# hazard_stall_unit_flat

hazard_stall_unit_flat, clock routing:
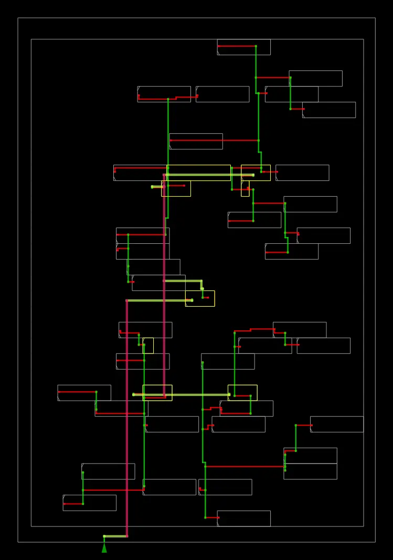

[src/rtl/hazard_stall_unit_if.sv]
// Pipeline-control bundle between the decode/execute datapath and the hazard stall unit.
// The datapath side drives hazard operands and consumes the enables; the unit side does the opposite.
interface hazard_stall_unit_if #(
  parameter int REG_AW = 5,
  parameter int TW     = 2,
  parameter int CNT_W  = 32
);
  logic [REG_AW-1:0] rs_D;
  logic [REG_AW-1:0] rt_D;
  logic              use_rs_D;
  logic              use_rt_D;
  logic [TW-1:0]     tuse_rs_D;
  logic [TW-1:0]     tuse_rt_D;
  logic [REG_AW-1:0] a3_E;
  logic [REG_AW-1:0] a3_M;
  logic [TW-1:0]     tnew_E;
  logic [TW-1:0]     tnew_M;
  logic              md_use_D;
  logic              md_start_E;
  logic              md_div_E;
  logic              cnt_clr;

  logic              en_pc;
  logic              en_D;
  logic              clr_E;
  logic              md_busy;
  logic [CNT_W-1:0]  stall_cnt;

  modport master (
    output rs_D, rt_D, use_rs_D, use_rt_D, tuse_rs_D, tuse_rt_D,
           a3_E, a3_M, tnew_E, tnew_M, md_use_D, md_start_E, md_div_E, cnt_clr,
    input  en_pc, en_D, clr_E, md_busy, stall_cnt
  );

  modport slave (
    input  rs_D, rt_D, use_rs_D, use_rt_D, tuse_rs_D, tuse_rt_D,
           a3_E, a3_M, tnew_E, tnew_M, md_use_D, md_start_E, md_div_E, cnt_clr,
    output en_pc, en_D, clr_E, md_busy, stall_cnt
  );
endinterface

[src/rtl/hazard_stall_unit.sv]
// Tuse/Tnew data-hazard and mult/div structural-hazard stall generator for a 5-stage pipeline,
// with a saturating counter of stalled cycles.
module hazard_stall_unit #(
  parameter int REG_AW      = 5,
  parameter int TW          = 2,
  parameter int MULT_CYCLES = 5,
  parameter int DIV_CYCLES  = 10,
  parameter int CNT_W       = 32
) (
  input  logic               clk,
  input  logic               reset_n,
  hazard_stall_unit_if.slave bus
);

  localparam int MAX_CYCLES = (MULT_CYCLES > DIV_CYCLES) ? MULT_CYCLES : DIV_CYCLES;
  localparam int BW         = $clog2(MAX_CYCLES + 1);
  localparam logic [BW-1:0] MULT_LD = BW'(MULT_CYCLES);
  localparam logic [BW-1:0] DIV_LD  = BW'(DIV_CYCLES);

  logic [BW-1:0] busy_cnt;
  logic          md_busy;
  logic          stall_rs;
  logic          stall_rt;
  logic          stall_md;
  logic          stall;

  // The youngest producer (E) shadows M: if E writes the register, M's older value is irrelevant.
  function automatic logic operand_stall(
    input logic              use_op,
    input logic [REG_AW-1:0] addr,
    input logic [TW-1:0]     tuse
  );
    logic hit;
    hit = 1'b0;
    if (use_op && addr != '0) begin
      if (addr == bus.a3_E)      hit = (bus.tnew_E > tuse);
      else if (addr == bus.a3_M) hit = (bus.tnew_M > tuse);
    end
    return hit;
  endfunction

  // NOTE: every always_comb target gets a value on every path, so no latch can be inferred.
  always_comb begin
    stall_rs = operand_stall(bus.use_rs_D, bus.rs_D, bus.tuse_rs_D);
    stall_rt = operand_stall(bus.use_rt_D, bus.rt_D, bus.tuse_rt_D);
    stall_md = bus.md_use_D && (bus.md_start_E || md_busy);
    stall    = stall_rs || stall_rt || stall_md;
  end

  // NOTE: sequential state uses non-blocking assignments so all registers update together.
  always_ff @(posedge clk or negedge reset_n) begin
    if (!reset_n) begin
      busy_cnt <= '0;
    end else if (bus.md_start_E) begin
      busy_cnt <= bus.md_div_E ? DIV_LD : MULT_LD;
    end else if (busy_cnt != '0) begin
      busy_cnt <= busy_cnt - BW'(1);
    end
  end

  assign md_busy = (busy_cnt != '0);

  always_ff @(posedge clk or negedge reset_n) begin
    if (!reset_n) begin
      bus.stall_cnt <= '0;
    end else if (bus.cnt_clr) begin
      bus.stall_cnt <= '0;
    end else if (stall && bus.stall_cnt != '1) begin
      bus.stall_cnt <= bus.stall_cnt + CNT_W'(1);
    end
  end

  assign bus.md_busy = md_busy;
  assign bus.en_pc   = ~stall;
  assign bus.en_D    = ~stall;
  assign bus.clr_E   = stall;

endmodule

[src/flat_wrapper.sv]
// flat-port wrapper written by rule: the top's interface ports become plain ports
module hazard_stall_unit_flat 
#(
  parameter int REG_AW      = 5,
  parameter int TW          = 2,
  parameter int MULT_CYCLES = 5,
  parameter int DIV_CYCLES  = 10,
  parameter int CNT_W       = 32
)
  (clk, reset_n, bus_rs_D, bus_rt_D, bus_use_rs_D, bus_use_rt_D, bus_tuse_rs_D, bus_tuse_rt_D, bus_a3_E, bus_a3_M, bus_tnew_E, bus_tnew_M, bus_md_use_D, bus_md_start_E, bus_md_div_E, bus_cnt_clr, bus_en_pc, bus_en_D, bus_clr_E, bus_md_busy, bus_stall_cnt);
  hazard_stall_unit_if #(.REG_AW(REG_AW), .TW(TW), .CNT_W(CNT_W)) bus_i ();
  input  logic clk;
  input  logic reset_n;
  input wire logic [$bits(bus_i.rs_D)-1:0] bus_rs_D;
  input wire logic [$bits(bus_i.rt_D)-1:0] bus_rt_D;
  input wire logic [$bits(bus_i.use_rs_D)-1:0] bus_use_rs_D;
  input wire logic [$bits(bus_i.use_rt_D)-1:0] bus_use_rt_D;
  input wire logic [$bits(bus_i.tuse_rs_D)-1:0] bus_tuse_rs_D;
  input wire logic [$bits(bus_i.tuse_rt_D)-1:0] bus_tuse_rt_D;
  input wire logic [$bits(bus_i.a3_E)-1:0] bus_a3_E;
  input wire logic [$bits(bus_i.a3_M)-1:0] bus_a3_M;
  input wire logic [$bits(bus_i.tnew_E)-1:0] bus_tnew_E;
  input wire logic [$bits(bus_i.tnew_M)-1:0] bus_tnew_M;
  input wire logic [$bits(bus_i.md_use_D)-1:0] bus_md_use_D;
  input wire logic [$bits(bus_i.md_start_E)-1:0] bus_md_start_E;
  input wire logic [$bits(bus_i.md_div_E)-1:0] bus_md_div_E;
  input wire logic [$bits(bus_i.cnt_clr)-1:0] bus_cnt_clr;
  output wire logic [$bits(bus_i.en_pc)-1:0] bus_en_pc;
  output wire logic [$bits(bus_i.en_D)-1:0] bus_en_D;
  output wire logic [$bits(bus_i.clr_E)-1:0] bus_clr_E;
  output wire logic [$bits(bus_i.md_busy)-1:0] bus_md_busy;
  output wire logic [$bits(bus_i.stall_cnt)-1:0] bus_stall_cnt;
  assign bus_i.rs_D = bus_rs_D;
  assign bus_i.rt_D = bus_rt_D;
  assign bus_i.use_rs_D = bus_use_rs_D;
  assign bus_i.use_rt_D = bus_use_rt_D;
  assign bus_i.tuse_rs_D = bus_tuse_rs_D;
  assign bus_i.tuse_rt_D = bus_tuse_rt_D;
  assign bus_i.a3_E = bus_a3_E;
  assign bus_i.a3_M = bus_a3_M;
  assign bus_i.tnew_E = bus_tnew_E;
  assign bus_i.tnew_M = bus_tnew_M;
  assign bus_i.md_use_D = bus_md_use_D;
  assign bus_i.md_start_E = bus_md_start_E;
  assign bus_i.md_div_E = bus_md_div_E;
  assign bus_i.cnt_clr = bus_cnt_clr;
  assign bus_en_pc = bus_i.en_pc;
  assign bus_en_D = bus_i.en_D;
  assign bus_clr_E = bus_i.clr_E;
  assign bus_md_busy = bus_i.md_busy;
  assign bus_stall_cnt = bus_i.stall_cnt;
  hazard_stall_unit #(.REG_AW(REG_AW), .TW(TW), .MULT_CYCLES(MULT_CYCLES), .DIV_CYCLES(DIV_CYCLES), .CNT_W(CNT_W)) u_core (.clk(clk), .reset_n(reset_n), .bus(bus_i));
endmodule
[config.mk]
export PLATFORM = sky130hd
export DESIGN_NAME = hazard_stall_unit_flat
export DESIGN_NICKNAME = d
export VERILOG_FILES = /design/src/rtl/hazard_stall_unit_if.sv /design/src/rtl/hazard_stall_unit.sv /design/src/flat_wrapper.sv
export SDC_FILE = /design/constraint.sdc
export NUM_CORES = 1
export LEC_CHECK = 0
export CAP_MARGIN = 20
export CORE_ASPECT_RATIO = 1.5
export CORE_MARGIN = 2
export CORE_UTILIZATION = 53
export CTS_CLUSTER_SIZE = 28
export DETAILED_ROUTE_END_ITERATION = 10
export GPL_TIMING_DRIVEN = 0
export PLACE_DENSITY = 0.87
export RECOVER_POWER = 25
export SYNTH_ARGS = -nofsm -noshare
export SYNTH_HDL_FRONTEND = slang
export SYNTH_SLANG_ARGS = --single-unit
[constraint.sdc]
create_clock -name clk -period 5.6 [get_ports clk]
set_input_delay 0.84 -clock clk [delete_from_list [all_inputs] [get_ports clk]]
set_output_delay 0.84 -clock clk [all_outputs]
set_load 0.01 [all_outputs]
# pwm_capture

==> src/rtl/pwm_capture.sv <==
// -----------------------------------------------------------------------------
// pwm_capture
//
// Receive side of the PWM link. Measures an incoming PWM waveform and reports
// its high time, its period and its duty cycle as a 7-bit code on the same
// 0..SCALE scale that the PWM generator takes on its duty input.
//
// Data path:
//   pwm_in -> 2-flop synchroniser (s_sync) -> delay flop (s_prev) -> edge detect
//   edge detect -> saturating cycle counter -> capture registers
//   capture registers -> 7-iteration restoring divider -> result registers
//
// Ports:
//   clk         system clock
//   reset       asynchronous, active-high reset
//   pwm_in      PWM waveform, may be asynchronous to clk
//   duty        last measured duty code, floor(high_len*SCALE/period_len)
//   high_len    last captured high time, in clk cycles
//   period_len  last captured period, in clk cycles
//   valid       one-cycle pulse when duty/high_len/period_len update
//   busy        high while the divider runs
//   stuck_hi    pwm_in stayed high for TIMEOUT cycles without an edge
//   stuck_lo    pwm_in stayed low for TIMEOUT cycles without an edge
//
// Parameters:
//   CNT_W    width of the high-time and period counters
//   SCALE    full-scale duty code, at most 127
//   TIMEOUT  cycles without a rise before a stuck condition, < 2**CNT_W
// -----------------------------------------------------------------------------
module pwm_capture #(
  parameter int CNT_W   = 16,
  parameter int SCALE   = 100,
  parameter int TIMEOUT = 1023
) (
  input  logic             clk,
  input  logic             reset,
  input  logic             pwm_in,
  output logic [6:0]       duty,
  output logic [CNT_W-1:0] high_len,
  output logic [CNT_W-1:0] period_len,
  output logic             valid,
  output logic             busy,
  output logic             stuck_hi,
  output logic             stuck_lo
);

  // Divider width: the dividend hi_cap*SCALE needs CNT_W+7 bits because
  // SCALE fits in 7 bits.
  localparam int unsigned DW = CNT_W + 7;

  localparam logic [CNT_W-1:0] TMO    = CNT_W'(TIMEOUT);
  localparam logic [6:0]       SCL    = 7'(SCALE);
  localparam logic [2:0]       LAST_I = 3'd6;

  typedef enum logic {
    S_IDLE,
    S_DIV
  } state_t;

  // ---------------------------------------------------------------------------
  // Input synchroniser and edge detector
  // ---------------------------------------------------------------------------
  logic r_meta;
  logic r_sync;
  logic r_prev;
  logic w_rise;
  logic w_fall;

  // NOTE: sequential state is written with non-blocking assignments so every
  // flop samples the pre-edge value of its neighbours; blocking here would
  // collapse the synchroniser chain into a single flop.
  always_ff @(posedge clk or posedge reset) begin
    if (reset) begin
      r_meta <= 1'b0;
      r_sync <= 1'b0;
      r_prev <= 1'b0;
    end else begin
      r_meta <= pwm_in;
      r_sync <= r_meta;
      r_prev <= r_sync;
    end
  end

  assign w_rise = r_sync & ~r_prev;
  assign w_fall = ~r_sync & r_prev;

  // ---------------------------------------------------------------------------
  // Cycle counter and high-time capture
  // ---------------------------------------------------------------------------
  // The counter is loaded with 1 on the first high cycle, so on the following
  // fall it holds the number of high cycles and on the following rise it holds
  // the period. It parks at TMO, which is what the timeout logic watches.
  logic [CNT_W-1:0] r_cnt;
  logic [CNT_W-1:0] r_hi_cap;

  always_ff @(posedge clk or posedge reset) begin
    if (reset) begin
      r_cnt    <= '0;
      r_hi_cap <= '0;
    end else begin
      if (w_rise) begin
        r_cnt <= CNT_W'(1);
      end else if (r_cnt != TMO) begin
        r_cnt <= r_cnt + CNT_W'(1);
      end

      if (w_fall) begin
        r_hi_cap <= r_cnt;
      end
    end
  end

  // ---------------------------------------------------------------------------
  // Control FSM
  // ---------------------------------------------------------------------------
  state_t     r_state;
  state_t     w_state_next;
  logic [2:0] r_iter;
  logic       r_armed;
  logic       r_stuck_hi;
  logic       r_stuck_lo;
  logic       w_start;
  logic       w_div_done;
  logic       w_timeout;
  logic       w_busy;

  // A rise starts a divide only when a full period lies behind it (armed),
  // the divider is free, and the period did not saturate: a saturated
  // period is a timeout, never a measurement.
  assign w_start = w_rise & r_armed & (r_state == S_IDLE) & (r_cnt != TMO);

  assign w_div_done = (r_state == S_DIV) && (r_iter == LAST_I);

  // A timeout that coincides with a divide completion is held off; the
  // counter stays parked at TMO, so it fires on the very next cycle. Rise
  // cycles are excluded because the counter restarts there.
  assign w_timeout = (r_cnt == TMO) && !r_stuck_hi && !r_stuck_lo &&
                     !w_rise && !w_div_done;

  always_ff @(posedge clk or posedge reset) begin
    if (reset) begin
      r_state <= S_IDLE;
    end else begin
      r_state <= w_state_next;
    end
  end

  // NOTE: every signal written in this block gets a default first, so no
  // path through the case statement can leave one unassigned and infer a
  // latch.
  always_comb begin
    w_state_next = r_state;
    w_busy       = 1'b0;
    case (r_state)
      S_IDLE: begin
        if (w_start) begin
          w_state_next = S_DIV;
        end
      end
      S_DIV: begin
        w_busy = 1'b1;
        if (w_div_done) begin
          w_state_next = S_IDLE;
        end
      end
      default: begin
        w_state_next = S_IDLE;
      end
    endcase
  end

  // armed means the counter currently times a complete period: set by any
  // rise, cleared by a timeout so that the first rise afterwards only
  // restarts timing.
  always_ff @(posedge clk or posedge reset) begin
    if (reset) begin
      r_armed <= 1'b0;
    end else if (w_rise) begin
      r_armed <= 1'b1;
    end else if (w_timeout) begin
      r_armed <= 1'b0;
    end
  end

  // ---------------------------------------------------------------------------
  // Restoring divider: duty = floor(hi_cap*SCALE / period)
  // ---------------------------------------------------------------------------
  // The quotient never exceeds SCALE (< 128), so dividend < divisor*128 and
  // seven trial subtractions of divisor<<6 .. divisor<<0 give the full
  // quotient, MSB first. Operands are latched at start so edges arriving
  // during the divide cannot disturb the running result.
  logic [DW-1:0]    r_rem;
  logic [DW-1:0]    r_dvs;
  logic [6:0]       r_quo;
  logic [CNT_W-1:0] r_hi_op;
  logic [CNT_W-1:0] r_per_op;
  logic [DW-1:0]    w_dividend;
  logic             w_ge;
  logic [DW-1:0]    w_rem_next;
  logic [6:0]       w_quo_next;

  assign w_dividend = {7'd0, r_hi_cap} * DW'(SCALE);
  assign w_ge       = (r_rem >= r_dvs);
  assign w_rem_next = w_ge ? (r_rem - r_dvs) : r_rem;
  assign w_quo_next = {r_quo[5:0], w_ge};

  always_ff @(posedge clk or posedge reset) begin
    if (reset) begin
      r_rem    <= '0;
      r_dvs    <= '0;
      r_quo    <= '0;
      r_iter   <= '0;
      r_hi_op  <= '0;
      r_per_op <= '0;
    end else if (w_start) begin
      r_rem    <= w_dividend;
      r_dvs    <= {7'd0, r_cnt} << 6;
      r_quo    <= '0;
      r_iter   <= '0;
      r_hi_op  <= r_hi_cap;
      r_per_op <= r_cnt;
    end else if (r_state == S_DIV) begin
      r_rem  <= w_rem_next;
      r_dvs  <= r_dvs >> 1;
      r_quo  <= w_quo_next;
      r_iter <= r_iter + 3'd1;
    end
  end

  // ---------------------------------------------------------------------------
  // Result registers and stuck flags
  // ---------------------------------------------------------------------------
  logic [6:0]       r_duty;
  logic [CNT_W-1:0] r_high_len;
  logic [CNT_W-1:0] r_period_len;
  logic             r_valid;

  always_ff @(posedge clk or posedge reset) begin
    if (reset) begin
      r_duty       <= '0;
      r_high_len   <= '0;
      r_period_len <= '0;
      r_valid      <= 1'b0;
      r_stuck_hi   <= 1'b0;
      r_stuck_lo   <= 1'b0;
    end else begin
      r_valid <= 1'b0;

      if (w_div_done) begin
        // The last quotient bit is still combinational this cycle.
        r_duty       <= w_quo_next;
        r_high_len   <= r_hi_op;
        r_period_len <= r_per_op;
        r_valid      <= 1'b1;
      end else if (w_timeout) begin
        r_valid      <= 1'b1;
        r_period_len <= TMO;
        if (r_sync) begin
          r_stuck_hi <= 1'b1;
          r_duty     <= SCL;
          r_high_len <= TMO;
        end else begin
          r_stuck_lo <= 1'b1;
          r_duty     <= '0;
          r_high_len <= '0;
        end
      end

      // Any rise proves the line is toggling again.
      if (w_rise) begin
        r_stuck_hi <= 1'b0;
        r_stuck_lo <= 1'b0;
      end
    end
  end

  assign duty       = r_duty;
  assign high_len   = r_high_len;
  assign period_len = r_period_len;
  assign valid      = r_valid;
  assign busy       = w_busy;
  assign stuck_hi   = r_stuck_hi;
  assign stuck_lo   = r_stuck_lo;

endmodule

==> config.mk <==
export PLATFORM = sky130hd
export DESIGN_NAME = pwm_capture
export DESIGN_NICKNAME = d
export VERILOG_FILES = /design/src/rtl/pwm_capture.sv
export SDC_FILE = /design/constraint.sdc
export NUM_CORES = 1
export LEC_CHECK = 0
export CAP_MARGIN = 15
export CORE_MARGIN = 2
export CORE_UTILIZATION = 45
export CTS_CLUSTER_SIZE = 25
export DETAILED_ROUTE_END_ITERATION = 6
export GPL_TIMING_DRIVEN = 0
export PLACE_DENSITY = 0.75
export RECOVER_POWER = 50
export SLEW_MARGIN = 20
export SYNTH_ARGS = -nofsm -noshare
export SYNTH_HDL_FRONTEND = slang
export SYNTH_SLANG_ARGS = --single-unit
export TNS_END_PERCENT = 10
==> constraint.sdc <==
create_clock -name clk -period 5.7 [get_ports clk]
set_input_delay 0.57 -clock clk [delete_from_list [all_inputs] [get_ports clk]]
set_output_delay 0.57 -clock clk [all_outputs]
set_load 0.02 [all_outputs]
# rr_mux

[config.mk]
export PLATFORM = sky130hd
export DESIGN_NAME = rr_mux
export DESIGN_NICKNAME = d
export VERILOG_FILES = /design/src/rtl/rr_mux_pkg.sv /design/src/rtl/rr_mux_arbiter.sv /design/src/rtl/rr_mux.sv
export SDC_FILE = /design/constraint.sdc
export NUM_CORES = 1
export LEC_CHECK = 0
export ABC_CLOCK_PERIOD_IN_PS = 5270
export CORE_ASPECT_RATIO = 0.75
export CORE_MARGIN = 2
export CORE_UTILIZATION = 37
export CTS_CLUSTER_SIZE = 20
export DETAILED_ROUTE_END_ITERATION = 7
export PLACE_DENSITY = 0.8
export SLEW_MARGIN = 30
export SYNTH_ARGS = -nofsm -noshare
export SYNTH_HDL_FRONTEND = slang
export SYNTH_SLANG_ARGS = --single-unit
[constraint.sdc]
create_clock -name Clk -period 5.27 [get_ports Clk]
set_clock_uncertainty 0.1 [all_clocks]
set_input_delay 1.3175 -clock Clk [delete_from_list [all_inputs] [get_ports Clk]]
set_output_delay 1.3175 -clock Clk [all_outputs]
set_load 0.02 [all_outputs]
[src/rtl/rr_mux_pkg.sv]
// Shared constants and types for the round-robin / fixed-select output mux.
// Users import rr_mux_pkg::* so that defaults and mode encodings stay consistent.
package rr_mux_pkg;

  localparam int DEF_DATA_WIDTH = 16;
  localparam int NUM_MUX_CH     = 4;

  typedef enum logic {
    MUX_MODE_FIXED = 1'b0,
    MUX_MODE_RR    = 1'b1
  } mux_mode_e;

endpackage

[src/rtl/rr_mux_arbiter.sv]
// Combinational rotate-priority arbiter: grants the first requester found
// when scanning upward from Ptr and wrapping modulo NUM_CH.
module rr_mux_arbiter #(
  parameter int NUM_CH    = 4,
  parameter int SEL_WIDTH = $clog2(NUM_CH)
) (
  input  logic [NUM_CH-1:0]    Req,
  input  logic [SEL_WIDTH-1:0] Ptr,
  output logic [SEL_WIDTH-1:0] Grant,
  output logic                 Grant_Valid
);

  localparam logic [SEL_WIDTH:0] NCH = NUM_CH[SEL_WIDTH:0];

  logic [SEL_WIDTH:0]   sum;
  logic [SEL_WIDTH-1:0] idx;

  // Scan from the farthest offset down so the nearest requester wins last.
  always_comb begin
    Grant       = '0;
    Grant_Valid = 1'b0;
    sum         = '0;
    idx         = '0;
    for (int k = NUM_CH - 1; k >= 0; k--) begin
      sum = {1'b0, Ptr} + (SEL_WIDTH + 1)'(k);
      if (sum >= NCH) begin
        sum = sum - NCH;
      end
      idx = sum[SEL_WIDTH-1:0];
      if (Req[idx]) begin
        Grant       = idx;
        Grant_Valid = 1'b1;
      end
    end
  end

endmodule

[src/rtl/rr_mux.sv]
// N:1 mux with registered output and valid/ready handshakes, selecting either
// a software-chosen channel (Mode=0) or arbitrating round-robin (Mode=1).
module rr_mux
  import rr_mux_pkg::*;
#(
  parameter int DATA_WIDTH = DEF_DATA_WIDTH,
  parameter int NUM_CH     = NUM_MUX_CH,
  parameter int SEL_WIDTH  = $clog2(NUM_CH)
) (
  input  logic                         Clk,
  input  logic                         Reset,
  input  logic                         Mode,
  input  logic [SEL_WIDTH-1:0]         Sel,
  input  logic [NUM_CH*DATA_WIDTH-1:0] In_Data,
  input  logic [NUM_CH-1:0]            In_Valid,
  output logic [NUM_CH-1:0]            In_Ready,
  output logic [DATA_WIDTH-1:0]        Out_Data,
  output logic [SEL_WIDTH-1:0]         Out_Ch,
  output logic                         Out_Valid,
  input  logic                         Out_Ready
);

  localparam logic [SEL_WIDTH-1:0] LAST_CH = SEL_WIDTH'(NUM_CH - 1);

  logic [DATA_WIDTH-1:0] out_data_q, out_data_d;
  logic [SEL_WIDTH-1:0]  out_ch_q, out_ch_d;
  logic                  out_valid_q, out_valid_d;
  logic [SEL_WIDTH-1:0]  ptr_q, ptr_d;

  logic [SEL_WIDTH-1:0]  rr_grant;
  logic                  rr_grant_valid;
  logic                  fix_grant_valid;
  logic [SEL_WIDTH-1:0]  grant;
  logic                  grant_valid;
  logic                  load_en;
  logic                  xfer;
  logic [DATA_WIDTH-1:0] sel_data;
  logic [DATA_WIDTH-1:0] ch_data [NUM_CH];

  rr_mux_arbiter #(
    .NUM_CH    (NUM_CH),
    .SEL_WIDTH (SEL_WIDTH)
  ) u_arbiter (
    .Req         (In_Valid),
    .Ptr         (ptr_q),
    .Grant       (rr_grant),
    .Grant_Valid (rr_grant_valid)
  );

  genvar gi;
  generate
    for (gi = 0; gi < NUM_CH; gi++) begin : g_ch
      assign ch_data[gi]  = In_Data[gi*DATA_WIDTH +: DATA_WIDTH];
      assign In_Ready[gi] = xfer && (grant == SEL_WIDTH'(gi));
    end
  endgenerate

  // An out-of-range Sel simply matches no channel, so it yields no grant.
  always_comb begin
    fix_grant_valid = 1'b0;
    for (int i = 0; i < NUM_CH; i++) begin
      if (Sel == SEL_WIDTH'(i)) begin
        fix_grant_valid = In_Valid[i];
      end
    end
  end

  always_comb begin
    if (Mode == MUX_MODE_RR) begin
      grant       = rr_grant;
      grant_valid = rr_grant_valid;
    end else begin
      grant       = Sel;
      grant_valid = fix_grant_valid;
    end
  end

  assign load_en = !out_valid_q || Out_Ready;
  assign xfer    = load_en && grant_valid && !Reset;

  always_comb begin
    sel_data = '0;
    for (int i = 0; i < NUM_CH; i++) begin
      if (grant == SEL_WIDTH'(i)) begin
        sel_data = ch_data[i];
      end
    end
  end

  always_comb begin
    out_data_d  = out_data_q;
    out_ch_d    = out_ch_q;
    out_valid_d = out_valid_q;
    ptr_d       = ptr_q;
    if (xfer) begin
      out_data_d  = sel_data;
      out_ch_d    = grant;
      out_valid_d = 1'b1;
      if (Mode == MUX_MODE_RR) begin
        ptr_d = (grant == LAST_CH) ? '0 : grant + 1'b1;
      end
    end else if (load_en) begin
      out_valid_d = 1'b0;
    end
  end

  always_ff @(posedge Clk) begin
    if (Reset) begin
      out_data_q  <= '0;
      out_ch_q    <= '0;
      out_valid_q <= 1'b0;
      ptr_q       <= '0;
    end else begin
      out_data_q  <= out_data_d;
      out_ch_q    <= out_ch_d;
      out_valid_q <= out_valid_d;
      ptr_q       <= ptr_d;
    end
  end

  assign Out_Data  = out_data_q;
  assign Out_Ch    = out_ch_q;
  assign Out_Valid = out_valid_q;

endmodule
hazard_stall_unit_flat, routed metal, one color a layer:
Drawn at 4 px/um.
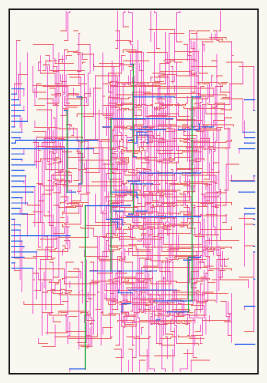
M1: marked red, wire length 2600 um. M2: marked magenta, wire length 3980 um. M4: marked green, wire length 216 um. M3: marked blue, wire length 391 um.

## Picture notes: 'clock routing' of hazard_stall_unit_flat
CTS sink count: 36
Num CTS Buffers: 5
clock buf count: 6

==> impl_metrics.json, hazard_stall_unit_flat <==
{
  "place_inst": 438,
  "drv_cap": 1,
  "cp.arrival_ns": 3.86,
  "grt_pass1_wl_mm": 11.9,
  "dieArea_sq_um": 5610,
  "synthArstFlopShare": 1.00,
  "power_frac_comb": 0.194,
  "top_register": "u_core.bus.stall_cnt",
  "grtUsageMet3": 0.0458,
  "wl_per_cell_um": 16.1,
  "setup_viol": 0,
  "swShare": 0.267,
  "largest_area_cell": "dfrtp_1",
  "failed_checks": "max-capacitance violations, max-slew violations",
  "drc": 0,
  "initCoreUtil": 0.548,
  "synth.avg_cell_area_sq_um": 8.80,
  "clk_path_buf_depth": 2,
  "status": "finished, violations left",
  "num-fill-cells": 372,
  "slew_viol_final": 37,
  "ys_chip_area_sq_um": 2660
}
==> hazard_stall_unit_flat: critical path: stages <==
cell and delay [ns]:
clkdlybuf4s50_1 0.45, inv_1 0.06, ha_1 0.28, nor2b_1 0.13
o211ai_1 0.17, a211oi_1 0.09, mux2i_1 0.16, nor2_1 0.06
nor2_1 0.33, buf_2 0.33, buf_2 0.28, buf_4 0.15
clkdlybuf4s50_1 0.53
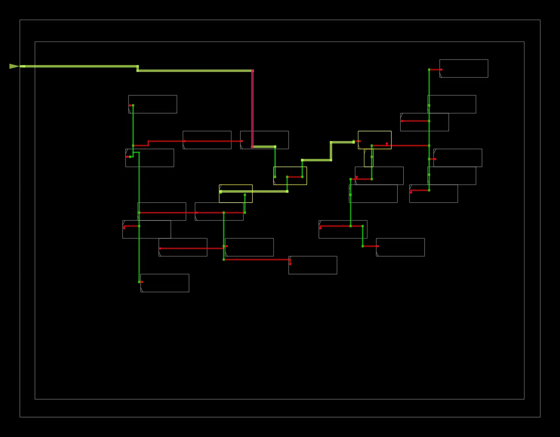
rr_mux: clock routing
clock buf count: 4
clk latency late pin: 0.25 ns

==> impl_metrics.json, rr_mux <==
{
  "dpl-instance-area_sq_um": 2610,
  "antenna_found_initial": 0,
  "grt_busiest_layer": "met2",
  "use_met1": 0.285,
  "power_frac_comb": 0.490,
  "root_buffer": "clkbuf_8",
  "clkCellAreaFrac": 0.0169,
  "drt_iter0_drc": 118,
  "pwr-share-seq": 0.335,
  "vias": 1877,
  "synth_flops": 21,
  "worstPathRequired_ns": 3.85,
  "dieArea_sq_um": 4790,
  "status": "complete, no violations",
  "top_cell_area_share": 0.268,
  "hpwl_mm": 4.01
}
==> rr_mux: cells in the final DEF (no fill, tap or decap), types with 2 or more instances in the layout <==
cell type	netlist	layout
ha_1	4	4
a21oi_1	3	3
a221o_1	15	15
o21a_1	16	16
or2_2	3	3
inv_1	8	8
dfxtp_1	21	21
clkinv_1	2	2
nand2_1	4	4
a31oi_1	2	2
o21ai_0	11	11
dlymetal6s2s_1	0	3
buf_4	4	15
nand3b_1	2	2
o21ai_2	8	8
clkbuf_8	0	3
o211ai_1	19	19
a22oi_1	16	16
nor2_1	7	7
clkdlybuf4s50_1	0	93
pwm_capture, routed metal, one color a layer:
Drawn at 3 px/um.
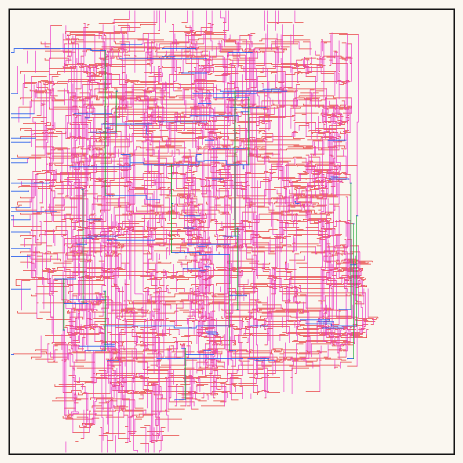
M4: marked green, wire length 437 um. M3: marked blue, wire length 814 um. M1: marked red, wire length 10100 um. M2: marked magenta, wire length 10900 um.

==> impl_metrics.json, pwm_capture <==
{
  "status": "finished, violations left",
  "failed_checks": "max-capacitance violations, max-slew violations",
  "pg_seq_mw": 1.66,
  "seq_share": 0.385,
  "buf_share": 0.0630,
  "synthArstFlopShare": 1.00,
  "syn_area_sq_um": 9310,
  "max_slew.worst_pin.slew_ns": 2.65,
  "pwr-share-seq": 0.310,
  "topCellsByArea": "dfrtp_1 (44%), ha_1 (10%), nand2_1 (6.2%)",
  "drive_gt1_frac": 0.0634,
  "top_cell": "dfrtp_1",
  "vdd_ir_drop_max_v": 0.000273,
  "drv_cap": 1,
  "final_util": 0.530,
  "leakage_nw": 5.23,
  "clkTransAtPathRegs_ns": 0.07,
  "clk_path_buf_depth": 2,
  "die_x_um": 148,
  "intPower_mw": 3.23,
  "root_buffer": "clkbuf_16",
  "cp-startpoint": "r_hi_cap[3]",
  "ios": 46,
  "grtUsageMet3": 0.0333,
  "slew_viol_final": 60,
  "path_delay_family": "adder cells",
  "final_nets": 1104,
  "ys_sh_aoi": 0.152,
  "wl_met3_um": 814,
  "cts_buffers": 17,
  "crit_path_end_kind": "flop",
  "largest_cell_class": "logic gates",
  "mux_share": 0.0441,
  "top_layer": "met4",
  "top_cell_area_share": 0.444,
  "ff2ff_setup_slack_ns": 2.19,
  "period_used_share": 0.615
}
-- pwm_capture: cells by family (layout without fill, tap and decap cells) --
kind of cell,count (synthesis),after routing
adder cells (fa/ha/maj),89,89
XOR/XNOR,44,44
AND/OR/NAND/NOR,284,284
flip-flops,165,165
multiplexers,40,40
buffers and inverters,118,196
AND-OR/OR-AND,207,207
-- pwm_capture: sequential cells by signal, indices dropped and copies added, names as in the netlist, 3 cells and up --
register and flops:
r_iter 3, r_dvs 22, period_len 16, r_quo 6, duty 7, r_rem 23
r_hi_op 16, high_len 16, r_per_op 16, r_cnt 16, r_hi_cap 16

## Gallery

Placement density heat map.
panel A
Drawn at 4 px/um. 8 x 6 tiles, from white (low) to dark blue (high), 0 to 100% covered.
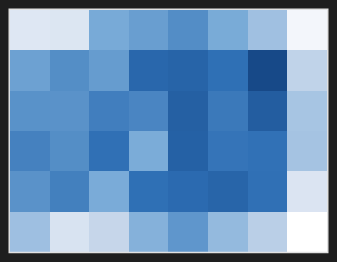
panel B
Drawn at 2 px/um. 15 x 15 tiles, from white (low) to dark blue (high), 0 to 100% covered.
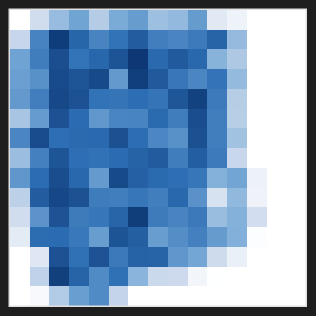
panel C
Drawn at 4 px/um. 6 x 9 tiles, from white (low) to dark blue (high), 0 to 100% covered.
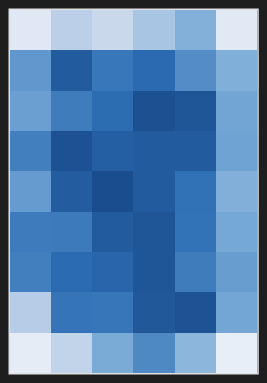
| from | picture |
|---|---|
| pwm_capture | panel B |
| rr_mux | panel A |
| hazard_stall_unit_flat | panel C |
The one with the smallest die is panel A.

Key to panel A:
The mean over all tiles is 54%. The fullest tile reaches 90%. 17% of the tiles are over 75% full. 2.1% of the tiles are nearly empty.


# instruction_fetch_unit

instruction_fetch_unit, sequential cells colored by netlist name:
Drawn at 3 px/um. Other sequential cells in the stronger gray, the rest of the logic in the fainter gray.
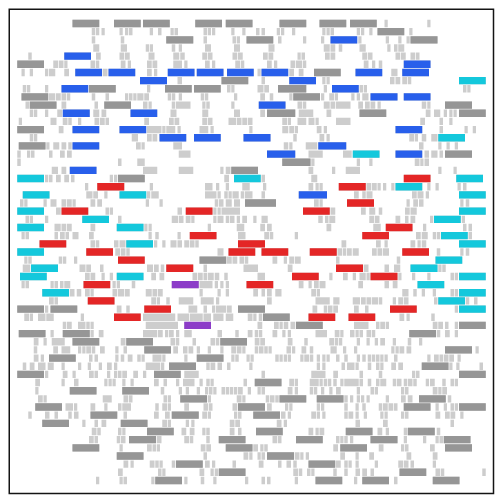

[config.mk]
export PLATFORM = sky130hd
export DESIGN_NAME = instruction_fetch_unit
export DESIGN_NICKNAME = d
export VERILOG_FILES = /design/src/rtl/instruction_fetch_unit.sv
export SDC_FILE = /design/constraint.sdc
export NUM_CORES = 1
export LEC_CHECK = 0
export ABC_AREA = 1
export CORE_MARGIN = 2
export CORE_UTILIZATION = 40
export CTS_BUF_LIST = sky130_fd_sc_hd__clkbuf_2 sky130_fd_sc_hd__clkbuf_4 sky130_fd_sc_hd__clkbuf_8
export CTS_CLUSTER_SIZE = 25
export DETAILED_ROUTE_END_ITERATION = 8
export DONT_BUFFER_PORTS = 1
export GPL_ROUTABILITY_DRIVEN = 1
export PLACE_DENSITY_LB_ADDON = 0.08
export SLEW_MARGIN = 20
export SYNTH_ARGS = -nofsm -noshare
export SYNTH_HDL_FRONTEND = slang
export SYNTH_SLANG_ARGS = --single-unit
[constraint.sdc]
create_clock -name clk -period 4.38 [get_ports clk]
set_input_delay 1.314 -clock clk [delete_from_list [all_inputs] [get_ports clk]]
set_output_delay 1.314 -clock clk [all_outputs]
set_load 0.01 [all_outputs]
[src/rtl/instruction_fetch_unit.sv]
// rtl/instruction_fetch_unit.sv - instruction fetch with one outstanding request, output+skid buffer and redirect kill
module instruction_fetch_unit #(
  parameter logic [31:0] RESET_PC = 32'h00000000
) (
  input  logic        clk,
  input  logic        rst_n,
  input  logic        Stall,
  input  logic        Redirect,
  input  logic [31:0] redirect_pc,
  output logic        imem_req,
  output logic [31:0] imem_addr,
  input  logic        imem_ack,
  input  logic [31:0] imem_rdata,
  output logic [31:0] instr_out,
  output logic [31:0] pc_out,
  output logic        valid_out
);

  localparam logic [31:0] NOP = 32'h00000013;

  typedef enum logic [1:0] {IDLE, FETCH, FULL, KILL} state_t;

  state_t      state;
  logic [31:0] kill_pc;
  logic        skid_valid;
  logic [31:0] skid_instr;
  logic [31:0] skid_pc;

  logic        consume;
  logic        ack_ok;
  logic        outstanding;
  logic        skid_next;
  logic [31:0] redirect_aligned;
  logic        unused_redirect_bits;

  assign unused_redirect_bits = ^redirect_pc[1:0];

  // Edge qualifiers: consumption, usable ack data, and whether the skid slot is occupied after this edge
  always_comb begin
    consume          = valid_out & ~Stall;
    ack_ok           = imem_ack & imem_req & (state == FETCH);
    outstanding      = imem_req & ~imem_ack;
    redirect_aligned = {redirect_pc[31:2], 2'b00};
    skid_next        = 1'b0;
    if (valid_out) begin
      if (consume) skid_next = skid_valid & ack_ok;
      else         skid_next = skid_valid | ack_ok;
    end
  end

  // Fetch FSM, request register and the two-entry instruction buffer
  always_ff @(posedge clk or negedge rst_n) begin
    if (!rst_n) begin
      state      <= IDLE;
      imem_req   <= 1'b0;
      imem_addr  <= RESET_PC;
      kill_pc    <= RESET_PC;
      valid_out  <= 1'b0;
      instr_out  <= NOP;
      pc_out     <= 32'h0;
      skid_valid <= 1'b0;
      skid_instr <= NOP;
      skid_pc    <= 32'h0;
    end else if (Redirect) begin
      // Redirect wins over stall and ack data: flush everything buffered
      valid_out  <= 1'b0;
      instr_out  <= NOP;
      pc_out     <= 32'h0;
      skid_valid <= 1'b0;
      if (outstanding) begin
        // Old request must complete before the new one may be issued
        state   <= KILL;
        kill_pc <= redirect_aligned;
      end else begin
        state     <= FETCH;
        imem_req  <= 1'b1;
        imem_addr <= redirect_aligned;
      end
    end else begin
      case (state)
        IDLE: begin
          state    <= FETCH;
          imem_req <= 1'b1;
        end
        KILL: begin
          if (imem_ack) begin
            state     <= FETCH;
            imem_addr <= kill_pc;
          end
        end
        default: begin
          if (consume) begin
            if (skid_valid) begin
              instr_out  <= skid_instr;
              pc_out     <= skid_pc;
              skid_valid <= ack_ok;
              if (ack_ok) begin
                skid_instr <= imem_rdata;
                skid_pc    <= imem_addr;
              end
            end else if (ack_ok) begin
              instr_out <= imem_rdata;
              pc_out    <= imem_addr;
            end else begin
              valid_out <= 1'b0;
              instr_out <= NOP;
              pc_out    <= 32'h0;
            end
          end else if (ack_ok) begin
            if (!valid_out) begin
              valid_out <= 1'b1;
              instr_out <= imem_rdata;
              pc_out    <= imem_addr;
            end else begin
              skid_valid <= 1'b1;
              skid_instr <= imem_rdata;
              skid_pc    <= imem_addr;
            end
          end
          if (ack_ok) imem_addr <= imem_addr + 32'd4;
          state    <= skid_next ? FULL : FETCH;
          imem_req <= ~skid_next;
        end
      endcase
    end
  end

endmodule

# multicycle_control

### config.mk
export PLATFORM = sky130hd
export DESIGN_NAME = multicycle_control
export DESIGN_NICKNAME = d
export VERILOG_FILES = /design/src/rtl/multicycle_control.sv
export SDC_FILE = /design/constraint.sdc
export NUM_CORES = 1
export LEC_CHECK = 0
export CAP_MARGIN = 5
export CORE_MARGIN = 5
export CORE_UTILIZATION = 50
export DETAILED_ROUTE_END_ITERATION = 6
export DONT_BUFFER_PORTS = 1
export GPL_TIMING_DRIVEN = 0
export SYNTH_ARGS = -nofsm -noshare
export SYNTH_HDL_FRONTEND = slang
export SYNTH_SLANG_ARGS = --single-unit
### constraint.sdc
create_clock -name clk -period 1.6 [get_ports clk]
set_input_delay 0.16 -clock clk [delete_from_list [all_inputs] [get_ports clk]]
set_output_delay 0.16 -clock clk [all_outputs]
set_load 0.005 [all_outputs]
### src/rtl/multicycle_control.sv
// Moore control FSM for a multicycle MIPS-subset datapath.
// Outputs decode the current state; reset gates every strobe low and parks the selects at FETCH values.
module multicycle_control (
    input  logic       clk,
    input  logic       reset,
    input  logic [5:0] opcode,
    input  logic [5:0] funct,
    input  logic       zero,
    output logic [3:0] alu_control,
    output logic       pc_write,
    output logic       i_or_d,
    output logic       mem_read,
    output logic       mem_write,
    output logic       ir_write,
    output logic       mem_to_reg,
    output logic       reg_dst,
    output logic       reg_write,
    output logic       alu_src_a,
    output logic       ext_zero,
    output logic       illegal,
    output logic [1:0] alu_src_b,
    output logic [1:0] pc_source,
    output logic [3:0] state
);

    typedef enum logic [3:0] {
        S_FETCH  = 4'd0,  S_DECODE = 4'd1,  S_MEMADR = 4'd2,  S_MEMRD = 4'd3,
        S_MEMWB  = 4'd4,  S_MEMWR  = 4'd5,  S_EXEC   = 4'd6,  S_ALUWB = 4'd7,
        S_BRANCH = 4'd8,  S_JUMP   = 4'd9,  S_IEXEC  = 4'd10, S_IWB   = 4'd11
    } state_t;

    function automatic logic funct_ok(input logic [5:0] f);
        case (f)
            6'b100000, 6'b100010, 6'b100100,
            6'b100101, 6'b100111, 6'b101010: return 1'b1;
            default:                         return 1'b0;
        endcase
    endfunction

    function automatic logic [3:0] funct_alu(input logic [5:0] f);
        case (f)
            6'b100010: return 4'b0110;
            6'b100100: return 4'b0000;
            6'b100101: return 4'b0001;
            6'b100111: return 4'b1100;
            6'b101010: return 4'b0111;
            default:   return 4'b0010;
        endcase
    endfunction

    function automatic logic [3:0] imm_alu(input logic [5:0] op);
        case (op)
            6'b001100: return 4'b0000;
            6'b001101: return 4'b0001;
            6'b001010: return 4'b0111;
            default:   return 4'b0010;
        endcase
    endfunction

    state_t     r_state;
    state_t     w_next;
    logic [3:0] w_alu_control;
    logic [1:0] w_alu_src_b, w_pc_source;
    logic       w_pc_write, w_i_or_d, w_mem_read, w_mem_write, w_ir_write;
    logic       w_mem_to_reg, w_reg_dst, w_reg_write, w_alu_src_a, w_ext_zero, w_illegal;
    logic       w_logical_imm;

    assign w_logical_imm = (opcode == 6'b001100) || (opcode == 6'b001101);

    // State register; reset overrides next-state logic.
    always_ff @(posedge clk) begin
        if (reset) begin
            r_state <= S_FETCH;
        end else begin
            r_state <= w_next;
        end
    end

    // Next-state selection; unused codes fall back to FETCH.
    always_comb begin
        w_next = S_FETCH;
        case (r_state)
            S_FETCH:  w_next = S_DECODE;
            S_DECODE: begin
                case (opcode)
                    6'b100011, 6'b101011:                        w_next = S_MEMADR;
                    6'b000000:                                   w_next = funct_ok(funct) ? S_EXEC : S_FETCH;
                    6'b000100, 6'b000101:                        w_next = S_BRANCH;
                    6'b000010:                                   w_next = S_JUMP;
                    6'b001000, 6'b001100, 6'b001101, 6'b001010:  w_next = S_IEXEC;
                    default:                                     w_next = S_FETCH;
                endcase
            end
            S_MEMADR: w_next = (opcode == 6'b100011) ? S_MEMRD : S_MEMWR;
            S_MEMRD:  w_next = S_MEMWB;
            S_EXEC:   w_next = S_ALUWB;
            S_IEXEC:  w_next = S_IWB;
            default:  w_next = S_FETCH;
        endcase
    end

    // Per-state datapath controls before reset gating.
    always_comb begin
        w_alu_control = 4'b0000;
        w_alu_src_b   = 2'b00;
        w_pc_source   = 2'b00;
        w_pc_write    = 1'b0;
        w_i_or_d      = 1'b0;
        w_mem_read    = 1'b0;
        w_mem_write   = 1'b0;
        w_ir_write    = 1'b0;
        w_mem_to_reg  = 1'b0;
        w_reg_dst     = 1'b0;
        w_reg_write   = 1'b0;
        w_alu_src_a   = 1'b0;
        w_ext_zero    = 1'b0;
        w_illegal     = 1'b0;
        case (r_state)
            S_FETCH: begin
                w_mem_read = 1'b1; w_ir_write = 1'b1; w_pc_write = 1'b1;
                w_alu_src_b = 2'b01; w_alu_control = 4'b0010;
            end
            S_DECODE: begin
                w_alu_src_b = 2'b11; w_alu_control = 4'b0010;
                case (opcode)
                    6'b100011, 6'b101011, 6'b000100, 6'b000101, 6'b000010,
                    6'b001000, 6'b001100, 6'b001101, 6'b001010: w_illegal = 1'b0;
                    6'b000000:                                  w_illegal = ~funct_ok(funct);
                    default:                                    w_illegal = 1'b1;
                endcase
            end
            S_MEMADR: begin
                w_alu_src_a = 1'b1; w_alu_src_b = 2'b10; w_alu_control = 4'b0010;
            end
            S_MEMRD:  begin w_mem_read = 1'b1; w_i_or_d = 1'b1; end
            S_MEMWB:  begin w_reg_write = 1'b1; w_mem_to_reg = 1'b1; end
            S_MEMWR:  begin w_mem_write = 1'b1; w_i_or_d = 1'b1; end
            S_EXEC: begin
                w_alu_src_a = 1'b1; w_alu_control = funct_alu(funct);
            end
            S_ALUWB:  begin w_reg_dst = 1'b1; w_reg_write = 1'b1; end
            S_BRANCH: begin
                w_alu_src_a = 1'b1; w_alu_control = 4'b0110; w_pc_source = 2'b01;
                w_pc_write  = (opcode == 6'b000100) ? zero :
                              (opcode == 6'b000101) ? ~zero : 1'b0;
            end
            S_JUMP:   begin w_pc_source = 2'b10; w_pc_write = 1'b1; end
            S_IEXEC: begin
                w_alu_src_a = 1'b1; w_alu_src_b = 2'b10;
                w_alu_control = imm_alu(opcode); w_ext_zero = w_logical_imm;
            end
            S_IWB: begin
                w_reg_write = 1'b1; w_alu_control = imm_alu(opcode); w_ext_zero = w_logical_imm;
            end
            default: w_illegal = 1'b0;
        endcase
    end

    // While reset is high, strobes are suppressed and selects show FETCH values.
    assign pc_write    = w_pc_write  & ~reset;
    assign mem_read    = w_mem_read  & ~reset;
    assign mem_write   = w_mem_write & ~reset;
    assign ir_write    = w_ir_write  & ~reset;
    assign reg_write   = w_reg_write & ~reset;
    assign illegal     = w_illegal   & ~reset;
    assign alu_control = reset ? 4'b0010 : w_alu_control;
    assign alu_src_b   = reset ? 2'b01   : w_alu_src_b;
    assign pc_source   = reset ? 2'b00   : w_pc_source;
    assign i_or_d      = reset ? 1'b0    : w_i_or_d;
    assign mem_to_reg  = reset ? 1'b0    : w_mem_to_reg;
    assign reg_dst     = reset ? 1'b0    : w_reg_dst;
    assign alu_src_a   = reset ? 1'b0    : w_alu_src_a;
    assign ext_zero    = reset ? 1'b0    : w_ext_zero;
    assign state       = r_state;

endmodule

# clkdiv_rate_ctrl

**src/rtl/clkdiv_pkg.sv**
```systemverilog
// Shared types and helpers for the clock-divider rate controller.
// Holds the handshake state encoding, default geometry and the tick mask helper.
package clkdiv_pkg;

    localparam int DEF_N_TAPS = 4;
    localparam int DEF_SEL_W  = 2;

    typedef enum logic [1:0] {
        IDLE = 2'd0,
        WAIT = 2'd1,
        ACK  = 2'd2
    } state_t;

    // Low-bit mask covering cnt[i:0]; tap i ends its period when these bits are all ones.
    function automatic logic [31:0] ones_mask(input int unsigned i);
        return (32'd1 << (i + 1)) - 32'd1;
    endfunction

endpackage

```
**src/rtl/clkdiv_counter.sv**
```systemverilog
// Run-gated free-running divider counter shared by all taps.
// wrap marks the edge on which the counter returns to zero.
module clkdiv_counter #(
    parameter int N_TAPS = 4
) (
    input  logic              clk,
    input  logic              reset,
    input  logic              run,
    output logic [N_TAPS-1:0] cnt,
    output logic              wrap
);

    logic [N_TAPS-1:0] cnt_reg;

    always_ff @(posedge clk or posedge reset) begin
        if (reset) begin
            cnt_reg <= '0;
        end else if (run) begin
            cnt_reg <= cnt_reg + N_TAPS'(1);
        end
    end

    assign cnt  = cnt_reg;
    assign wrap = run & (&cnt_reg);

endmodule

```
**src/rtl/clkdiv_rate_ctrl.sv**
```systemverilog
// Clock-divider sequencer: per-tap tick strobes, one registered divided clock,
// and a req/ack rate-change handshake that only commits at counter wrap.
module clkdiv_rate_ctrl
    import clkdiv_pkg::*;
#(
    parameter int N_TAPS  = DEF_N_TAPS,
    parameter int SEL_W   = DEF_SEL_W,
    parameter int RST_SEL = 0
) (
    input  logic              clk,
    input  logic              reset,
    input  logic              run,
    input  logic              sel_req,
    input  logic [SEL_W-1:0]  sel_val,
    output logic              sel_ack,
    output logic              sel_busy,
    output logic [SEL_W-1:0]  cur_sel,
    output logic [N_TAPS-1:0] tick,
    output logic              tick_sel,
    output logic              div_clk
);

    logic [N_TAPS-1:0] cnt;
    logic [N_TAPS-1:0] cnt_next;
    logic              wrap;

    state_t            state_reg, state_next;
    logic [SEL_W-1:0]  cur_sel_reg, cur_sel_next;
    logic [SEL_W-1:0]  pend_sel_reg, pend_sel_next;
    logic [SEL_W-1:0]  sel_clamped;
    logic              div_clk_reg;

    clkdiv_counter #(
        .N_TAPS (N_TAPS)
    ) u_counter (
        .clk   (clk),
        .reset (reset),
        .run   (run),
        .cnt   (cnt),
        .wrap  (wrap)
    );

    assign cnt_next = run ? cnt + N_TAPS'(1) : cnt;

    // Out-of-range requests fall back to the slowest tap.
    assign sel_clamped = (int'({1'b0, sel_val}) >= N_TAPS) ? SEL_W'(N_TAPS - 1) : sel_val;

    generate
        for (genvar gi = 0; gi < N_TAPS; gi++) begin : g_tick
            localparam logic [N_TAPS-1:0] TAP_MASK = N_TAPS'(ones_mask(gi));
            assign tick[gi] = run & ((cnt & TAP_MASK) == TAP_MASK);
        end
    endgenerate

    always_ff @(posedge clk or posedge reset) begin
        if (reset) begin
            state_reg    <= IDLE;
            cur_sel_reg  <= SEL_W'(RST_SEL);
            pend_sel_reg <= SEL_W'(RST_SEL);
            div_clk_reg  <= 1'b0;
        end else begin
            state_reg    <= state_next;
            cur_sel_reg  <= cur_sel_next;
            pend_sel_reg <= pend_sel_next;
            // Track the tap bit the counter will hold after this edge, so a commit
            // on the wrap edge starts the new rate from a clean low phase.
            div_clk_reg  <= cnt_next[cur_sel_next];
        end
    end

    always_comb begin
        state_next    = state_reg;
        cur_sel_next  = cur_sel_reg;
        pend_sel_next = pend_sel_reg;
        sel_ack       = 1'b0;
        case (state_reg)
            IDLE: begin
                if (sel_req) begin
                    pend_sel_next = sel_clamped;
                    state_next    = (sel_clamped == cur_sel_reg) ? ACK : WAIT;
                end
            end
            WAIT: begin
                if (wrap) begin
                    cur_sel_next = pend_sel_reg;
                    state_next   = ACK;
                end
            end
            ACK: begin
                sel_ack = 1'b1;
                if (!sel_req) begin
                    state_next = IDLE;
                end
            end
            default: state_next = IDLE;
        endcase
    end

    assign sel_busy = (state_reg != IDLE);
    assign cur_sel  = cur_sel_reg;
    assign tick_sel = tick[cur_sel_reg];
    assign div_clk  = div_clk_reg;

endmodule

```
**config.mk**
```make
export PLATFORM = sky130hd
export DESIGN_NAME = clkdiv_rate_ctrl
export DESIGN_NICKNAME = d
export VERILOG_FILES = /design/src/rtl/clkdiv_pkg.sv /design/src/rtl/clkdiv_counter.sv /design/src/rtl/clkdiv_rate_ctrl.sv
export SDC_FILE = /design/constraint.sdc
export NUM_CORES = 1
export LEC_CHECK = 0
export ABC_CLOCK_PERIOD_IN_PS = 2130
export CAP_MARGIN = 20
export CORE_MARGIN = 2
export CORE_UTILIZATION = 30
export DETAILED_ROUTE_END_ITERATION = 12
export GPL_TIMING_DRIVEN = 0
export PLACE_DENSITY = 0.58
export SLEW_MARGIN = 20
export SYNTH_ARGS = -nofsm -noshare
export SYNTH_HDL_FRONTEND = slang
export SYNTH_HIERARCHICAL = 1
export SYNTH_SLANG_ARGS = --single-unit
```
**constraint.sdc**
```tcl
create_clock -name clk -period 2.13 [get_ports clk]
set_input_delay 0.426 -clock clk [delete_from_list [all_inputs] [get_ports clk]]
set_output_delay 0.426 -clock clk [all_outputs]
set_load 0.01 [all_outputs]
```
# seq_divider

<file path="config.mk">
export PLATFORM = sky130hd
export DESIGN_NAME = seq_divider
export DESIGN_NICKNAME = d
export VERILOG_FILES = /design/src/rtl/div_pkg.sv /design/src/rtl/div_step.sv /design/src/rtl/seq_divider.sv
export SDC_FILE = /design/constraint.sdc
export NUM_CORES = 1
export LEC_CHECK = 0
export ABC_AREA = 1
export CORE_UTILIZATION = 34
export DETAILED_ROUTE_END_ITERATION = 10
export HOLD_SLACK_MARGIN = 0.06
export MAX_ROUTING_LAYER = met4
export PLACE_DENSITY = 0.51
export SYNTH_ARGS = -nofsm -noshare
export SYNTH_HDL_FRONTEND = slang
export SYNTH_HIERARCHICAL = 1
export SYNTH_SLANG_ARGS = --single-unit
</file>
<file path="constraint.sdc">
create_clock -name clk -period 4 [get_ports clk]
set_clock_uncertainty 0.05 [all_clocks]
set_input_delay 1 -clock clk [delete_from_list [all_inputs] [get_ports clk]]
set_output_delay 1 -clock clk [all_outputs]
set_load 0.005 [all_outputs]
</file>
<file path="src/rtl/div_pkg.sv">
// Shared types and constants for the sequential divider: FSM states, default
// width and the divide-by-zero result convention.
package div_pkg;

    localparam int DIV_WIDTH = 32;

    typedef enum logic [1:0] {
        IDLE,
        CALC,
        FIX,
        DONE
    } div_state_e;

    // Divide-by-zero: quotient is filled with this bit, remainder returns the dividend.
    localparam logic DBZ_QUOT_BIT = 1'b1;

endpackage

</file>
<file path="src/rtl/div_step.sv">
// One combinational restoring-division iteration: shift in the next dividend
// bit, trial-subtract the divisor magnitude, keep the difference if non-negative.
module div_step
    import div_pkg::*;
#(
    parameter int WIDTH = DIV_WIDTH
) (
    input  logic [WIDTH-1:0] rem,
    input  logic             dbit,
    input  logic [WIDTH-1:0] dvs,
    output logic [WIDTH-1:0] rem_next,
    output logic             qbit
);

    logic [WIDTH:0] shifted;
    logic [WIDTH:0] diff;

    // rem < dvs, so the shifted value fits WIDTH+1 bits and diff's MSB is the borrow.
    assign shifted  = {rem, dbit};
    assign diff     = shifted - {1'b0, dvs};
    assign qbit     = ~diff[WIDTH];
    assign rem_next = qbit ? diff[WIDTH-1:0] : shifted[WIDTH-1:0];

endmodule

</file>
<file path="src/rtl/seq_divider.sv">
// Multi-cycle restoring divider, one quotient bit per clock, start/done handshake.
// Define DIV_SIGNED_EN to honour the sign input (overflow fast path, sign fix-up).
module seq_divider
    import div_pkg::*;
#(
    parameter int WIDTH = DIV_WIDTH
) (
    input  logic             clk,
    input  logic             reset,
    input  logic [WIDTH-1:0] dividendIn,
    input  logic [WIDTH-1:0] divisorIn,
    input  logic             sign,
    input  logic             start,
    output logic [WIDTH-1:0] quotientOut,
    output logic [WIDTH-1:0] remainderOut,
    output logic             error,
    output logic             done,
    output logic             busy
);

    localparam int               CW       = $clog2(WIDTH + 1);
    localparam logic [CW-1:0]    LAST     = CW'(WIDTH - 1);
    localparam logic [WIDTH-1:0] MOST_NEG = {1'b1, {(WIDTH-1){1'b0}}};

    div_state_e       state;
    logic [CW-1:0]    cnt;
    logic [WIDTH-1:0] rem_r, quo_r, dvs_r;
    logic             neg_q, neg_r;
    logic [WIDTH-1:0] rem_nx;
    logic             qbit;

    logic             sgn, a_neg, b_neg, ovf;
    logic [WIDTH-1:0] a_mag, b_mag;

`ifdef DIV_SIGNED_EN
    assign sgn = sign;
`else
    logic unused_sign;
    assign unused_sign = sign;
    assign sgn         = 1'b0;
`endif

    assign a_neg = sgn & dividendIn[WIDTH-1];
    assign b_neg = sgn & divisorIn[WIDTH-1];
    assign a_mag = a_neg ? -dividendIn : dividendIn;
    assign b_mag = b_neg ? -divisorIn  : divisorIn;
    assign ovf   = sgn && (dividendIn == MOST_NEG) && (&divisorIn);

    // quo_r starts as the dividend magnitude and is shifted out MSB-first while
    // quotient bits shift in at the bottom.
    div_step #(.WIDTH(WIDTH)) u_step (
        .rem      (rem_r),
        .dbit     (quo_r[WIDTH-1]),
        .dvs      (dvs_r),
        .rem_next (rem_nx),
        .qbit     (qbit)
    );

    always_ff @(posedge clk or negedge reset) begin
        if (!reset) begin
            state        <= IDLE;
            cnt          <= '0;
            rem_r        <= '0;
            quo_r        <= '0;
            dvs_r        <= '0;
            neg_q        <= 1'b0;
            neg_r        <= 1'b0;
            quotientOut  <= '0;
            remainderOut <= '0;
            error        <= 1'b0;
            done         <= 1'b0;
            busy         <= 1'b0;
        end else begin
            done <= 1'b0;
            case (state)
                IDLE: if (start) begin
                    busy <= 1'b1;
                    if (divisorIn == '0) begin
                        quotientOut  <= {WIDTH{DBZ_QUOT_BIT}};
                        remainderOut <= dividendIn;
                        error        <= 1'b1;
                        done         <= 1'b1;
                        state        <= DONE;
                    end else if (ovf) begin
                        quotientOut  <= MOST_NEG;
                        remainderOut <= '0;
                        error        <= 1'b0;
                        done         <= 1'b1;
                        state        <= DONE;
                    end else begin
                        rem_r <= '0;
                        quo_r <= a_mag;
                        dvs_r <= b_mag;
                        neg_q <= a_neg ^ b_neg;
                        neg_r <= a_neg;
                        cnt   <= '0;
                        state <= CALC;
                    end
                end
                CALC: begin
                    rem_r <= rem_nx;
                    quo_r <= {quo_r[WIDTH-2:0], qbit};
                    cnt   <= cnt + 1'b1;
                    if (cnt == LAST) state <= FIX;
                end
                FIX: begin
                    quotientOut  <= neg_q ? -quo_r : quo_r;
                    remainderOut <= neg_r ? -rem_r : rem_r;
                    error        <= 1'b0;
                    done         <= 1'b1;
                    cnt          <= '0;
                    state        <= DONE;
                end
                DONE: begin
                    busy  <= 1'b0;
                    state <= IDLE;
                end
                default: state <= IDLE;
            endcase
        end
    end

endmodule

</file>

==> screenshots <==
Clock routing.
shot_01.png
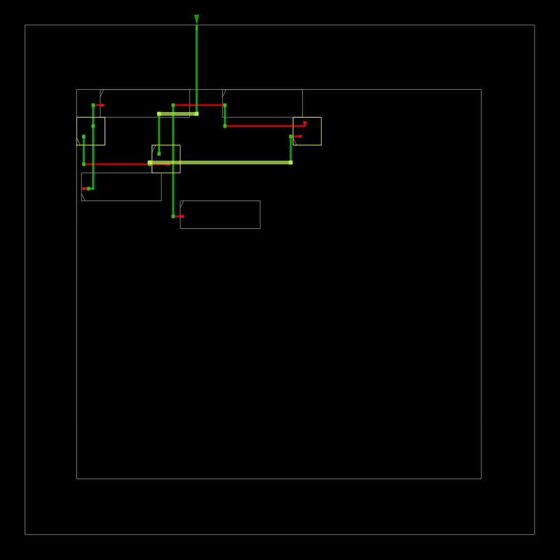
shot_02.png
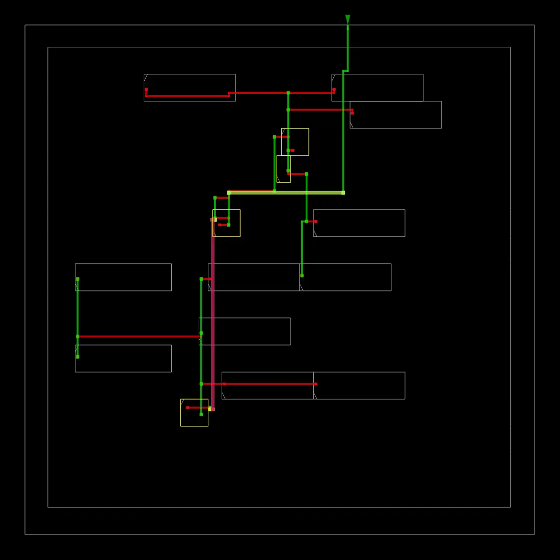
shot_03.png
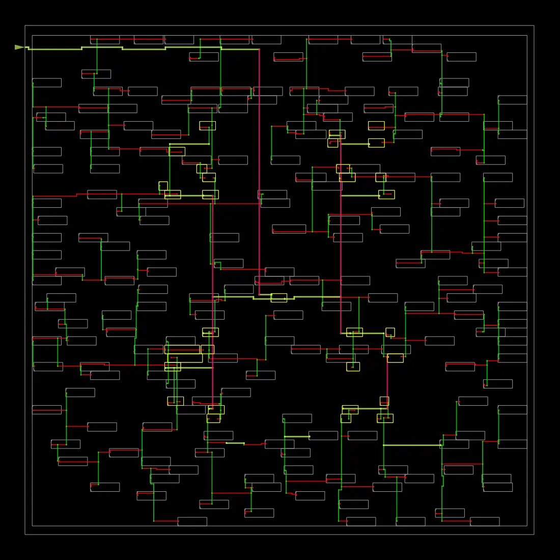
shot_04.png
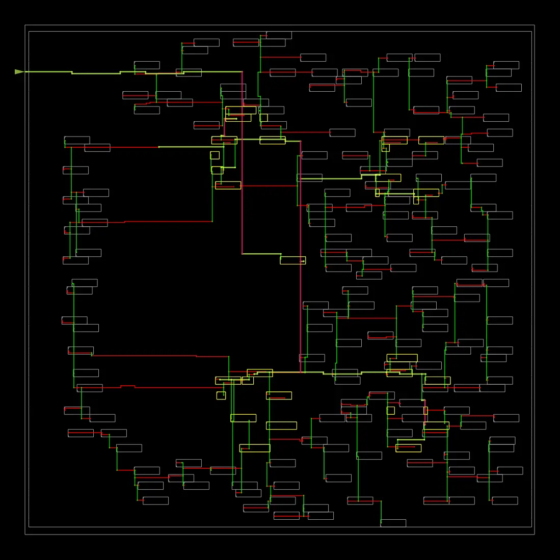
The one with the fewest sequential cells is shot_01.png.
| picture | from |
|---|---|
| shot_04.png | seq_divider |
| shot_03.png | instruction_fetch_unit |
| shot_02.png | clkdiv_rate_ctrl |
| shot_01.png | multicycle_control |

clkdiv_rate_ctrl, sequential cells colored by netlist name:
Drawn at 10 px/um. Other sequential cells in the stronger gray, the rest of the logic in the fainter gray.
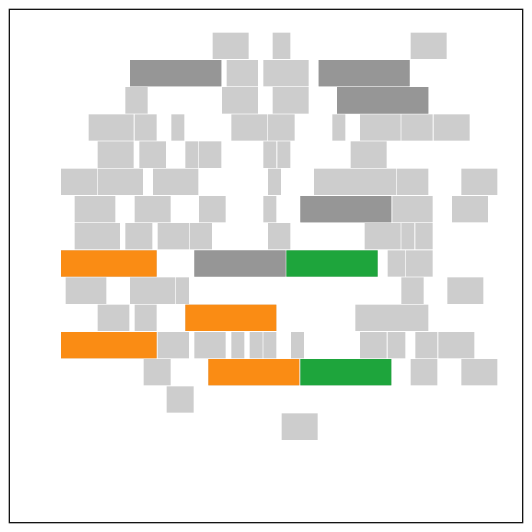
u_counter/cnt: marked orange, sequential cells 4. state_reg: marked green, sequential cells 2.
Another 5 sequential cells are not colored.

clkdiv_rate_ctrl, placement density heat map:
Drawn at 8 px/um. 10 x 10 tiles, from white (low) to dark blue (high), 0 to 100% covered.
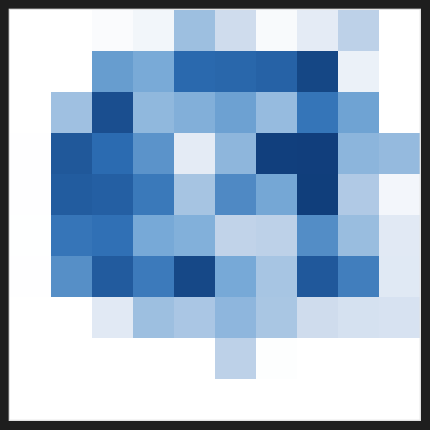
The emptiest ninth of the die: bottom left. The mean over all tiles is 33%. 15% of the tiles are over 75% full. The fullest tile reaches 94%. 33% of the tiles are nearly empty.
Core Area: 2150 sq um
Core Util, Final: 0.416
fp_density: 0.311

==> impl_metrics.json, clkdiv_rate_ctrl <==
{
  "final_nets": 93,
  "grt_busiest_layer": "met2",
  "drc": 0,
  "hpwl_um": 925,
  "clk_latency_ns": 0.27,
  "area_delta_synth_final_pct": 33.7,
  "ys_chip_area_sq_um": 668,
  "hp-class": "in -> async",
  "swShare": 0.375,
  "cp.arrival_ns": 1.61,
  "status": "complete, no violations",
  "setup_viol": 0,
  "clkTransAtPathRegs_ns": 0.07,
  "root_buffer": "clkbuf_4",
  "seq_share": 0.311,
  "wl_met2_um": 605,
  "fa_ha_area_frac": 0.0936,
  "ys_sh_simple": 0.163,
  "crit_buf_inv": 2,
  "max_stage_delay_ns": 0.41,
  "clkbuf_count": 4,
  "crit_chain": "buf_4 > ha_1 > and2_1 > and3_1 > clkdlybuf4s15_1",
  "max_slew.worst_pin.slew_ns": 0.373,
  "ctsHtreeMaxLevel": 1,
  "use_met2": 0.162,
  "layout_top_cells": "clkdlybuf4s50_1 (10), dfrtp_1 (9)",
  "slew_viol_final": 0,
  "top_layer": "met4",
  "wl_per_cell_um": 11.4,
  "grt_max_degree": 11
}
==> clkdiv_rate_ctrl: power by group through the flow <==
stage	sequential, mW	clock, mW	combinational, mW
after floorplan	0.449	0	0.368
after global placement	0.458	0	0.571
after detailed placement	0.468	0	0.577
after CTS	0.454	0.151	0.615
after global routing	0.476	0.161	0.675
final	0.451	0.142	0.602
==> clkdiv_rate_ctrl: worst register-to-register path, stage by stage (launching register included) <==
cell	delay [ns]
dfrtp_2	0.41
buf_4	0.15
buf_4	0.14
ha_1	0.18
nand2_1	0.10
nor2_1	0.11
nand3b_4	0.12
mux2i_4	0.28
mux2i_1	0.21
o22ai_1	0.09
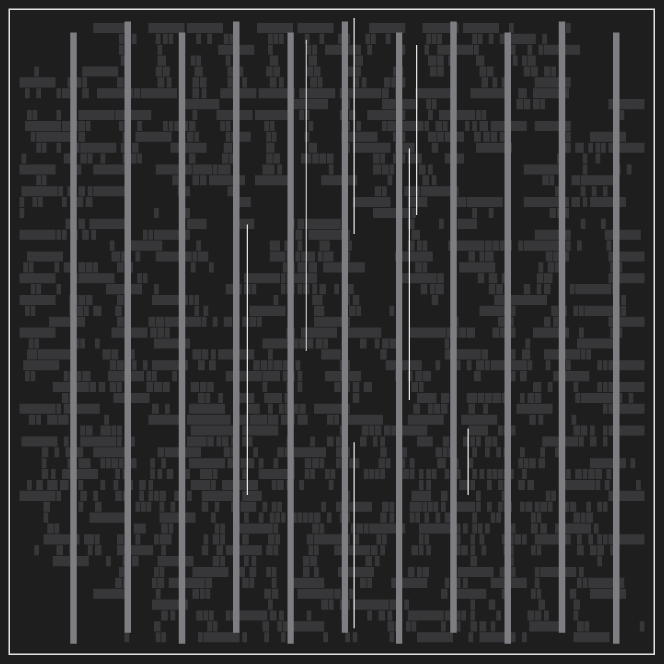
instruction_fetch_unit: the metal 4 layer
Drawn at 4 px/um. Supply wires on this layer in gray. Cells faint in the background.
The longest straight run is 77.5 um. The wires run mostly vertical. The layer holds 1.4% of the routed length. 5 nets have wire on it. The layer carries 366 um of wire.

About 'sequential cells colored by netlist name' of instruction_fetch_unit:
skid_instr: marked blue, sequential cells 32, where a band across the top. state: marked purple, sequential cells 2. skid_pc: marked red, sequential cells 30, where a band across the middle. pc_out: marked cyan, sequential cells 31, where a band across the middle.
Another 95 sequential cells are not colored.
Register Area: 4770 sq um
power in sequential cells: 3.37 mW
fraction of area in registers: 0.459

==> impl_metrics.json, instruction_fetch_unit <==
{
  "status": "complete, no violations",
  "cp_num_cells": 9,
  "leakage_nw": 5.01,
  "antenna_found_initial": 0,
  "path_delay_family": "buffers and inverters",
  "wl_met3_mm": 1.56,
  "xor_area_frac": 0.00356,
  "dpl_worst_slack_ns": 1.18,
  "top_layer": "met4",
  "hold_depth": 2,
  "clk_path_buf_depth": 2,
  "top_cell_area_share": 0.468,
  "worst_hold_path.endpoint": "skid_instr[1]",
  "drt_iter0_drc": 662,
  "layout_top_cell": "nand2_1",
  "vias": 8362,
  "cp.arrival_ns": 3.12,
  "synth_flops": 190,
  "hpwl_mm": 17.1,
  "dpl-instance-area_sq_um": 9950,
  "vdd_ir_drop_max_v": 0.000461
}
## instruction_fetch_unit: cell type report
class / count / area [sq um] / share of cell area
Multi-Input combinational cell: 938 / 4240 / 0.409
Tap cell: 324 / 405 / 0.0391
Sequential cell: 190 / 4770 / 0.459
Clock buffer: 18 / 248 / 0.0239
Inverter: 118 / 443 / 0.0427
Timing Repair Buffer: 13 / 97.6 / 0.00941
Clock inverter: 14 / 174 / 0.0168
## instruction_fetch_unit: per-layer routing
metal	vias to the layer above	GRT usage
met5	-	0
met4	0	0.0568
met3	21	0.0496
met2	214	0.328
met1	3901	0.303
li1	4226	-
multicycle_control, routed metal, one color a layer:
Drawn at 10 px/um.
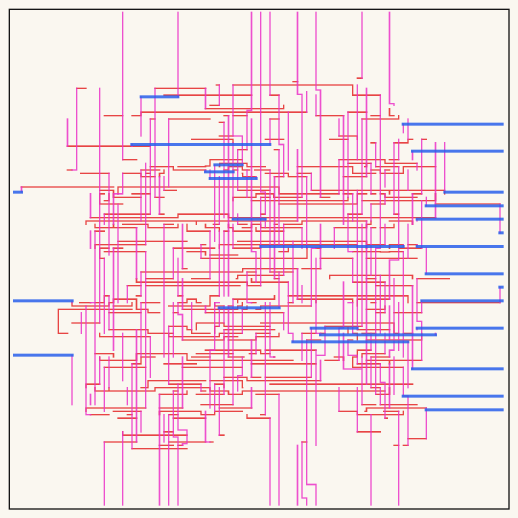
M1: marked red, wire length 1050 um. M2: marked magenta, wire length 1220 um. M3: marked blue, wire length 191 um.
wirelength, routed: 2.46 mm
all-layer global routing usage: 0.183
Via Count: 938
DR WL/cell: 17.8 um

multicycle_control, supply network:
Drawn at 8 px/um. Pins as bars on the die edge. Tap cells in gray.
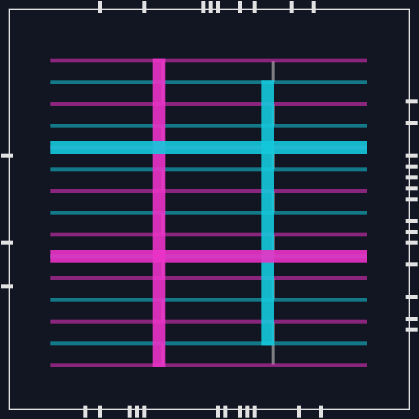
VDD: marked cyan. VSS: marked magenta.
15 met1 rails follow the rows. The core has 14 rows. 38 signal pins sit on the boundary.
chip width: 49.8 um
Core Area: 1510 sq um
Peak VDD IR: 0.000465 V
die height: 49.8 um

==> impl_metrics.json, multicycle_control <==
{
  "top_cells_by_count": "nor2_1 (11), nor3_1 (10), nand2_1 (8)",
  "crit_path_end_kind": "output port",
  "drt_iter0_drc": 39,
  "skew_ns": 0.00836,
  "path_delay_family": "AND-OR/OR-AND gates",
  "power_frac_comb": 0.336,
  "worst_slack_ns": -0.0137,
  "yosysWarnings": 0,
  "setup_viol": 1,
  "firstDrtPassIters": 4,
  "final_nets": 139,
  "clock_power_mw": 0.127,
  "topCellsByArea": "dfxtp_1 (10%), nor3_1 (6.3%), o32a_1 (6.3%)",
  "dpl_worst_slack_ns": 0.0171,
  "hold_viol_final": 0,
  "clk_path_buf_depth": 2,
  "failed_checks": "negative setup slack",
  "first_global_vias": 829,
  "status": "finished, violations left",
  "top_power_group": "clock",
  "largest_area_cell": "dfxtp_1"
}
[multicycle_control: final cells by class]
class                           instances  share of cell area
Sequential cell                         4              0.0907
Inverter                                4              0.0155
Buffer                                  7              0.0596
Clock buffer                            3              0.0233
Multi-Input combinational cell         99               0.751
Tap cell                               16              0.0207
Timing Repair Buffer                    5              0.0389
[multicycle_control: final timing paths]
kind / endpoint / slack (ns) / cells past startpoint
worst max register to register: state[1] / 0.21 / 5
worst min-delay path: state[0] / 0.1 / 2
worst min register to register: state[0] / 0.73 / 4
worst max-delay path: alu_control[2] / -0.01 / 4
seq_divider, drive-strength map:
Drawn at 2 px/um.
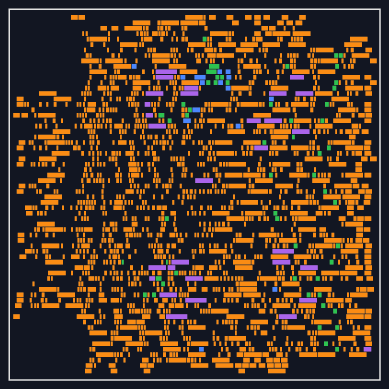
x6 and larger: marked purple, cells 30, share 1.6%. x2: marked green, cells 54, share 2.9%. x3 and x4: marked blue, cells 15, share 0.81%. x1 and smaller: marked orange, cells 1762, share 95%.
synthesis-to-layout area growth: 20.4%
bufs w/o clock: 146
post-route cell area: 13600 sq um
worst setup slack after layout: 1.05 ns

seq_divider, placement density heat map:
Drawn at 2 px/um. 18 x 18 tiles, from white (low) to dark blue (high), 0 to 100% covered.
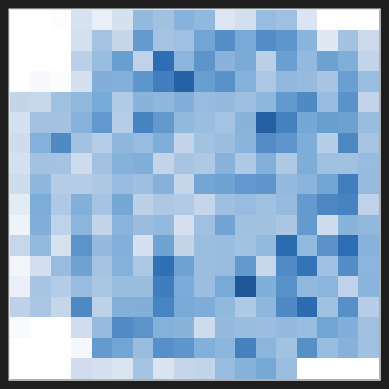
1.9% of the tiles are over 75% full. The emptiest ninth of the die: top left. The fullest tile reaches 84%.
Core Area: 32700 sq um
Core Util, Final: 0.417
fp_density: 0.347

==> impl_metrics.json, seq_divider <==
{
  "buf_share": 0.108,
  "combGateArea_sq_um": 5720,
  "synth_nets": 1865,
  "hold_depth": 2,
  "top_logic_kind": "simple AND/OR/NAND/NOR gates",
  "cts_buffers": 17,
  "clk_latency_ns": 0.43,
  "worstPathRequired_ns": 4.32,
  "worst_path_most_repeated_cell": "nand2_1",
  "use_met1": 0.297,
  "seq_share": 0.314,
  "clkSinkCount": 171,
  "layout_top_cells": "nand2_1 (751), inv_1 (262), dfrtp_1 (171)",
  "ctsResizeCount": 0,
  "status": "complete, no violations",
  "cts_setup_buffers": 0,
  "dieArea_sq_um": 34100,
  "finalCriticalPeriod_ns": 2.95,
  "r2r_end": "rem_r[19]",
  "ff2ff_setup_slack_ns": 1.05,
  "drive_gt1_frac": 0.0532,
  "top_cell_area_share": 0.378,
  "rsz0062_at_grt": "no",
  "grt_busiest_layer": "met2"
}
seq_divider: stage by stage:
step	util	hold WS, ns	instances	setup WS [ns]	instance area [sq um]
floorplan	-	0.403	1759	1.69	11300
global placement	0.398	0.417	2272	0.636	13000
detailed placement	0.398	0.424	2272	0.599	13000
CTS	0.417	0.442	2303	0.999	13600
global route	0.417	0.455	2303	0.754	13600
finish	0.417	0.434	2303	1.05	13600

# acc_fed_multi

acc_fed_multi, routed metal, one color a layer:
Drawn at 4 px/um.
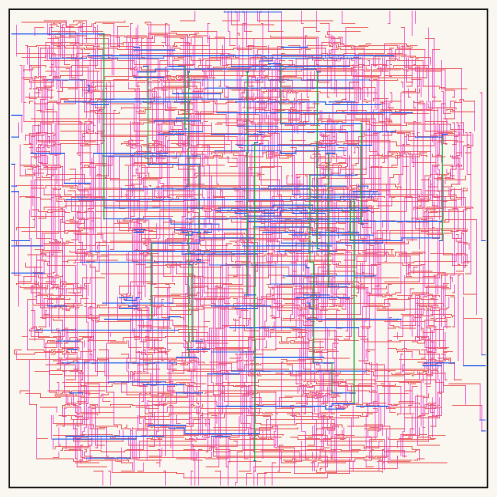

`src/rtl/acc_fed_pkg.sv`:
```
// Shared constants for the multi-channel accumulator.
// Build option: define ACC_FED_SAT_EN to saturate on overflow instead of wrapping.
package acc_fed_pkg;

  localparam int DEF_WIDTH    = 16;
  localparam int DEF_CHANNELS = 4;

`ifdef ACC_FED_SAT_EN
  localparam bit SAT_EN = 1'b1;
`else
  localparam bit SAT_EN = 1'b0;
`endif

endpackage

```
`src/rtl/acc_fed_lane.sv`:
```
// One accumulator channel: register, adder, overflow policy and sticky flag.
// nxt_o is the value the register takes at the coming edge, so the top can
// register it as the result without a second add.
module acc_fed_lane
  import acc_fed_pkg::*;
#(
  parameter int WIDTH = DEF_WIDTH
) (
  input  logic             clk,
  input  logic             res,
  input  logic             add_i,
  input  logic             clr_i,
  input  logic [WIDTH-1:0] din_i,
  output logic [WIDTH-1:0] nxt_o,
  output logic             ovf_o
);

  logic [WIDTH-1:0] acc_q, acc_d;
  logic             ovf_q, ovf_d;
  logic [WIDTH:0]   sum;

  // Next-state: clear (optionally loading din) beats a plain accumulate.
  always_comb begin
    sum   = {1'b0, acc_q} + {1'b0, din_i};
    acc_d = acc_q;
    ovf_d = ovf_q;
    if (clr_i) begin
      acc_d = add_i ? din_i : '0;
      ovf_d = 1'b0;
    end else if (add_i) begin
      ovf_d = ovf_q | sum[WIDTH];
      if (sum[WIDTH] && SAT_EN) acc_d = '1;
      else                      acc_d = sum[WIDTH-1:0];
    end
  end

  // Channel state register with synchronous active-low reset.
  always_ff @(posedge clk) begin
    if (!res) begin
      acc_q <= '0;
      ovf_q <= 1'b0;
    end else begin
      acc_q <= acc_d;
      ovf_q <= ovf_d;
    end
  end

  assign nxt_o = acc_d;
  assign ovf_o = ovf_q;

endmodule

```
`src/rtl/acc_fed_multi.sv`:
```
// Multi-channel accumulator: decodes in_ch to one lane, registers that
// lane's updated value as the single-cycle-latency result.
// Build option: ACC_FED_SAT_EN selects saturating overflow (default wraps).
module acc_fed_multi
  import acc_fed_pkg::*;
#(
  parameter int WIDTH    = DEF_WIDTH,
  parameter int CHANNELS = DEF_CHANNELS,
  parameter int CHW      = (CHANNELS > 1) ? $clog2(CHANNELS) : 1
) (
  input  logic                clk,
  input  logic                res,
  input  logic                in_valid,
  input  logic [CHW-1:0]      in_ch,
  input  logic [WIDTH-1:0]    din,
  input  logic                clr,
  output logic                out_valid,
  output logic [CHW-1:0]      out_ch,
  output logic [WIDTH-1:0]    dout,
  output logic [CHANNELS-1:0] ovf
);

  logic                           hit;
  logic [CHANNELS-1:0]            sel;
  logic [CHANNELS-1:0][WIDTH-1:0] nxt;
  logic [WIDTH-1:0]               mux;

  logic             out_valid_q;
  logic [CHW-1:0]   out_ch_q;
  logic [WIDTH-1:0] dout_q;

  // Indices past the last channel are dropped entirely.
  assign hit = 32'(in_ch) < 32'(CHANNELS);

  for (genvar g = 0; g < CHANNELS; g++) begin : g_lane
    assign sel[g] = hit && (in_ch == CHW'(g));
    acc_fed_lane #(.WIDTH(WIDTH)) u_lane (
      .clk   (clk),
      .res   (res),
      .add_i (in_valid && sel[g]),
      .clr_i (clr && sel[g]),
      .din_i (din),
      .nxt_o (nxt[g]),
      .ovf_o (ovf[g])
    );
  end

  // Select the addressed lane's next value (one-hot sel).
  always_comb begin
    mux = '0;
    for (int i = 0; i < CHANNELS; i++)
      if (sel[i]) mux = nxt[i];
  end

  // Result register: dout/out_ch hold between results.
  always_ff @(posedge clk) begin
    if (!res) begin
      out_valid_q <= 1'b0;
      out_ch_q    <= '0;
      dout_q      <= '0;
    end else begin
      out_valid_q <= in_valid && hit;
      if (in_valid && hit) begin
        out_ch_q <= in_ch;
        dout_q   <= mux;
      end
    end
  end

  assign out_valid = out_valid_q;
  assign out_ch    = out_ch_q;
  assign dout      = dout_q;

endmodule

```
`config.mk`:
```
export PLATFORM = sky130hd
export DESIGN_NAME = acc_fed_multi
export DESIGN_NICKNAME = d
export VERILOG_FILES = /design/src/rtl/acc_fed_pkg.sv /design/src/rtl/acc_fed_lane.sv /design/src/rtl/acc_fed_multi.sv
export SDC_FILE = /design/constraint.sdc
export NUM_CORES = 1
export LEC_CHECK = 0
export CORE_MARGIN = 1
export CORE_UTILIZATION = 53
export CTS_CLUSTER_DIAMETER = 40
export DETAILED_ROUTE_END_ITERATION = 16
export PLACE_DENSITY = 0.72
export SLEW_MARGIN = 0
export SYNTH_ARGS = -nofsm -noshare
export SYNTH_HDL_FRONTEND = slang
export SYNTH_SLANG_ARGS = --single-unit
```
`constraint.sdc`:
```
create_clock -name clk -period 3.5 [get_ports clk]
set_input_delay 0.35 -clock clk [delete_from_list [all_inputs] [get_ports clk]]
set_output_delay 0.35 -clock clk [all_outputs]
set_load 0.02 [all_outputs]
```
# wb_cmd_master_flat

[src/rtl/wb_cmd_master_if.sv]
// Command, response and Wishbone bus signals of the command-driven bus master.
// The master modport is the bus master's view; the slave modport is the
// environment's view (command decoder, response sink and Wishbone slave).
interface wb_cmd_master_if #(
   parameter int AW = 30,
   parameter int DW = 32
);
   // command stream from the decoder
   logic             i_cmd_stb;
   logic [DW+1:0]    i_cmd_word;
   logic             o_cmd_busy;

   // response stream towards the encoder
   logic             o_rsp_stb;
   logic [DW+1:0]    o_rsp_word;
   logic             i_rsp_busy;

   // Wishbone pipelined master port
   logic             o_wb_cyc;
   logic             o_wb_stb;
   logic             o_wb_we;
   logic [AW-1:0]    o_wb_addr;
   logic [DW-1:0]    o_wb_data;
   logic [DW/8-1:0]  o_wb_sel;
   logic             i_wb_stall;
   logic             i_wb_ack;
   logic             i_wb_err;
   logic [DW-1:0]    i_wb_data;

   modport master (
      input  i_cmd_stb, i_cmd_word,
      output o_cmd_busy,
      output o_rsp_stb, o_rsp_word,
      input  i_rsp_busy,
      output o_wb_cyc, o_wb_stb, o_wb_we, o_wb_addr, o_wb_data, o_wb_sel,
      input  i_wb_stall, i_wb_ack, i_wb_err, i_wb_data
   );

   modport slave (
      output i_cmd_stb, i_cmd_word,
      input  o_cmd_busy,
      input  o_rsp_stb, o_rsp_word,
      output i_rsp_busy,
      input  o_wb_cyc, o_wb_stb, o_wb_we, o_wb_addr, o_wb_data, o_wb_sel,
      output i_wb_stall, i_wb_ack, i_wb_err, i_wb_data
   );
endinterface

[src/rtl/wb_cmd_master.sv]
// Wishbone pipelined single-outstanding master executing decoded commands.
// Latency: bus access responds the cycle after ack/err; address/ping respond next cycle.
// Backpressure: o_cmd_busy outside IDLE; response held until i_rsp_busy=0.
module wb_cmd_master #(
   parameter int AW      = 30,
   parameter int DW      = 32,
   parameter int TIMEOUT = 1023
) (
   input  logic              i_clk,
   input  logic              i_reset,
   wb_cmd_master_if.master   bus
);

   localparam int TW = $clog2(TIMEOUT + 1);

   localparam logic [1:0] SUB_RD   = 2'b00;
   localparam logic [1:0] SUB_WR   = 2'b01;
   localparam logic [1:0] SUB_ADDR = 2'b10;
   localparam logic [1:0] SUB_SPEC = 2'b11;

   // reset announcement and ping share one word; bus error/timeout has its own
   localparam logic [DW+1:0] RST_WORD = {2'b11, {DW{1'b0}}};
   localparam logic [DW+1:0] ERR_WORD = {2'b11, 3'b001, {(DW-3){1'b0}}};

   typedef enum logic [2:0] {
      RST_RSP,
      IDLE,
      BUS,
      WAIT_ACK,
      RESP
   } state_t;

   state_t            state_q, state_d;
   logic [AW-1:0]     addr_q, addr_d;
   logic              incr_q, incr_d;
   logic              we_q, we_d;
   logic [DW-1:0]     wdata_q, wdata_d;
   logic [DW+1:0]     rsp_q, rsp_d;
   logic [TW-1:0]     tmo_q, tmo_d;

   logic [1:0]        cmd_sub;
   logic [DW-1:0]     cmd_pay;
   logic              rsp_stb;
   logic              rsp_take;
   logic              tmo_hit;

   assign cmd_sub  = bus.i_cmd_word[DW+1:DW];
   assign cmd_pay  = bus.i_cmd_word[DW-1:0];

   // The reset word is withheld while reset is still asserted so a held
   // reset shows all-quiet outputs; it appears in the first free cycle.
   assign rsp_stb  = (state_q == RESP) || ((state_q == RST_RSP) && !i_reset);
   assign rsp_take = rsp_stb && !bus.i_rsp_busy;

   // counter holds the number of bus cycles already spent; the cycle seen
   // with TIMEOUT-1 is the last one the access may occupy
   assign tmo_hit  = (tmo_q == TW'(TIMEOUT - 1));

   // next-state and datapath updates
   always_comb begin
      state_d = state_q;
      addr_d  = addr_q;
      incr_d  = incr_q;
      we_d    = we_q;
      wdata_d = wdata_q;
      rsp_d   = rsp_q;
      tmo_d   = tmo_q;

      case (state_q)
         RST_RSP: begin
            if (rsp_take) begin
               state_d = IDLE;
            end
         end

         IDLE: begin
            if (bus.i_cmd_stb) begin
               case (cmd_sub)
                  SUB_RD: begin
                     we_d    = 1'b0;
                     tmo_d   = '0;
                     state_d = BUS;
                  end
                  SUB_WR: begin
                     we_d    = 1'b1;
                     wdata_d = cmd_pay;
                     tmo_d   = '0;
                     state_d = BUS;
                  end
                  SUB_ADDR: begin
                     addr_d  = cmd_pay[AW-1:0];
                     incr_d  = cmd_pay[DW-2];
                     rsp_d   = {2'b10, {(DW-AW){1'b0}}, cmd_pay[AW-1:0]};
                     state_d = RESP;
                  end
                  SUB_SPEC: begin
                     // only ping answers; other special codes are swallowed
                     if (cmd_pay[DW-1:DW-3] == 3'b000) begin
                        rsp_d   = RST_WORD;
                        state_d = RESP;
                     end
                  end
                  default: begin
                     state_d = IDLE;
                  end
               endcase
            end
         end

         BUS, WAIT_ACK: begin
            tmo_d = tmo_q + TW'(1);
            if (bus.i_wb_err) begin
               // err wins over a simultaneous ack; address is left alone
               rsp_d   = ERR_WORD;
               state_d = RESP;
            end else if (bus.i_wb_ack) begin
               // an ack while still stalled in BUS also completes the access
               rsp_d   = we_q ? {2'b01, {DW{1'b0}}} : {2'b00, bus.i_wb_data};
               if (incr_q) begin
                  addr_d = addr_q + AW'(1);
               end
               state_d = RESP;
            end else if (tmo_hit) begin
               rsp_d   = ERR_WORD;
               state_d = RESP;
            end else if ((state_q == BUS) && !bus.i_wb_stall) begin
               state_d = WAIT_ACK;
            end
         end

         RESP: begin
            if (rsp_take) begin
               state_d = IDLE;
            end
         end

         default: begin
            state_d = RST_RSP;
         end
      endcase
   end

   // state and datapath registers; reset aborts any access in flight
   always_ff @(posedge i_clk) begin
      if (i_reset) begin
         state_q <= RST_RSP;
         addr_q  <= '0;
         incr_q  <= 1'b0;
         we_q    <= 1'b0;
         wdata_q <= '0;
         rsp_q   <= '0;
         tmo_q   <= '0;
      end else begin
         state_q <= state_d;
         addr_q  <= addr_d;
         incr_q  <= incr_d;
         we_q    <= we_d;
         wdata_q <= wdata_d;
         rsp_q   <= rsp_d;
         tmo_q   <= tmo_d;
      end
   end

   assign bus.o_cmd_busy = (state_q != IDLE);
   assign bus.o_rsp_stb  = rsp_stb;
   assign bus.o_rsp_word = (state_q == RESP) ? rsp_q :
                           rsp_stb           ? RST_WORD : '0;

   assign bus.o_wb_cyc   = (state_q == BUS) || (state_q == WAIT_ACK);
   assign bus.o_wb_stb   = (state_q == BUS);
   assign bus.o_wb_we    = we_q;
   assign bus.o_wb_addr  = addr_q;
   assign bus.o_wb_data  = wdata_q;
   assign bus.o_wb_sel   = '1;

endmodule

[src/flat_wrapper.sv]
// flat-port wrapper written by rule: the top's interface ports become plain ports
module wb_cmd_master_flat 
#(
   parameter int AW      = 30,
   parameter int DW      = 32,
   parameter int TIMEOUT = 1023
)
  (i_clk, i_reset, bus_i_cmd_stb, bus_i_cmd_word, bus_o_cmd_busy, bus_o_rsp_stb, bus_o_rsp_word, bus_i_rsp_busy, bus_o_wb_cyc, bus_o_wb_stb, bus_o_wb_we, bus_o_wb_addr, bus_o_wb_data, bus_o_wb_sel, bus_i_wb_stall, bus_i_wb_ack, bus_i_wb_err, bus_i_wb_data);
  wb_cmd_master_if #(.AW(AW), .DW(DW)) bus_i ();
  input  logic i_clk;
  input  logic i_reset;
  input wire logic [$bits(bus_i.i_cmd_stb)-1:0] bus_i_cmd_stb;
  input wire logic [$bits(bus_i.i_cmd_word)-1:0] bus_i_cmd_word;
  output wire logic [$bits(bus_i.o_cmd_busy)-1:0] bus_o_cmd_busy;
  output wire logic [$bits(bus_i.o_rsp_stb)-1:0] bus_o_rsp_stb;
  output wire logic [$bits(bus_i.o_rsp_word)-1:0] bus_o_rsp_word;
  input wire logic [$bits(bus_i.i_rsp_busy)-1:0] bus_i_rsp_busy;
  output wire logic [$bits(bus_i.o_wb_cyc)-1:0] bus_o_wb_cyc;
  output wire logic [$bits(bus_i.o_wb_stb)-1:0] bus_o_wb_stb;
  output wire logic [$bits(bus_i.o_wb_we)-1:0] bus_o_wb_we;
  output wire logic [$bits(bus_i.o_wb_addr)-1:0] bus_o_wb_addr;
  output wire logic [$bits(bus_i.o_wb_data)-1:0] bus_o_wb_data;
  output wire logic [$bits(bus_i.o_wb_sel)-1:0] bus_o_wb_sel;
  input wire logic [$bits(bus_i.i_wb_stall)-1:0] bus_i_wb_stall;
  input wire logic [$bits(bus_i.i_wb_ack)-1:0] bus_i_wb_ack;
  input wire logic [$bits(bus_i.i_wb_err)-1:0] bus_i_wb_err;
  input wire logic [$bits(bus_i.i_wb_data)-1:0] bus_i_wb_data;
  assign bus_i.i_cmd_stb = bus_i_cmd_stb;
  assign bus_i.i_cmd_word = bus_i_cmd_word;
  assign bus_o_cmd_busy = bus_i.o_cmd_busy;
  assign bus_o_rsp_stb = bus_i.o_rsp_stb;
  assign bus_o_rsp_word = bus_i.o_rsp_word;
  assign bus_i.i_rsp_busy = bus_i_rsp_busy;
  assign bus_o_wb_cyc = bus_i.o_wb_cyc;
  assign bus_o_wb_stb = bus_i.o_wb_stb;
  assign bus_o_wb_we = bus_i.o_wb_we;
  assign bus_o_wb_addr = bus_i.o_wb_addr;
  assign bus_o_wb_data = bus_i.o_wb_data;
  assign bus_o_wb_sel = bus_i.o_wb_sel;
  assign bus_i.i_wb_stall = bus_i_wb_stall;
  assign bus_i.i_wb_ack = bus_i_wb_ack;
  assign bus_i.i_wb_err = bus_i_wb_err;
  assign bus_i.i_wb_data = bus_i_wb_data;
  wb_cmd_master #(.AW(AW), .DW(DW), .TIMEOUT(TIMEOUT)) u_core (.i_clk(i_clk), .i_reset(i_reset), .bus(bus_i));
endmodule
[config.mk]
export PLATFORM = sky130hd
export DESIGN_NAME = wb_cmd_master_flat
export DESIGN_NICKNAME = d
export VERILOG_FILES = /design/src/rtl/wb_cmd_master_if.sv /design/src/rtl/wb_cmd_master.sv /design/src/flat_wrapper.sv
export SDC_FILE = /design/constraint.sdc
export NUM_CORES = 1
export LEC_CHECK = 0
export ABC_AREA = 1
export CAP_MARGIN = 30
export CORE_MARGIN = 5
export CORE_UTILIZATION = 45
export DETAILED_ROUTE_END_ITERATION = 10
export PLACE_DENSITY = 0.86
export SLEW_MARGIN = 10
export SYNTH_ARGS = -nofsm -noshare
export SYNTH_HDL_FRONTEND = slang
export SYNTH_SLANG_ARGS = --single-unit
[constraint.sdc]
create_clock -name i_clk -period 1.95 [get_ports i_clk]
set_input_delay 0.195 -clock i_clk [delete_from_list [all_inputs] [get_ports i_clk]]
set_output_delay 0.195 -clock i_clk [all_outputs]
set_load 0.01 [all_outputs]
# input_conditioner

[src/rtl/input_conditioner.sv]
// rtl/input_conditioner.sv - synchronizes and debounces KEY[3:1] and SW[9:0]
// Optional key auto-repeat is built when INPUT_CONDITIONER_AUTO_REPEAT_EN is defined.
module input_conditioner #(
  parameter int unsigned DEBOUNCE_CYCLES = 1000000,
  parameter int unsigned REPEAT_DELAY    = 25000000,
  parameter int unsigned REPEAT_PERIOD   = 12500000
) (
  input  logic       CLOCK_50,
  input  logic       resetn,
  input  logic [2:0] key_raw,
  input  logic [9:0] sw_raw,
  output logic [2:0] key_level,
  output logic [2:0] key_press,
  output logic [9:0] sw_stable,
  output logic       sw_change,
  output logic [9:0] sw_toggled
);
  localparam int CW = 24;
  localparam logic [CW-1:0] CNT_LAST = CW'(DEBOUNCE_CYCLES - 1);
  localparam logic [CW-1:0] CNT_MAX  = '1;

  if (DEBOUNCE_CYCLES < 2 || DEBOUNCE_CYCLES > 32'h00FF_FFFF ||
      REPEAT_DELAY < 1 || REPEAT_PERIOD < 1) begin : g_bad_params
    $error("input_conditioner: parameter out of range");
  end

  logic [2:0]         key_s1, key_s2, key_pressed;
  logic [9:0]         sw_s1, sw_s2, sw_prev;
  logic [2:0][CW-1:0] key_cnt;
  logic [2:0]         key_flip;
  logic [2:0]         rpt_fire;
  logic [CW-1:0]      sw_cnt;
  logic               sw_moved, sw_accept;

  // Idle synchronizer state is "released" for the active-low keys and 0 for switches.
  always_ff @(posedge CLOCK_50 or negedge resetn) begin
    if (!resetn) begin
      key_s1      <= '1;
      key_s2      <= '1;
      key_pressed <= '0;
      sw_s1       <= '0;
      sw_s2       <= '0;
      sw_prev     <= '0;
    end else begin
      key_s1      <= key_raw;
      key_s2      <= key_s1;
      key_pressed <= ~key_s2;
      sw_s1       <= sw_raw;
      sw_s2       <= sw_s1;
      sw_prev     <= sw_s2;
    end
  end

  always_comb begin
    key_flip = '0;
    for (int i = 0; i < 3; i++)
      key_flip[i] = (key_pressed[i] != key_level[i]) && (key_cnt[i] == CNT_LAST);
  end

  always_ff @(posedge CLOCK_50 or negedge resetn) begin
    if (!resetn) begin
      key_cnt   <= '0;
      key_level <= '0;
      key_press <= '0;
    end else begin
      for (int i = 0; i < 3; i++) begin
        if (key_pressed[i] == key_level[i] || key_flip[i])
          key_cnt[i] <= '0;
        else if (key_cnt[i] != CNT_MAX)
          key_cnt[i] <= key_cnt[i] + 1'b1;
      end
      key_level <= key_level ^ key_flip;
      key_press <= (key_flip & ~key_level) | rpt_fire;
    end
  end

`ifdef INPUT_CONDITIONER_AUTO_REPEAT_EN
  localparam logic [31:0] RPT_DELAY_LAST  = 32'(REPEAT_DELAY - 1);
  localparam logic [31:0] RPT_PERIOD_LAST = 32'(REPEAT_PERIOD - 1);

  logic [2:0][31:0] rpt_cnt;
  logic [2:0]       rpt_armed;

  // A key that is about to be released never fires, so release cancels mid-interval.
  always_comb begin
    rpt_fire = '0;
    for (int i = 0; i < 3; i++)
      rpt_fire[i] = key_level[i] && !key_flip[i] &&
                    (rpt_cnt[i] == (rpt_armed[i] ? RPT_PERIOD_LAST : RPT_DELAY_LAST));
  end

  always_ff @(posedge CLOCK_50 or negedge resetn) begin
    if (!resetn) begin
      rpt_cnt   <= '0;
      rpt_armed <= '0;
    end else begin
      for (int i = 0; i < 3; i++) begin
        if (!key_level[i] || key_flip[i]) begin
          rpt_cnt[i]   <= '0;
          rpt_armed[i] <= 1'b0;
        end else if (rpt_fire[i]) begin
          rpt_cnt[i]   <= '0;
          rpt_armed[i] <= 1'b1;
        end else begin
          rpt_cnt[i]   <= rpt_cnt[i] + 1'b1;
        end
      end
    end
  end
`else
  assign rpt_fire = '0;
`endif

  assign sw_moved  = (sw_s2 != sw_prev);
  assign sw_accept = !sw_moved && (sw_s2 != sw_stable) && (sw_cnt == CNT_LAST);

  always_ff @(posedge CLOCK_50 or negedge resetn) begin
    if (!resetn) begin
      sw_cnt     <= '0;
      sw_stable  <= '0;
      sw_change  <= 1'b0;
      sw_toggled <= '0;
    end else begin
      if (sw_moved || sw_s2 == sw_stable || sw_accept)
        sw_cnt <= '0;
      else if (sw_cnt != CNT_MAX)
        sw_cnt <= sw_cnt + 1'b1;
      sw_change  <= sw_accept;
      sw_toggled <= sw_accept ? (sw_stable ^ sw_s2) : '0;
      if (sw_accept)
        sw_stable <= sw_s2;
    end
  end
endmodule

[config.mk]
export PLATFORM = sky130hd
export DESIGN_NAME = input_conditioner
export DESIGN_NICKNAME = d
export VERILOG_FILES = /design/src/rtl/input_conditioner.sv
export SDC_FILE = /design/constraint.sdc
export NUM_CORES = 1
export LEC_CHECK = 0
export CAP_MARGIN = 20
export CORE_UTILIZATION = 45
export CTS_CLUSTER_SIZE = 30
export DETAILED_ROUTE_END_ITERATION = 8
export MAX_ROUTING_LAYER = met4
export PLACE_DENSITY = 0.69
export SYNTH_ARGS = -nofsm -noshare
export SYNTH_HDL_FRONTEND = slang
export SYNTH_SLANG_ARGS = --single-unit
[constraint.sdc]
create_clock -name CLOCK_50 -period 2.4 [get_ports CLOCK_50]
set_input_delay 0.48 -clock CLOCK_50 [delete_from_list [all_inputs] [get_ports CLOCK_50]]
set_output_delay 0.48 -clock CLOCK_50 [all_outputs]
set_load 0.03 [all_outputs]
acc_fed_multi, the metal 4 layer:
Drawn at 4 px/um. Supply wires on this layer in gray. Cells faint in the background.
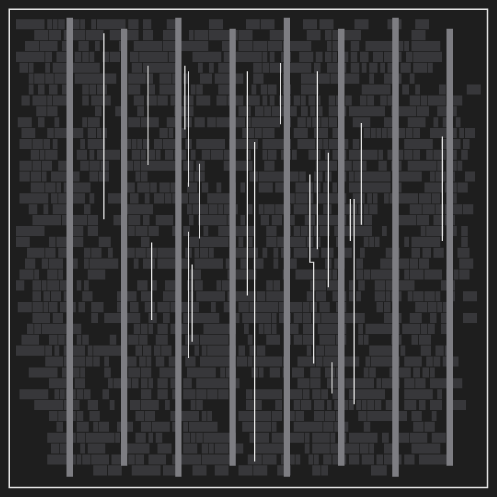
The layer carries 598 um of wire. 13 nets have wire on it. The longest straight run is 79.6 um. The layer holds 2.5% of the routed length.
wirelength, routed: 23.8 mm
Via Count: 7456

acc_fed_multi, clock routing:
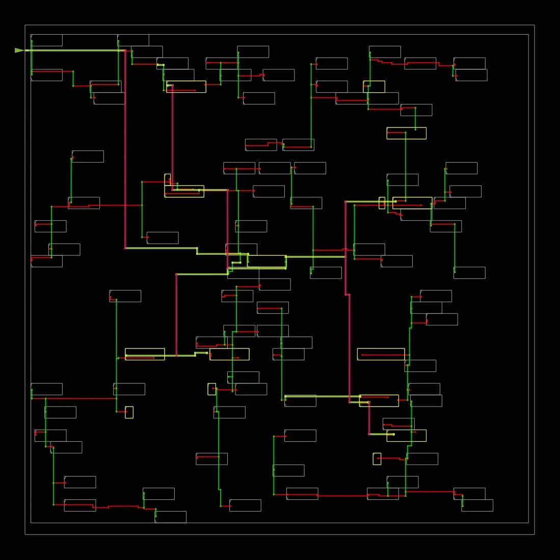
clk latency late pin: 0.35 ns
clock buf count: 12

About 'routed metal, one color a layer' of acc_fed_multi:
M4: marked green, wire length 598 um. M2: marked magenta, wire length 10400 um. M1: marked red, wire length 10600 um. M3: marked blue, wire length 2170 um.
all-layer global routing usage: 0.344
DR WL/cell: 19.8 um

==> impl_metrics.json, acc_fed_multi <==
{
  "status": "complete, no violations",
  "worstPathRequired_ns": 3.75,
  "clockPowerShare": 0.329,
  "cp.arrival_ns": 3.46,
  "drt_iter0_drc": 623,
  "num-fill-cells": 1213,
  "top_cell_area_share": 0.239,
  "gp_congestion": 0.960,
  "dpl_worst_slack_ns": -0.0431,
  "hpwl_mm": 18.5,
  "synth_cells": 942,
  "ff2ff_setup_slack_ns": 0.59,
  "drc": 0,
  "ctsHtreeMaxLevel": 3,
  "core_area_sq_um": 13300,
  "top_cell": "nor2_1",
  "grt_pass1_wl_mm": 37.6,
  "cp_max_fo": 4,
  "cts_setup_buffers": 0,
  "topCellsByArea": "dfxtp_1 (24%), ha_1 (11%), nor2_1 (5.9%)",
  "antenna_left": 0,
  "grtUsageMet3": 0.0594,
  "synth.avg_cell_area_sq_um": 7.72,
  "drive_gt1_frac": 0.109,
  "xor_area_frac": 0.0361,
  "tritoncts": "done",
  "ys_cells": 942,
  "logic_gates": 789,
  "synth.distinct_cells": 80,
  "setup_viol": 0,
  "r2r_end": "dout[14]",
  "max_slew.worst_pin.slew_ns": 0.613,
  "ys_chip_area_sq_um": 7280,
  "worst_slew_margin_rel": 0.590,
  "enable_flop_cells": 0,
  "cp-endpoint": "dout[14]"
}
==> acc_fed_multi: critical path, stage by stage <==
cell and delay, ns:
clkdlybuf4s50_1 0.53, ha_1 0.29, fa_1 0.40, a21oi_1 0.22, o22ai_1 0.18, o41ai_1 0.28
buf_4 0.19, o21ai_1 0.09, a31oi_1 0.25, mux2i_1 0.27, nand3_1 0.15, a32o_1 0.28
==> acc_fed_multi: registers in the layout, summed over array words and instances, names as in the netlist <==
signal               flops
dout                    16
g_lane.u_lane.acc_q     64
g_lane.u_lane.ovf_o      4
out_ch                   2
out_valid                1
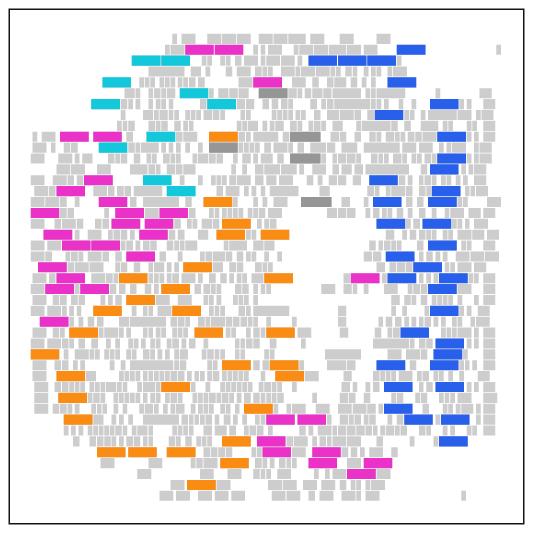
wb_cmd_master_flat: sequential cells colored by netlist name
Drawn at 4 px/um. Other sequential cells in the stronger gray, the rest of the logic in the fainter gray.
u_core.tmo_q: marked cyan, sequential cells 10. u_core.bus.o_wb_addr: marked orange, sequential cells 30. u_core.bus.o_wb_data: marked magenta, sequential cells 32. u_core.rsp_q: marked blue, sequential cells 34, where a column on the right.
Another 5 sequential cells are not colored.

wb_cmd_master_flat, the metal 4 layer:
Drawn at 4 px/um. Supply wires on this layer in gray. Cells faint in the background.
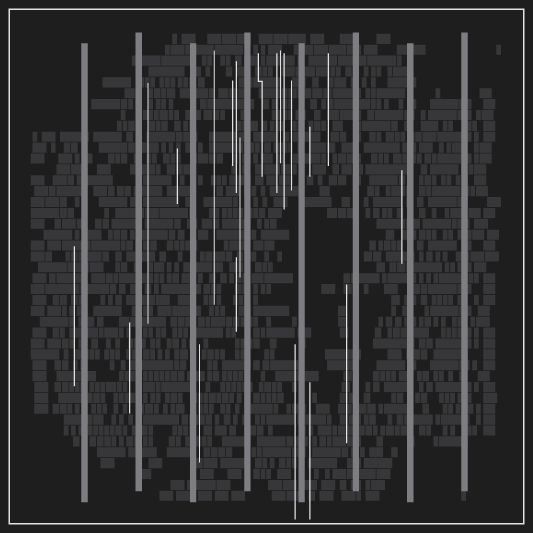
The layer carries 670 um of wire. The wires run mostly vertical. The longest straight run is 63.2 um. The layer holds 3.2% of the routed length.
wirelength, routed: 20.7 mm
Via Count: 7071

==> impl_metrics.json, wb_cmd_master_flat <==
{
  "wl_met3_mm": 1.89,
  "wl_per_cell_um": 15.1,
  "rsz0062_at_grt": "yes",
  "seqCellArea_sq_um": 2230,
  "cp-endpoint": "u_core.bus.o_wb_addr[16]",
  "synth_flops": 111,
  "ff_type": "dfxtp_1",
  "hp-class": "in -> reg",
  "start_kind": "flop",
  "cts_hold_buf": 0,
  "skew_ns": 0.0111,
  "final_nets": 1259,
  "slew_viol_final": 0,
  "clockPowerShare": 0.235,
  "reg2reg_depth": 10,
  "comb_cell_power_mw": 3.37,
  "yosysWarnings": 0,
  "max_slew.worst_pin.slew_ns": 0.525,
  "fp-row-count": 43,
  "antenna_found_initial": 0,
  "status": "complete, no violations",
  "worst_slack_ns": 0.0842,
  "topCellsByArea": "dfxtp_1 (35%), nor2_1 (13%), nand2_1 (13%)",
  "top_layer": "met4",
  "fmax_mhz": 536,
  "grt_pass1_wl_mm": 32.8,
  "crit_path_end_kind": "flop",
  "logic_gates": 755,
  "worstPathRequired_ns": 2.21,
  "pwr-share-seq": 0.382,
  "core_area_sq_um": 13800,
  "top_cell": "nor2_1",
  "path_delay_family": "simple AND/OR/NAND/NOR gates",
  "via_per_inst": 5.17,
  "firstDrtPassIters": 5,
  "wl_met2_mm": 9.14,
  "dpl_worst_slack_ns": 0.0833,
  "leakage_nw": 3.62
}
[wb_cmd_master_flat: per-stage QoR]
step | cells | cell area [sq um]
floorplan | 1032 | 6300
global placement | 1351 | 8210
detailed placement | 1351 | 8210
CTS | 1367 | 8510
global route | 1368 | 8540
finish | 1368 | 8540
input_conditioner, sequential cells colored by netlist name:
Drawn at 4 px/um. Other sequential cells in the stronger gray, the rest of the logic in the fainter gray.
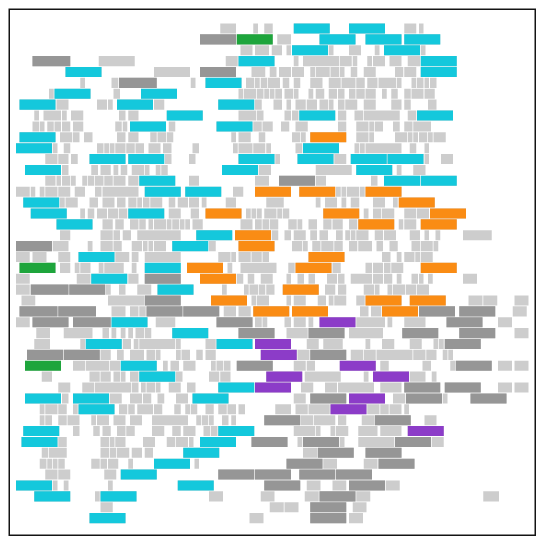
key_cnt: marked cyan, sequential cells 72, where widely spread. key_press: marked green, sequential cells 3. sw_cnt: marked orange, sequential cells 24. sw_prev: marked purple, sequential cells 10.
Another 53 sequential cells are not colored.

==> impl_metrics.json, input_conditioner <==
{
  "nFlopsAndLatches": 162,
  "antenna_found_initial": 0,
  "swShare": 0.220,
  "top_logic_kind": "simple AND/OR/NAND/NOR gates",
  "root_buffer": "clkbuf_16",
  "sh_comb_area": 0.369,
  "start_kind": "flop",
  "grt_max_degree": 63,
  "antenna_left": 0,
  "cp.arrival_ns": 2.47,
  "synth.distinct_cells": 49,
  "ys_chip_area_sq_um": 7500,
  "cp-endpoint": "sw_stable[1]",
  "topCellsByArea": "dfrtp_1 (52%), xnor2_1 (7.7%), nor2_1 (4.9%)",
  "drive_gt1_frac": 0.104,
  "dpl_worst_slack_ns": 0.131,
  "leakage_nw": 3.56,
  "pg_seq_mw": 2.82,
  "yosysWarnings": 0,
  "n_antenna_cell": 0,
  "final_cell_count_no_fill": 1004,
  "cp_num_cells": 6,
  "synth_cells": 718,
  "slowest_stage": "or4_1",
  "reg2reg_depth": 6,
  "status": "complete, no violations",
  "final_cell_area_sq_um": 8860,
  "ys_seq_frac": 0.541,
  "wl_met3_um": 466,
  "period_used_share": 0.901,
  "hold_viol_final": 0,
  "final_nets": 794,
  "power.total_mw": 5.64,
  "mux_share": 0.0302,
  "core_area_sq_um": 16100,
  "finalCriticalPeriod_ns": 2.16,
  "clockPowerShare": 0.470,
  "top_cell": "dfrtp_1",
  "dieArea_sq_um": 17200,
  "comb_cell_power_mw": 0.172,
  "largest_cell_class": "registers",
  "vias": 5547,
  "crit_type": "reg -> reg",
  "p_switching_mw": 1.24
}
## input_conditioner: how the worst min path moves through the flow
stage / endpoint / slack [ns] / cells after the start
after CTS: sw_change / 0.06 / 1
after global routing: sw_toggled[2] / 0.08 / 1
after global placement: sw_s2[1] / 0.34 / 0
after detailed placement: sw_s2[7] / 0.34 / 0
final: sw_toggled[6] / 0.03 / 1
after floorplan: async pin / 0.18 / 0
## input_conditioner: state kept, by name (all words and copies together) (netlist names), 10 cells and up, named ones only
name	cells
key_cnt	72
sw_cnt	24
sw_prev	10
sw_s1	10
sw_s2	10
sw_stable	10
sw_toggled	10

==> screenshots <==
Placement density heat map.
picture 1
Drawn at 3 px/um. 13 x 13 tiles, from white (low) to dark blue (high), 0 to 100% covered.
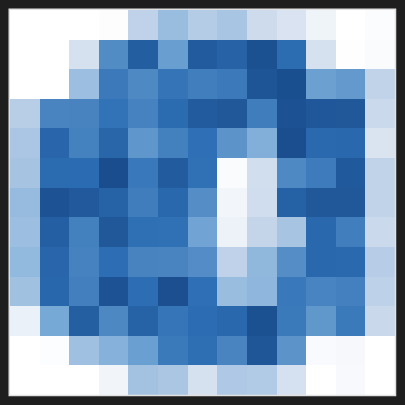
picture 2
Drawn at 3 px/um. 13 x 13 tiles, from white (low) to dark blue (high), 0 to 100% covered.
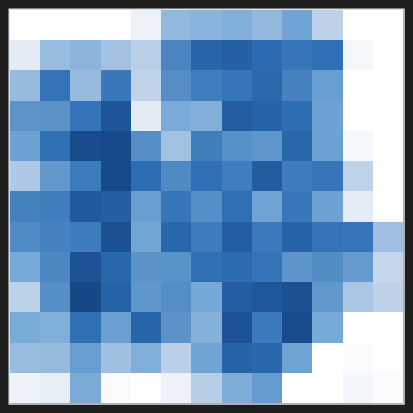
picture 3
Drawn at 3 px/um. 12 x 12 tiles, from white (low) to dark blue (high), 0 to 100% covered.
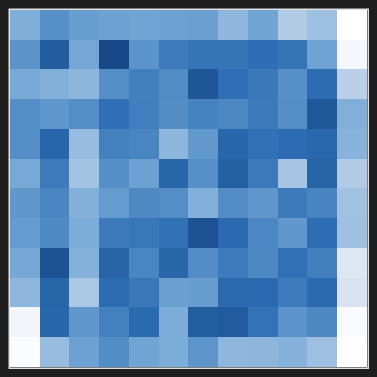
- picture 3 = acc_fed_multi
- picture 1 = wb_cmd_master_flat
- picture 2 = input_conditioner
The one with the smallest die is picture 3.


# phase_period_monitor

<file path="src/rtl/ecu_timing_pkg.sv">
// rtl/ecu_timing_pkg.sv - shared ECU timing types and helpers
package ecu_timing_pkg;

  localparam int c_NUM_PHASES = 4;

  typedef enum logic [1:0] {
    S_IDLE    = 2'd0,
    S_ACQUIRE = 2'd1,
    S_LOCKED  = 2'd2
  } t_phaseMonState;

  // True when two or more bits are set.
  function automatic logic f_multi_hot(input logic [c_NUM_PHASES-1:0] i_v);
    return (i_v & (i_v - c_NUM_PHASES'(1))) != '0;
  endfunction

endpackage

</file>
<file path="src/rtl/edge_sync_detect.sv">
// rtl/edge_sync_detect.sv - per-bit 2-flop synchroniser with registered rising-edge pulse
module edge_sync_detect #(
  parameter int c_WIDTH = 1
) (
  input  logic               i_clock,
  input  logic               i_reset,
  input  logic [c_WIDTH-1:0] i_async,
  output logic [c_WIDTH-1:0] o_rise
);

  logic [c_WIDTH-1:0] r_meta;
  logic [c_WIDTH-1:0] r_sync;
  logic [c_WIDTH-1:0] r_prev;
  logic [c_WIDTH-1:0] r_rise;

  always_ff @(posedge i_clock) begin
    if (i_reset) begin
      r_meta <= '0;
      r_sync <= '0;
      r_prev <= '0;
      r_rise <= '0;
    end else begin
      r_meta <= i_async;
      r_sync <= r_meta;
      r_prev <= r_sync;
      r_rise <= r_sync & ~r_prev;
    end
  end

  assign o_rise = r_rise;

endmodule

</file>
<file path="src/rtl/phase_period_monitor.sv">
// rtl/phase_period_monitor.sv - period and phase-offset monitor for four phased period signals
module phase_period_monitor
  import ecu_timing_pkg::*;
#(
  parameter int                     c_COUNT_WIDTH  = 16,
  parameter int                     c_LOCK_PERIODS = 4,
  parameter logic [c_COUNT_WIDTH-1:0] c_TIMEOUT    = 16'hFFFF
) (
  input  logic                     i_clock,
  input  logic                     i_reset,
  input  logic [3:0]               i_periodPhased,
  output logic [c_COUNT_WIDTH-1:0] o_periodCount,
  output logic [c_COUNT_WIDTH-1:0] o_phaseOffset1,
  output logic [c_COUNT_WIDTH-1:0] o_phaseOffset2,
  output logic [c_COUNT_WIDTH-1:0] o_phaseOffset3,
  output logic                     o_valid,
  output logic                     o_locked,
  output logic                     o_seqError,
  output logic                     o_timeout
);

  localparam logic [3:0]               c_LOCK_CNT = 4'(c_LOCK_PERIODS);
  localparam logic [c_COUNT_WIDTH-1:0] c_ONE      = c_COUNT_WIDTH'(1);

  logic [c_NUM_PHASES-1:0] w_rise;
  logic                    w_multi;
  logic [1:0]              w_rise_idx;

  t_phaseMonState          r_state, w_state_nxt;
  logic [1:0]              r_expected, w_expected_nxt;
  logic [3:0]              r_goodCount, w_good_nxt, w_good_inc;
  logic [c_COUNT_WIDTH-1:0] r_count, w_count_nxt;
  logic [c_COUNT_WIDTH-1:0] r_shadow1, r_shadow2, r_shadow3;
  logic [c_COUNT_WIDTH-1:0] r_periodCount, r_offset1, r_offset2, r_offset3;
  logic                    r_valid, r_locked, r_seqError, r_timeout;
  logic                    w_valid_nxt, w_locked_nxt, w_seq_nxt, w_timeout_nxt;
  logic                    w_capture, w_publish;

  edge_sync_detect #(
    .c_WIDTH(c_NUM_PHASES)
  ) u_edge_sync_detect (
    .i_clock (i_clock),
    .i_reset (i_reset),
    .i_async (i_periodPhased),
    .o_rise  (w_rise)
  );

  assign w_multi    = f_multi_hot(w_rise);
  assign w_rise_idx = w_rise[3] ? 2'd3 : (w_rise[2] ? 2'd2 : 2'd1);
  assign w_good_inc = (r_goodCount == 4'hF) ? r_goodCount : r_goodCount + 4'd1;

  // r_count holds cycles elapsed since the ch0 rise cycle, so it loads 1 the cycle after.
  always_comb begin
    w_state_nxt    = r_state;
    w_expected_nxt = r_expected;
    w_good_nxt     = r_goodCount;
    w_count_nxt    = r_count;
    w_valid_nxt    = 1'b0;
    w_seq_nxt      = 1'b0;
    w_locked_nxt   = r_locked;
    w_timeout_nxt  = r_timeout;
    w_capture      = 1'b0;
    w_publish      = 1'b0;

    case (r_state)
      S_IDLE: begin
        w_count_nxt = '0;
        if (w_rise[0] && !w_multi) begin
          w_state_nxt    = S_ACQUIRE;
          w_expected_nxt = 2'd1;
          w_good_nxt     = 4'd0;
          w_timeout_nxt  = 1'b0;
          w_count_nxt    = c_ONE;
        end
      end
      default: begin
        w_count_nxt = r_count + c_ONE;
        if (w_multi) begin
          w_seq_nxt    = 1'b1;
          w_locked_nxt = 1'b0;
          w_good_nxt   = 4'd0;
          w_state_nxt  = S_IDLE;
          w_count_nxt  = '0;
        end else if (w_rise[0]) begin
          w_count_nxt    = c_ONE;
          w_expected_nxt = 2'd1;
          if (r_expected == 2'd0) begin
            w_publish   = 1'b1;
            w_valid_nxt = 1'b1;
            w_good_nxt  = w_good_inc;
            if (w_good_inc >= c_LOCK_CNT) begin
              w_state_nxt  = S_LOCKED;
              w_locked_nxt = 1'b1;
            end
          end else begin
            w_seq_nxt    = 1'b1;
            w_good_nxt   = 4'd0;
            w_locked_nxt = 1'b0;
            w_state_nxt  = S_ACQUIRE;
          end
        end else if (w_rise[3:1] != 3'b000) begin
          if (w_rise_idx == r_expected) begin
            w_capture      = 1'b1;
            w_expected_nxt = w_rise_idx + 2'd1;
          end else begin
            w_seq_nxt    = 1'b1;
            w_locked_nxt = 1'b0;
            w_good_nxt   = 4'd0;
            w_state_nxt  = S_IDLE;
            w_count_nxt  = '0;
          end
        end else if (r_count == c_TIMEOUT) begin
          w_timeout_nxt = 1'b1;
          w_locked_nxt  = 1'b0;
          w_state_nxt   = S_IDLE;
          w_count_nxt   = '0;
        end
      end
    endcase
  end

  always_ff @(posedge i_clock) begin
    if (i_reset) begin
      r_state       <= S_IDLE;
      r_expected    <= 2'd0;
      r_goodCount   <= 4'd0;
      r_count       <= '0;
      r_shadow1     <= '0;
      r_shadow2     <= '0;
      r_shadow3     <= '0;
      r_periodCount <= '0;
      r_offset1     <= '0;
      r_offset2     <= '0;
      r_offset3     <= '0;
      r_valid       <= 1'b0;
      r_locked      <= 1'b0;
      r_seqError    <= 1'b0;
      r_timeout     <= 1'b0;
    end else begin
      r_state     <= w_state_nxt;
      r_expected  <= w_expected_nxt;
      r_goodCount <= w_good_nxt;
      r_count     <= w_count_nxt;
      r_valid     <= w_valid_nxt;
      r_locked    <= w_locked_nxt;
      r_seqError  <= w_seq_nxt;
      r_timeout   <= w_timeout_nxt;
      if (w_capture) begin
        case (w_rise_idx)
          2'd1:    r_shadow1 <= r_count;
          2'd2:    r_shadow2 <= r_count;
          default: r_shadow3 <= r_count;
        endcase
      end
      if (w_publish) begin
        r_periodCount <= r_count;
        r_offset1     <= r_shadow1;
        r_offset2     <= r_shadow2;
        r_offset3     <= r_shadow3;
      end
    end
  end

  assign o_periodCount  = r_periodCount;
  assign o_phaseOffset1 = r_offset1;
  assign o_phaseOffset2 = r_offset2;
  assign o_phaseOffset3 = r_offset3;
  assign o_valid        = r_valid;
  assign o_locked       = r_locked;
  assign o_seqError     = r_seqError;
  assign o_timeout      = r_timeout;

endmodule

</file>
<file path="config.mk">
export PLATFORM = sky130hd
export DESIGN_NAME = phase_period_monitor
export DESIGN_NICKNAME = d
export VERILOG_FILES = /design/src/rtl/ecu_timing_pkg.sv /design/src/rtl/edge_sync_detect.sv /design/src/rtl/phase_period_monitor.sv
export SDC_FILE = /design/constraint.sdc
export NUM_CORES = 1
export LEC_CHECK = 0
export ABC_AREA = 1
export CAP_MARGIN = 15
export CORE_MARGIN = 3
export CORE_UTILIZATION = 48
export DETAILED_ROUTE_END_ITERATION = 8
export HOLD_SLACK_MARGIN = 0.1
export PLACE_DENSITY = 0.7
export SLEW_MARGIN = 20
export SYNTH_ARGS = -nofsm -noshare
export SYNTH_HDL_FRONTEND = slang
export SYNTH_SLANG_ARGS = --single-unit
</file>
<file path="constraint.sdc">
create_clock -name i_clock -period 2.1 [get_ports i_clock]
set_clock_uncertainty 0.05 [all_clocks]
set_input_delay 0.42 -clock i_clock [delete_from_list [all_inputs] [get_ports i_clock]]
set_output_delay 0.42 -clock i_clock [all_outputs]
set_load 0.01 [all_outputs]
</file>
phase_period_monitor, placement density heat map:
Drawn at 3 px/um. 12 x 12 tiles, from white (low) to dark blue (high), 0 to 100% covered.
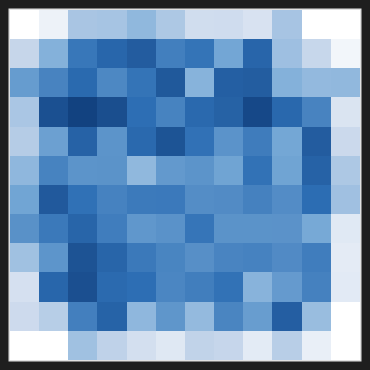
4.9% of the tiles are nearly empty. 21% of the tiles are over 75% full. The fullest tile reaches 93%. The mean over all tiles is 53%.
Core Area: 11700 sq um
fp_density: 0.502
Core Util, Final: 0.635

phase_period_monitor, supply network:
Drawn at 3 px/um. Pins as bars on the die edge. Tap cells in gray.
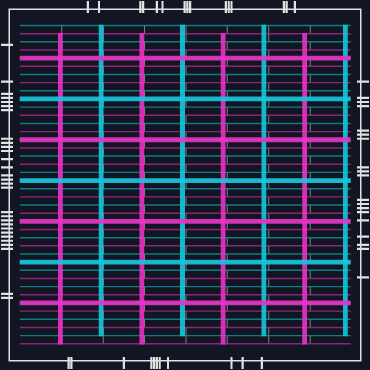
VSS: marked magenta. VDD: marked cyan.
The core has 39 rows. 143 tap cells. 40 met1 rails follow the rows. 8 straps on met4. 74 signal pins sit on the boundary.
die height: 117 um
chip width: 117 um
Peak VDD IR: 0.000711 V

phase_period_monitor, clock routing:
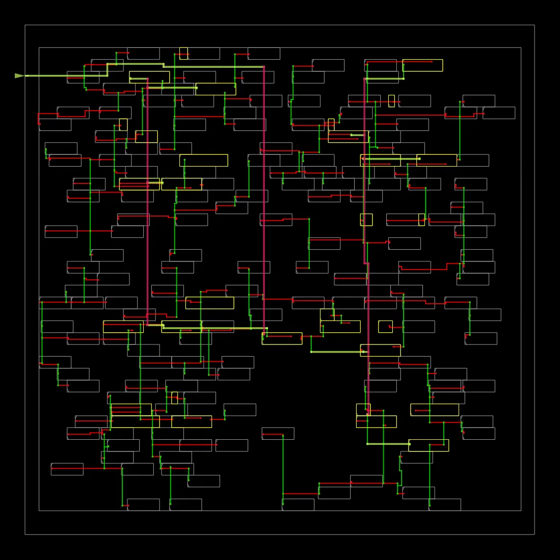
flip-flops: 156
Clock group: 3.21 mW
Num CTS Buffers: 17
CTS sink count: 156

==> impl_metrics.json <==
{
  "cts_hold_buf": 0,
  "ff_type": "dfxtp_1",
  "leakage_nw": 3.06,
  "status": "complete, no violations",
  "cp.arrival_ns": 2.12,
  "crit_path_end_kind": "flop",
  "wl_met2_mm": 6.72,
  "dpl_worst_slack_ns": 0.153,
  "buffers": 99,
  "hold_depth": 1,
  "dpl-instance-area_sq_um": 6780,
  "synth_nets": 757,
  "max_slew.worst_pin.slew_ns": 0.502,
  "fa_ha_area_frac": 0.00425,
  "top_logic_kind": "simple AND/OR/NAND/NOR gates",
  "r2r_end": "r_shadow3[9]",
  "tritoncts": "done",
  "clkbuf_count": 22,
  "firstDrtPassIters": 5,
  "use_met1": 0.305,
  "xor_area_frac": 0.00596,
  "grt_pass1_wl_mm": 24.4,
  "cp-startpoint": "r_state[1]",
  "top_layer": "met4",
  "wirelength_mm": 14.6,
  "ys_sh_aoi": 0.149,
  "grt_max_degree": 93,
  "via_per_inst": 5.24,
  "rsz0062_at_grt": "no",
  "synth_flops": 156,
  "taps": 143,
  "clk_path_buf_depth": 2,
  "drc": 0,
  "worstPathRequired_ns": 2.33,
  "largest_cell_class": "registers",
  "dieArea_sq_um": 13600,
  "synth.distinct_cells": 32,
  "worst_hold_path.endpoint": "u_edge_sync_detect.o_rise[0]",
  "reg2reg_depth": 10,
  "cts_setup_buffers": 0,
  "ys_chip_area_sq_um": 5880
}
-- worst max-delay path: stages, from the launching register on --
cell     delay, ns
dfxtp_1       0.38
nor2_4        0.09
inv_2         0.10
nand2_1       0.18
nor2_4        0.21
nand2_2       0.10
nor2_4        0.17
buf_12        0.18
nand2_4       0.13
nand2_1       0.10
a21oi_1       0.06
-- report_power, final --
group / switching [mW] / total, mW / internal (mW)
combinational: 0.648 / 1.01 / 0.363
sequential: 0.0774 / 3.16 / 3.08
clock: 1.18 / 3.21 / 2.03
total: 1.91 / 7.38 / 5.47


==> gallery <==
Supply network.
Plate I
Drawn at 2 px/um. Pins as bars on the die edge. Tap cells in gray.
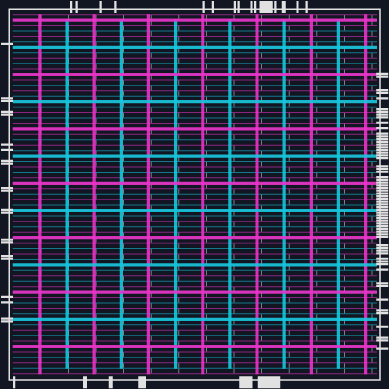
Plate II
Drawn at 8 px/um. Pins as bars on the die edge. Tap cells in gray.
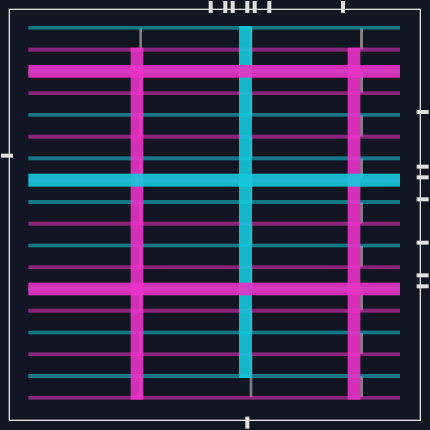
Plate III
Drawn at 4 px/um. Pins as bars on the die edge. Tap cells in gray.
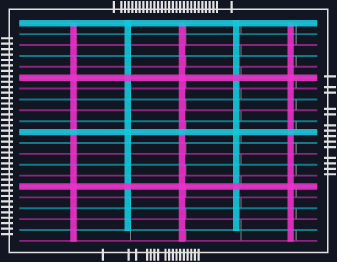
Of these, most pins: Plate I
Of these, smallest die: Plate II
rr_mux: Plate III
seq_divider: Plate I
clkdiv_rate_ctrl: Plate II


==> layout pictures side by side <==
Routed metal, one color a layer.
image #1
Drawn at 3 px/um.
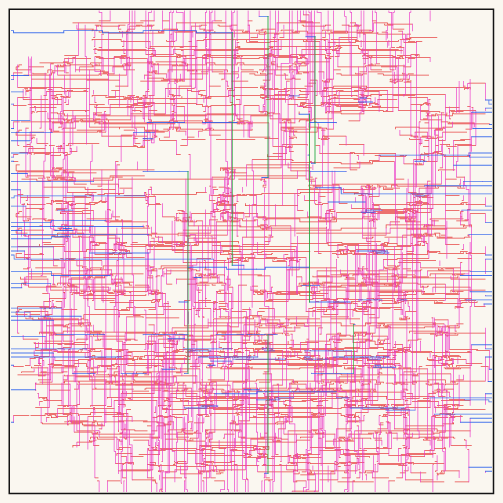
image #2
Drawn at 4 px/um.
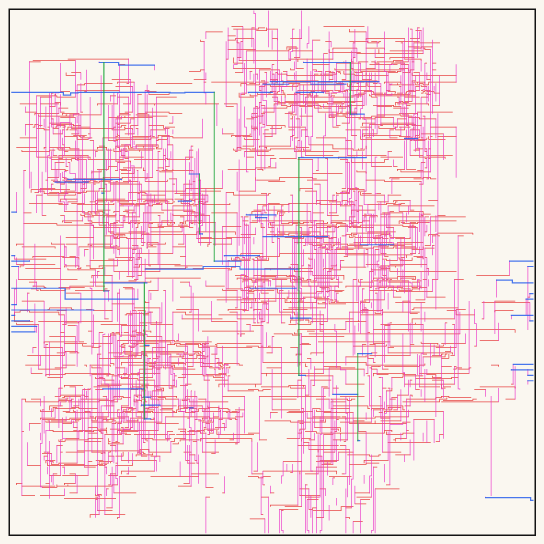
image #3
Drawn at 4 px/um.
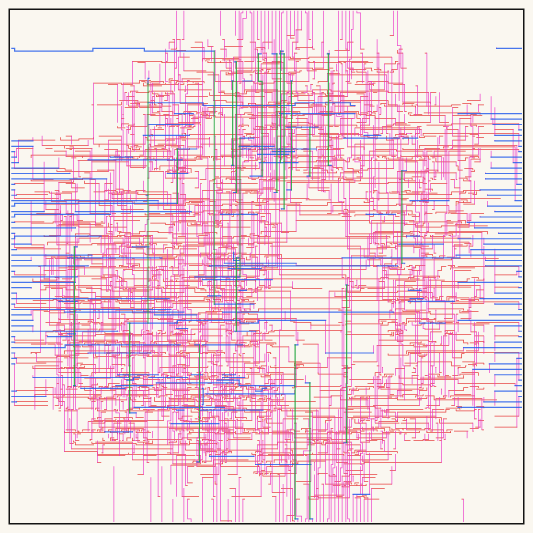
image #4
Drawn at 10 px/um.
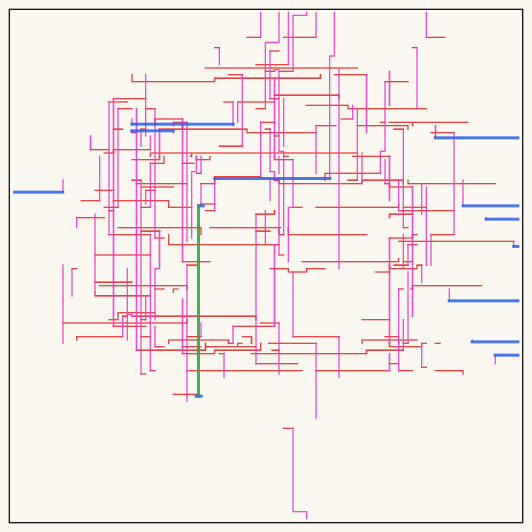
image #5
Drawn at 2 px/um.
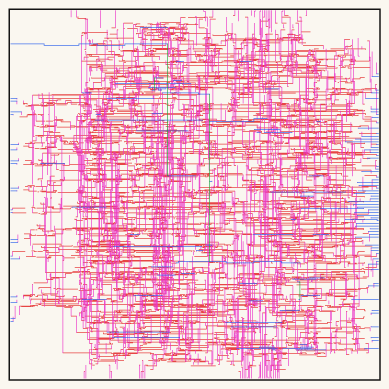
image #6
Drawn at 6 px/um.
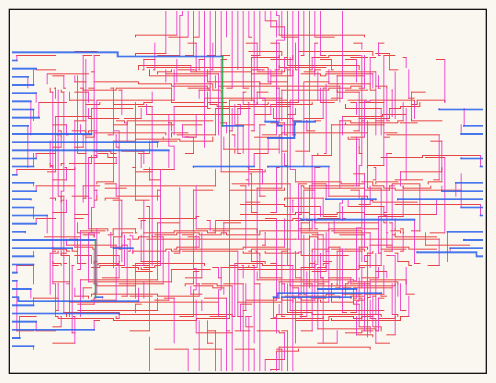
Image #2 comes from input_conditioner.
Image #4 comes from clkdiv_rate_ctrl.
Image #1 comes from instruction_fetch_unit.
Image #6 comes from rr_mux.
Image #5 comes from seq_divider.
Image #3 comes from wb_cmd_master_flat.
The one with the smallest die is image #4.
The one with the least wire is image #4.

Key to image #2:
M1: marked red, wire length 6880 um. M3: marked blue, wire length 466 um. M4: marked green, wire length 237 um. M2: marked magenta, wire length 7420 um.

No activity file was given, so power comes from the tool's default toggle rates.
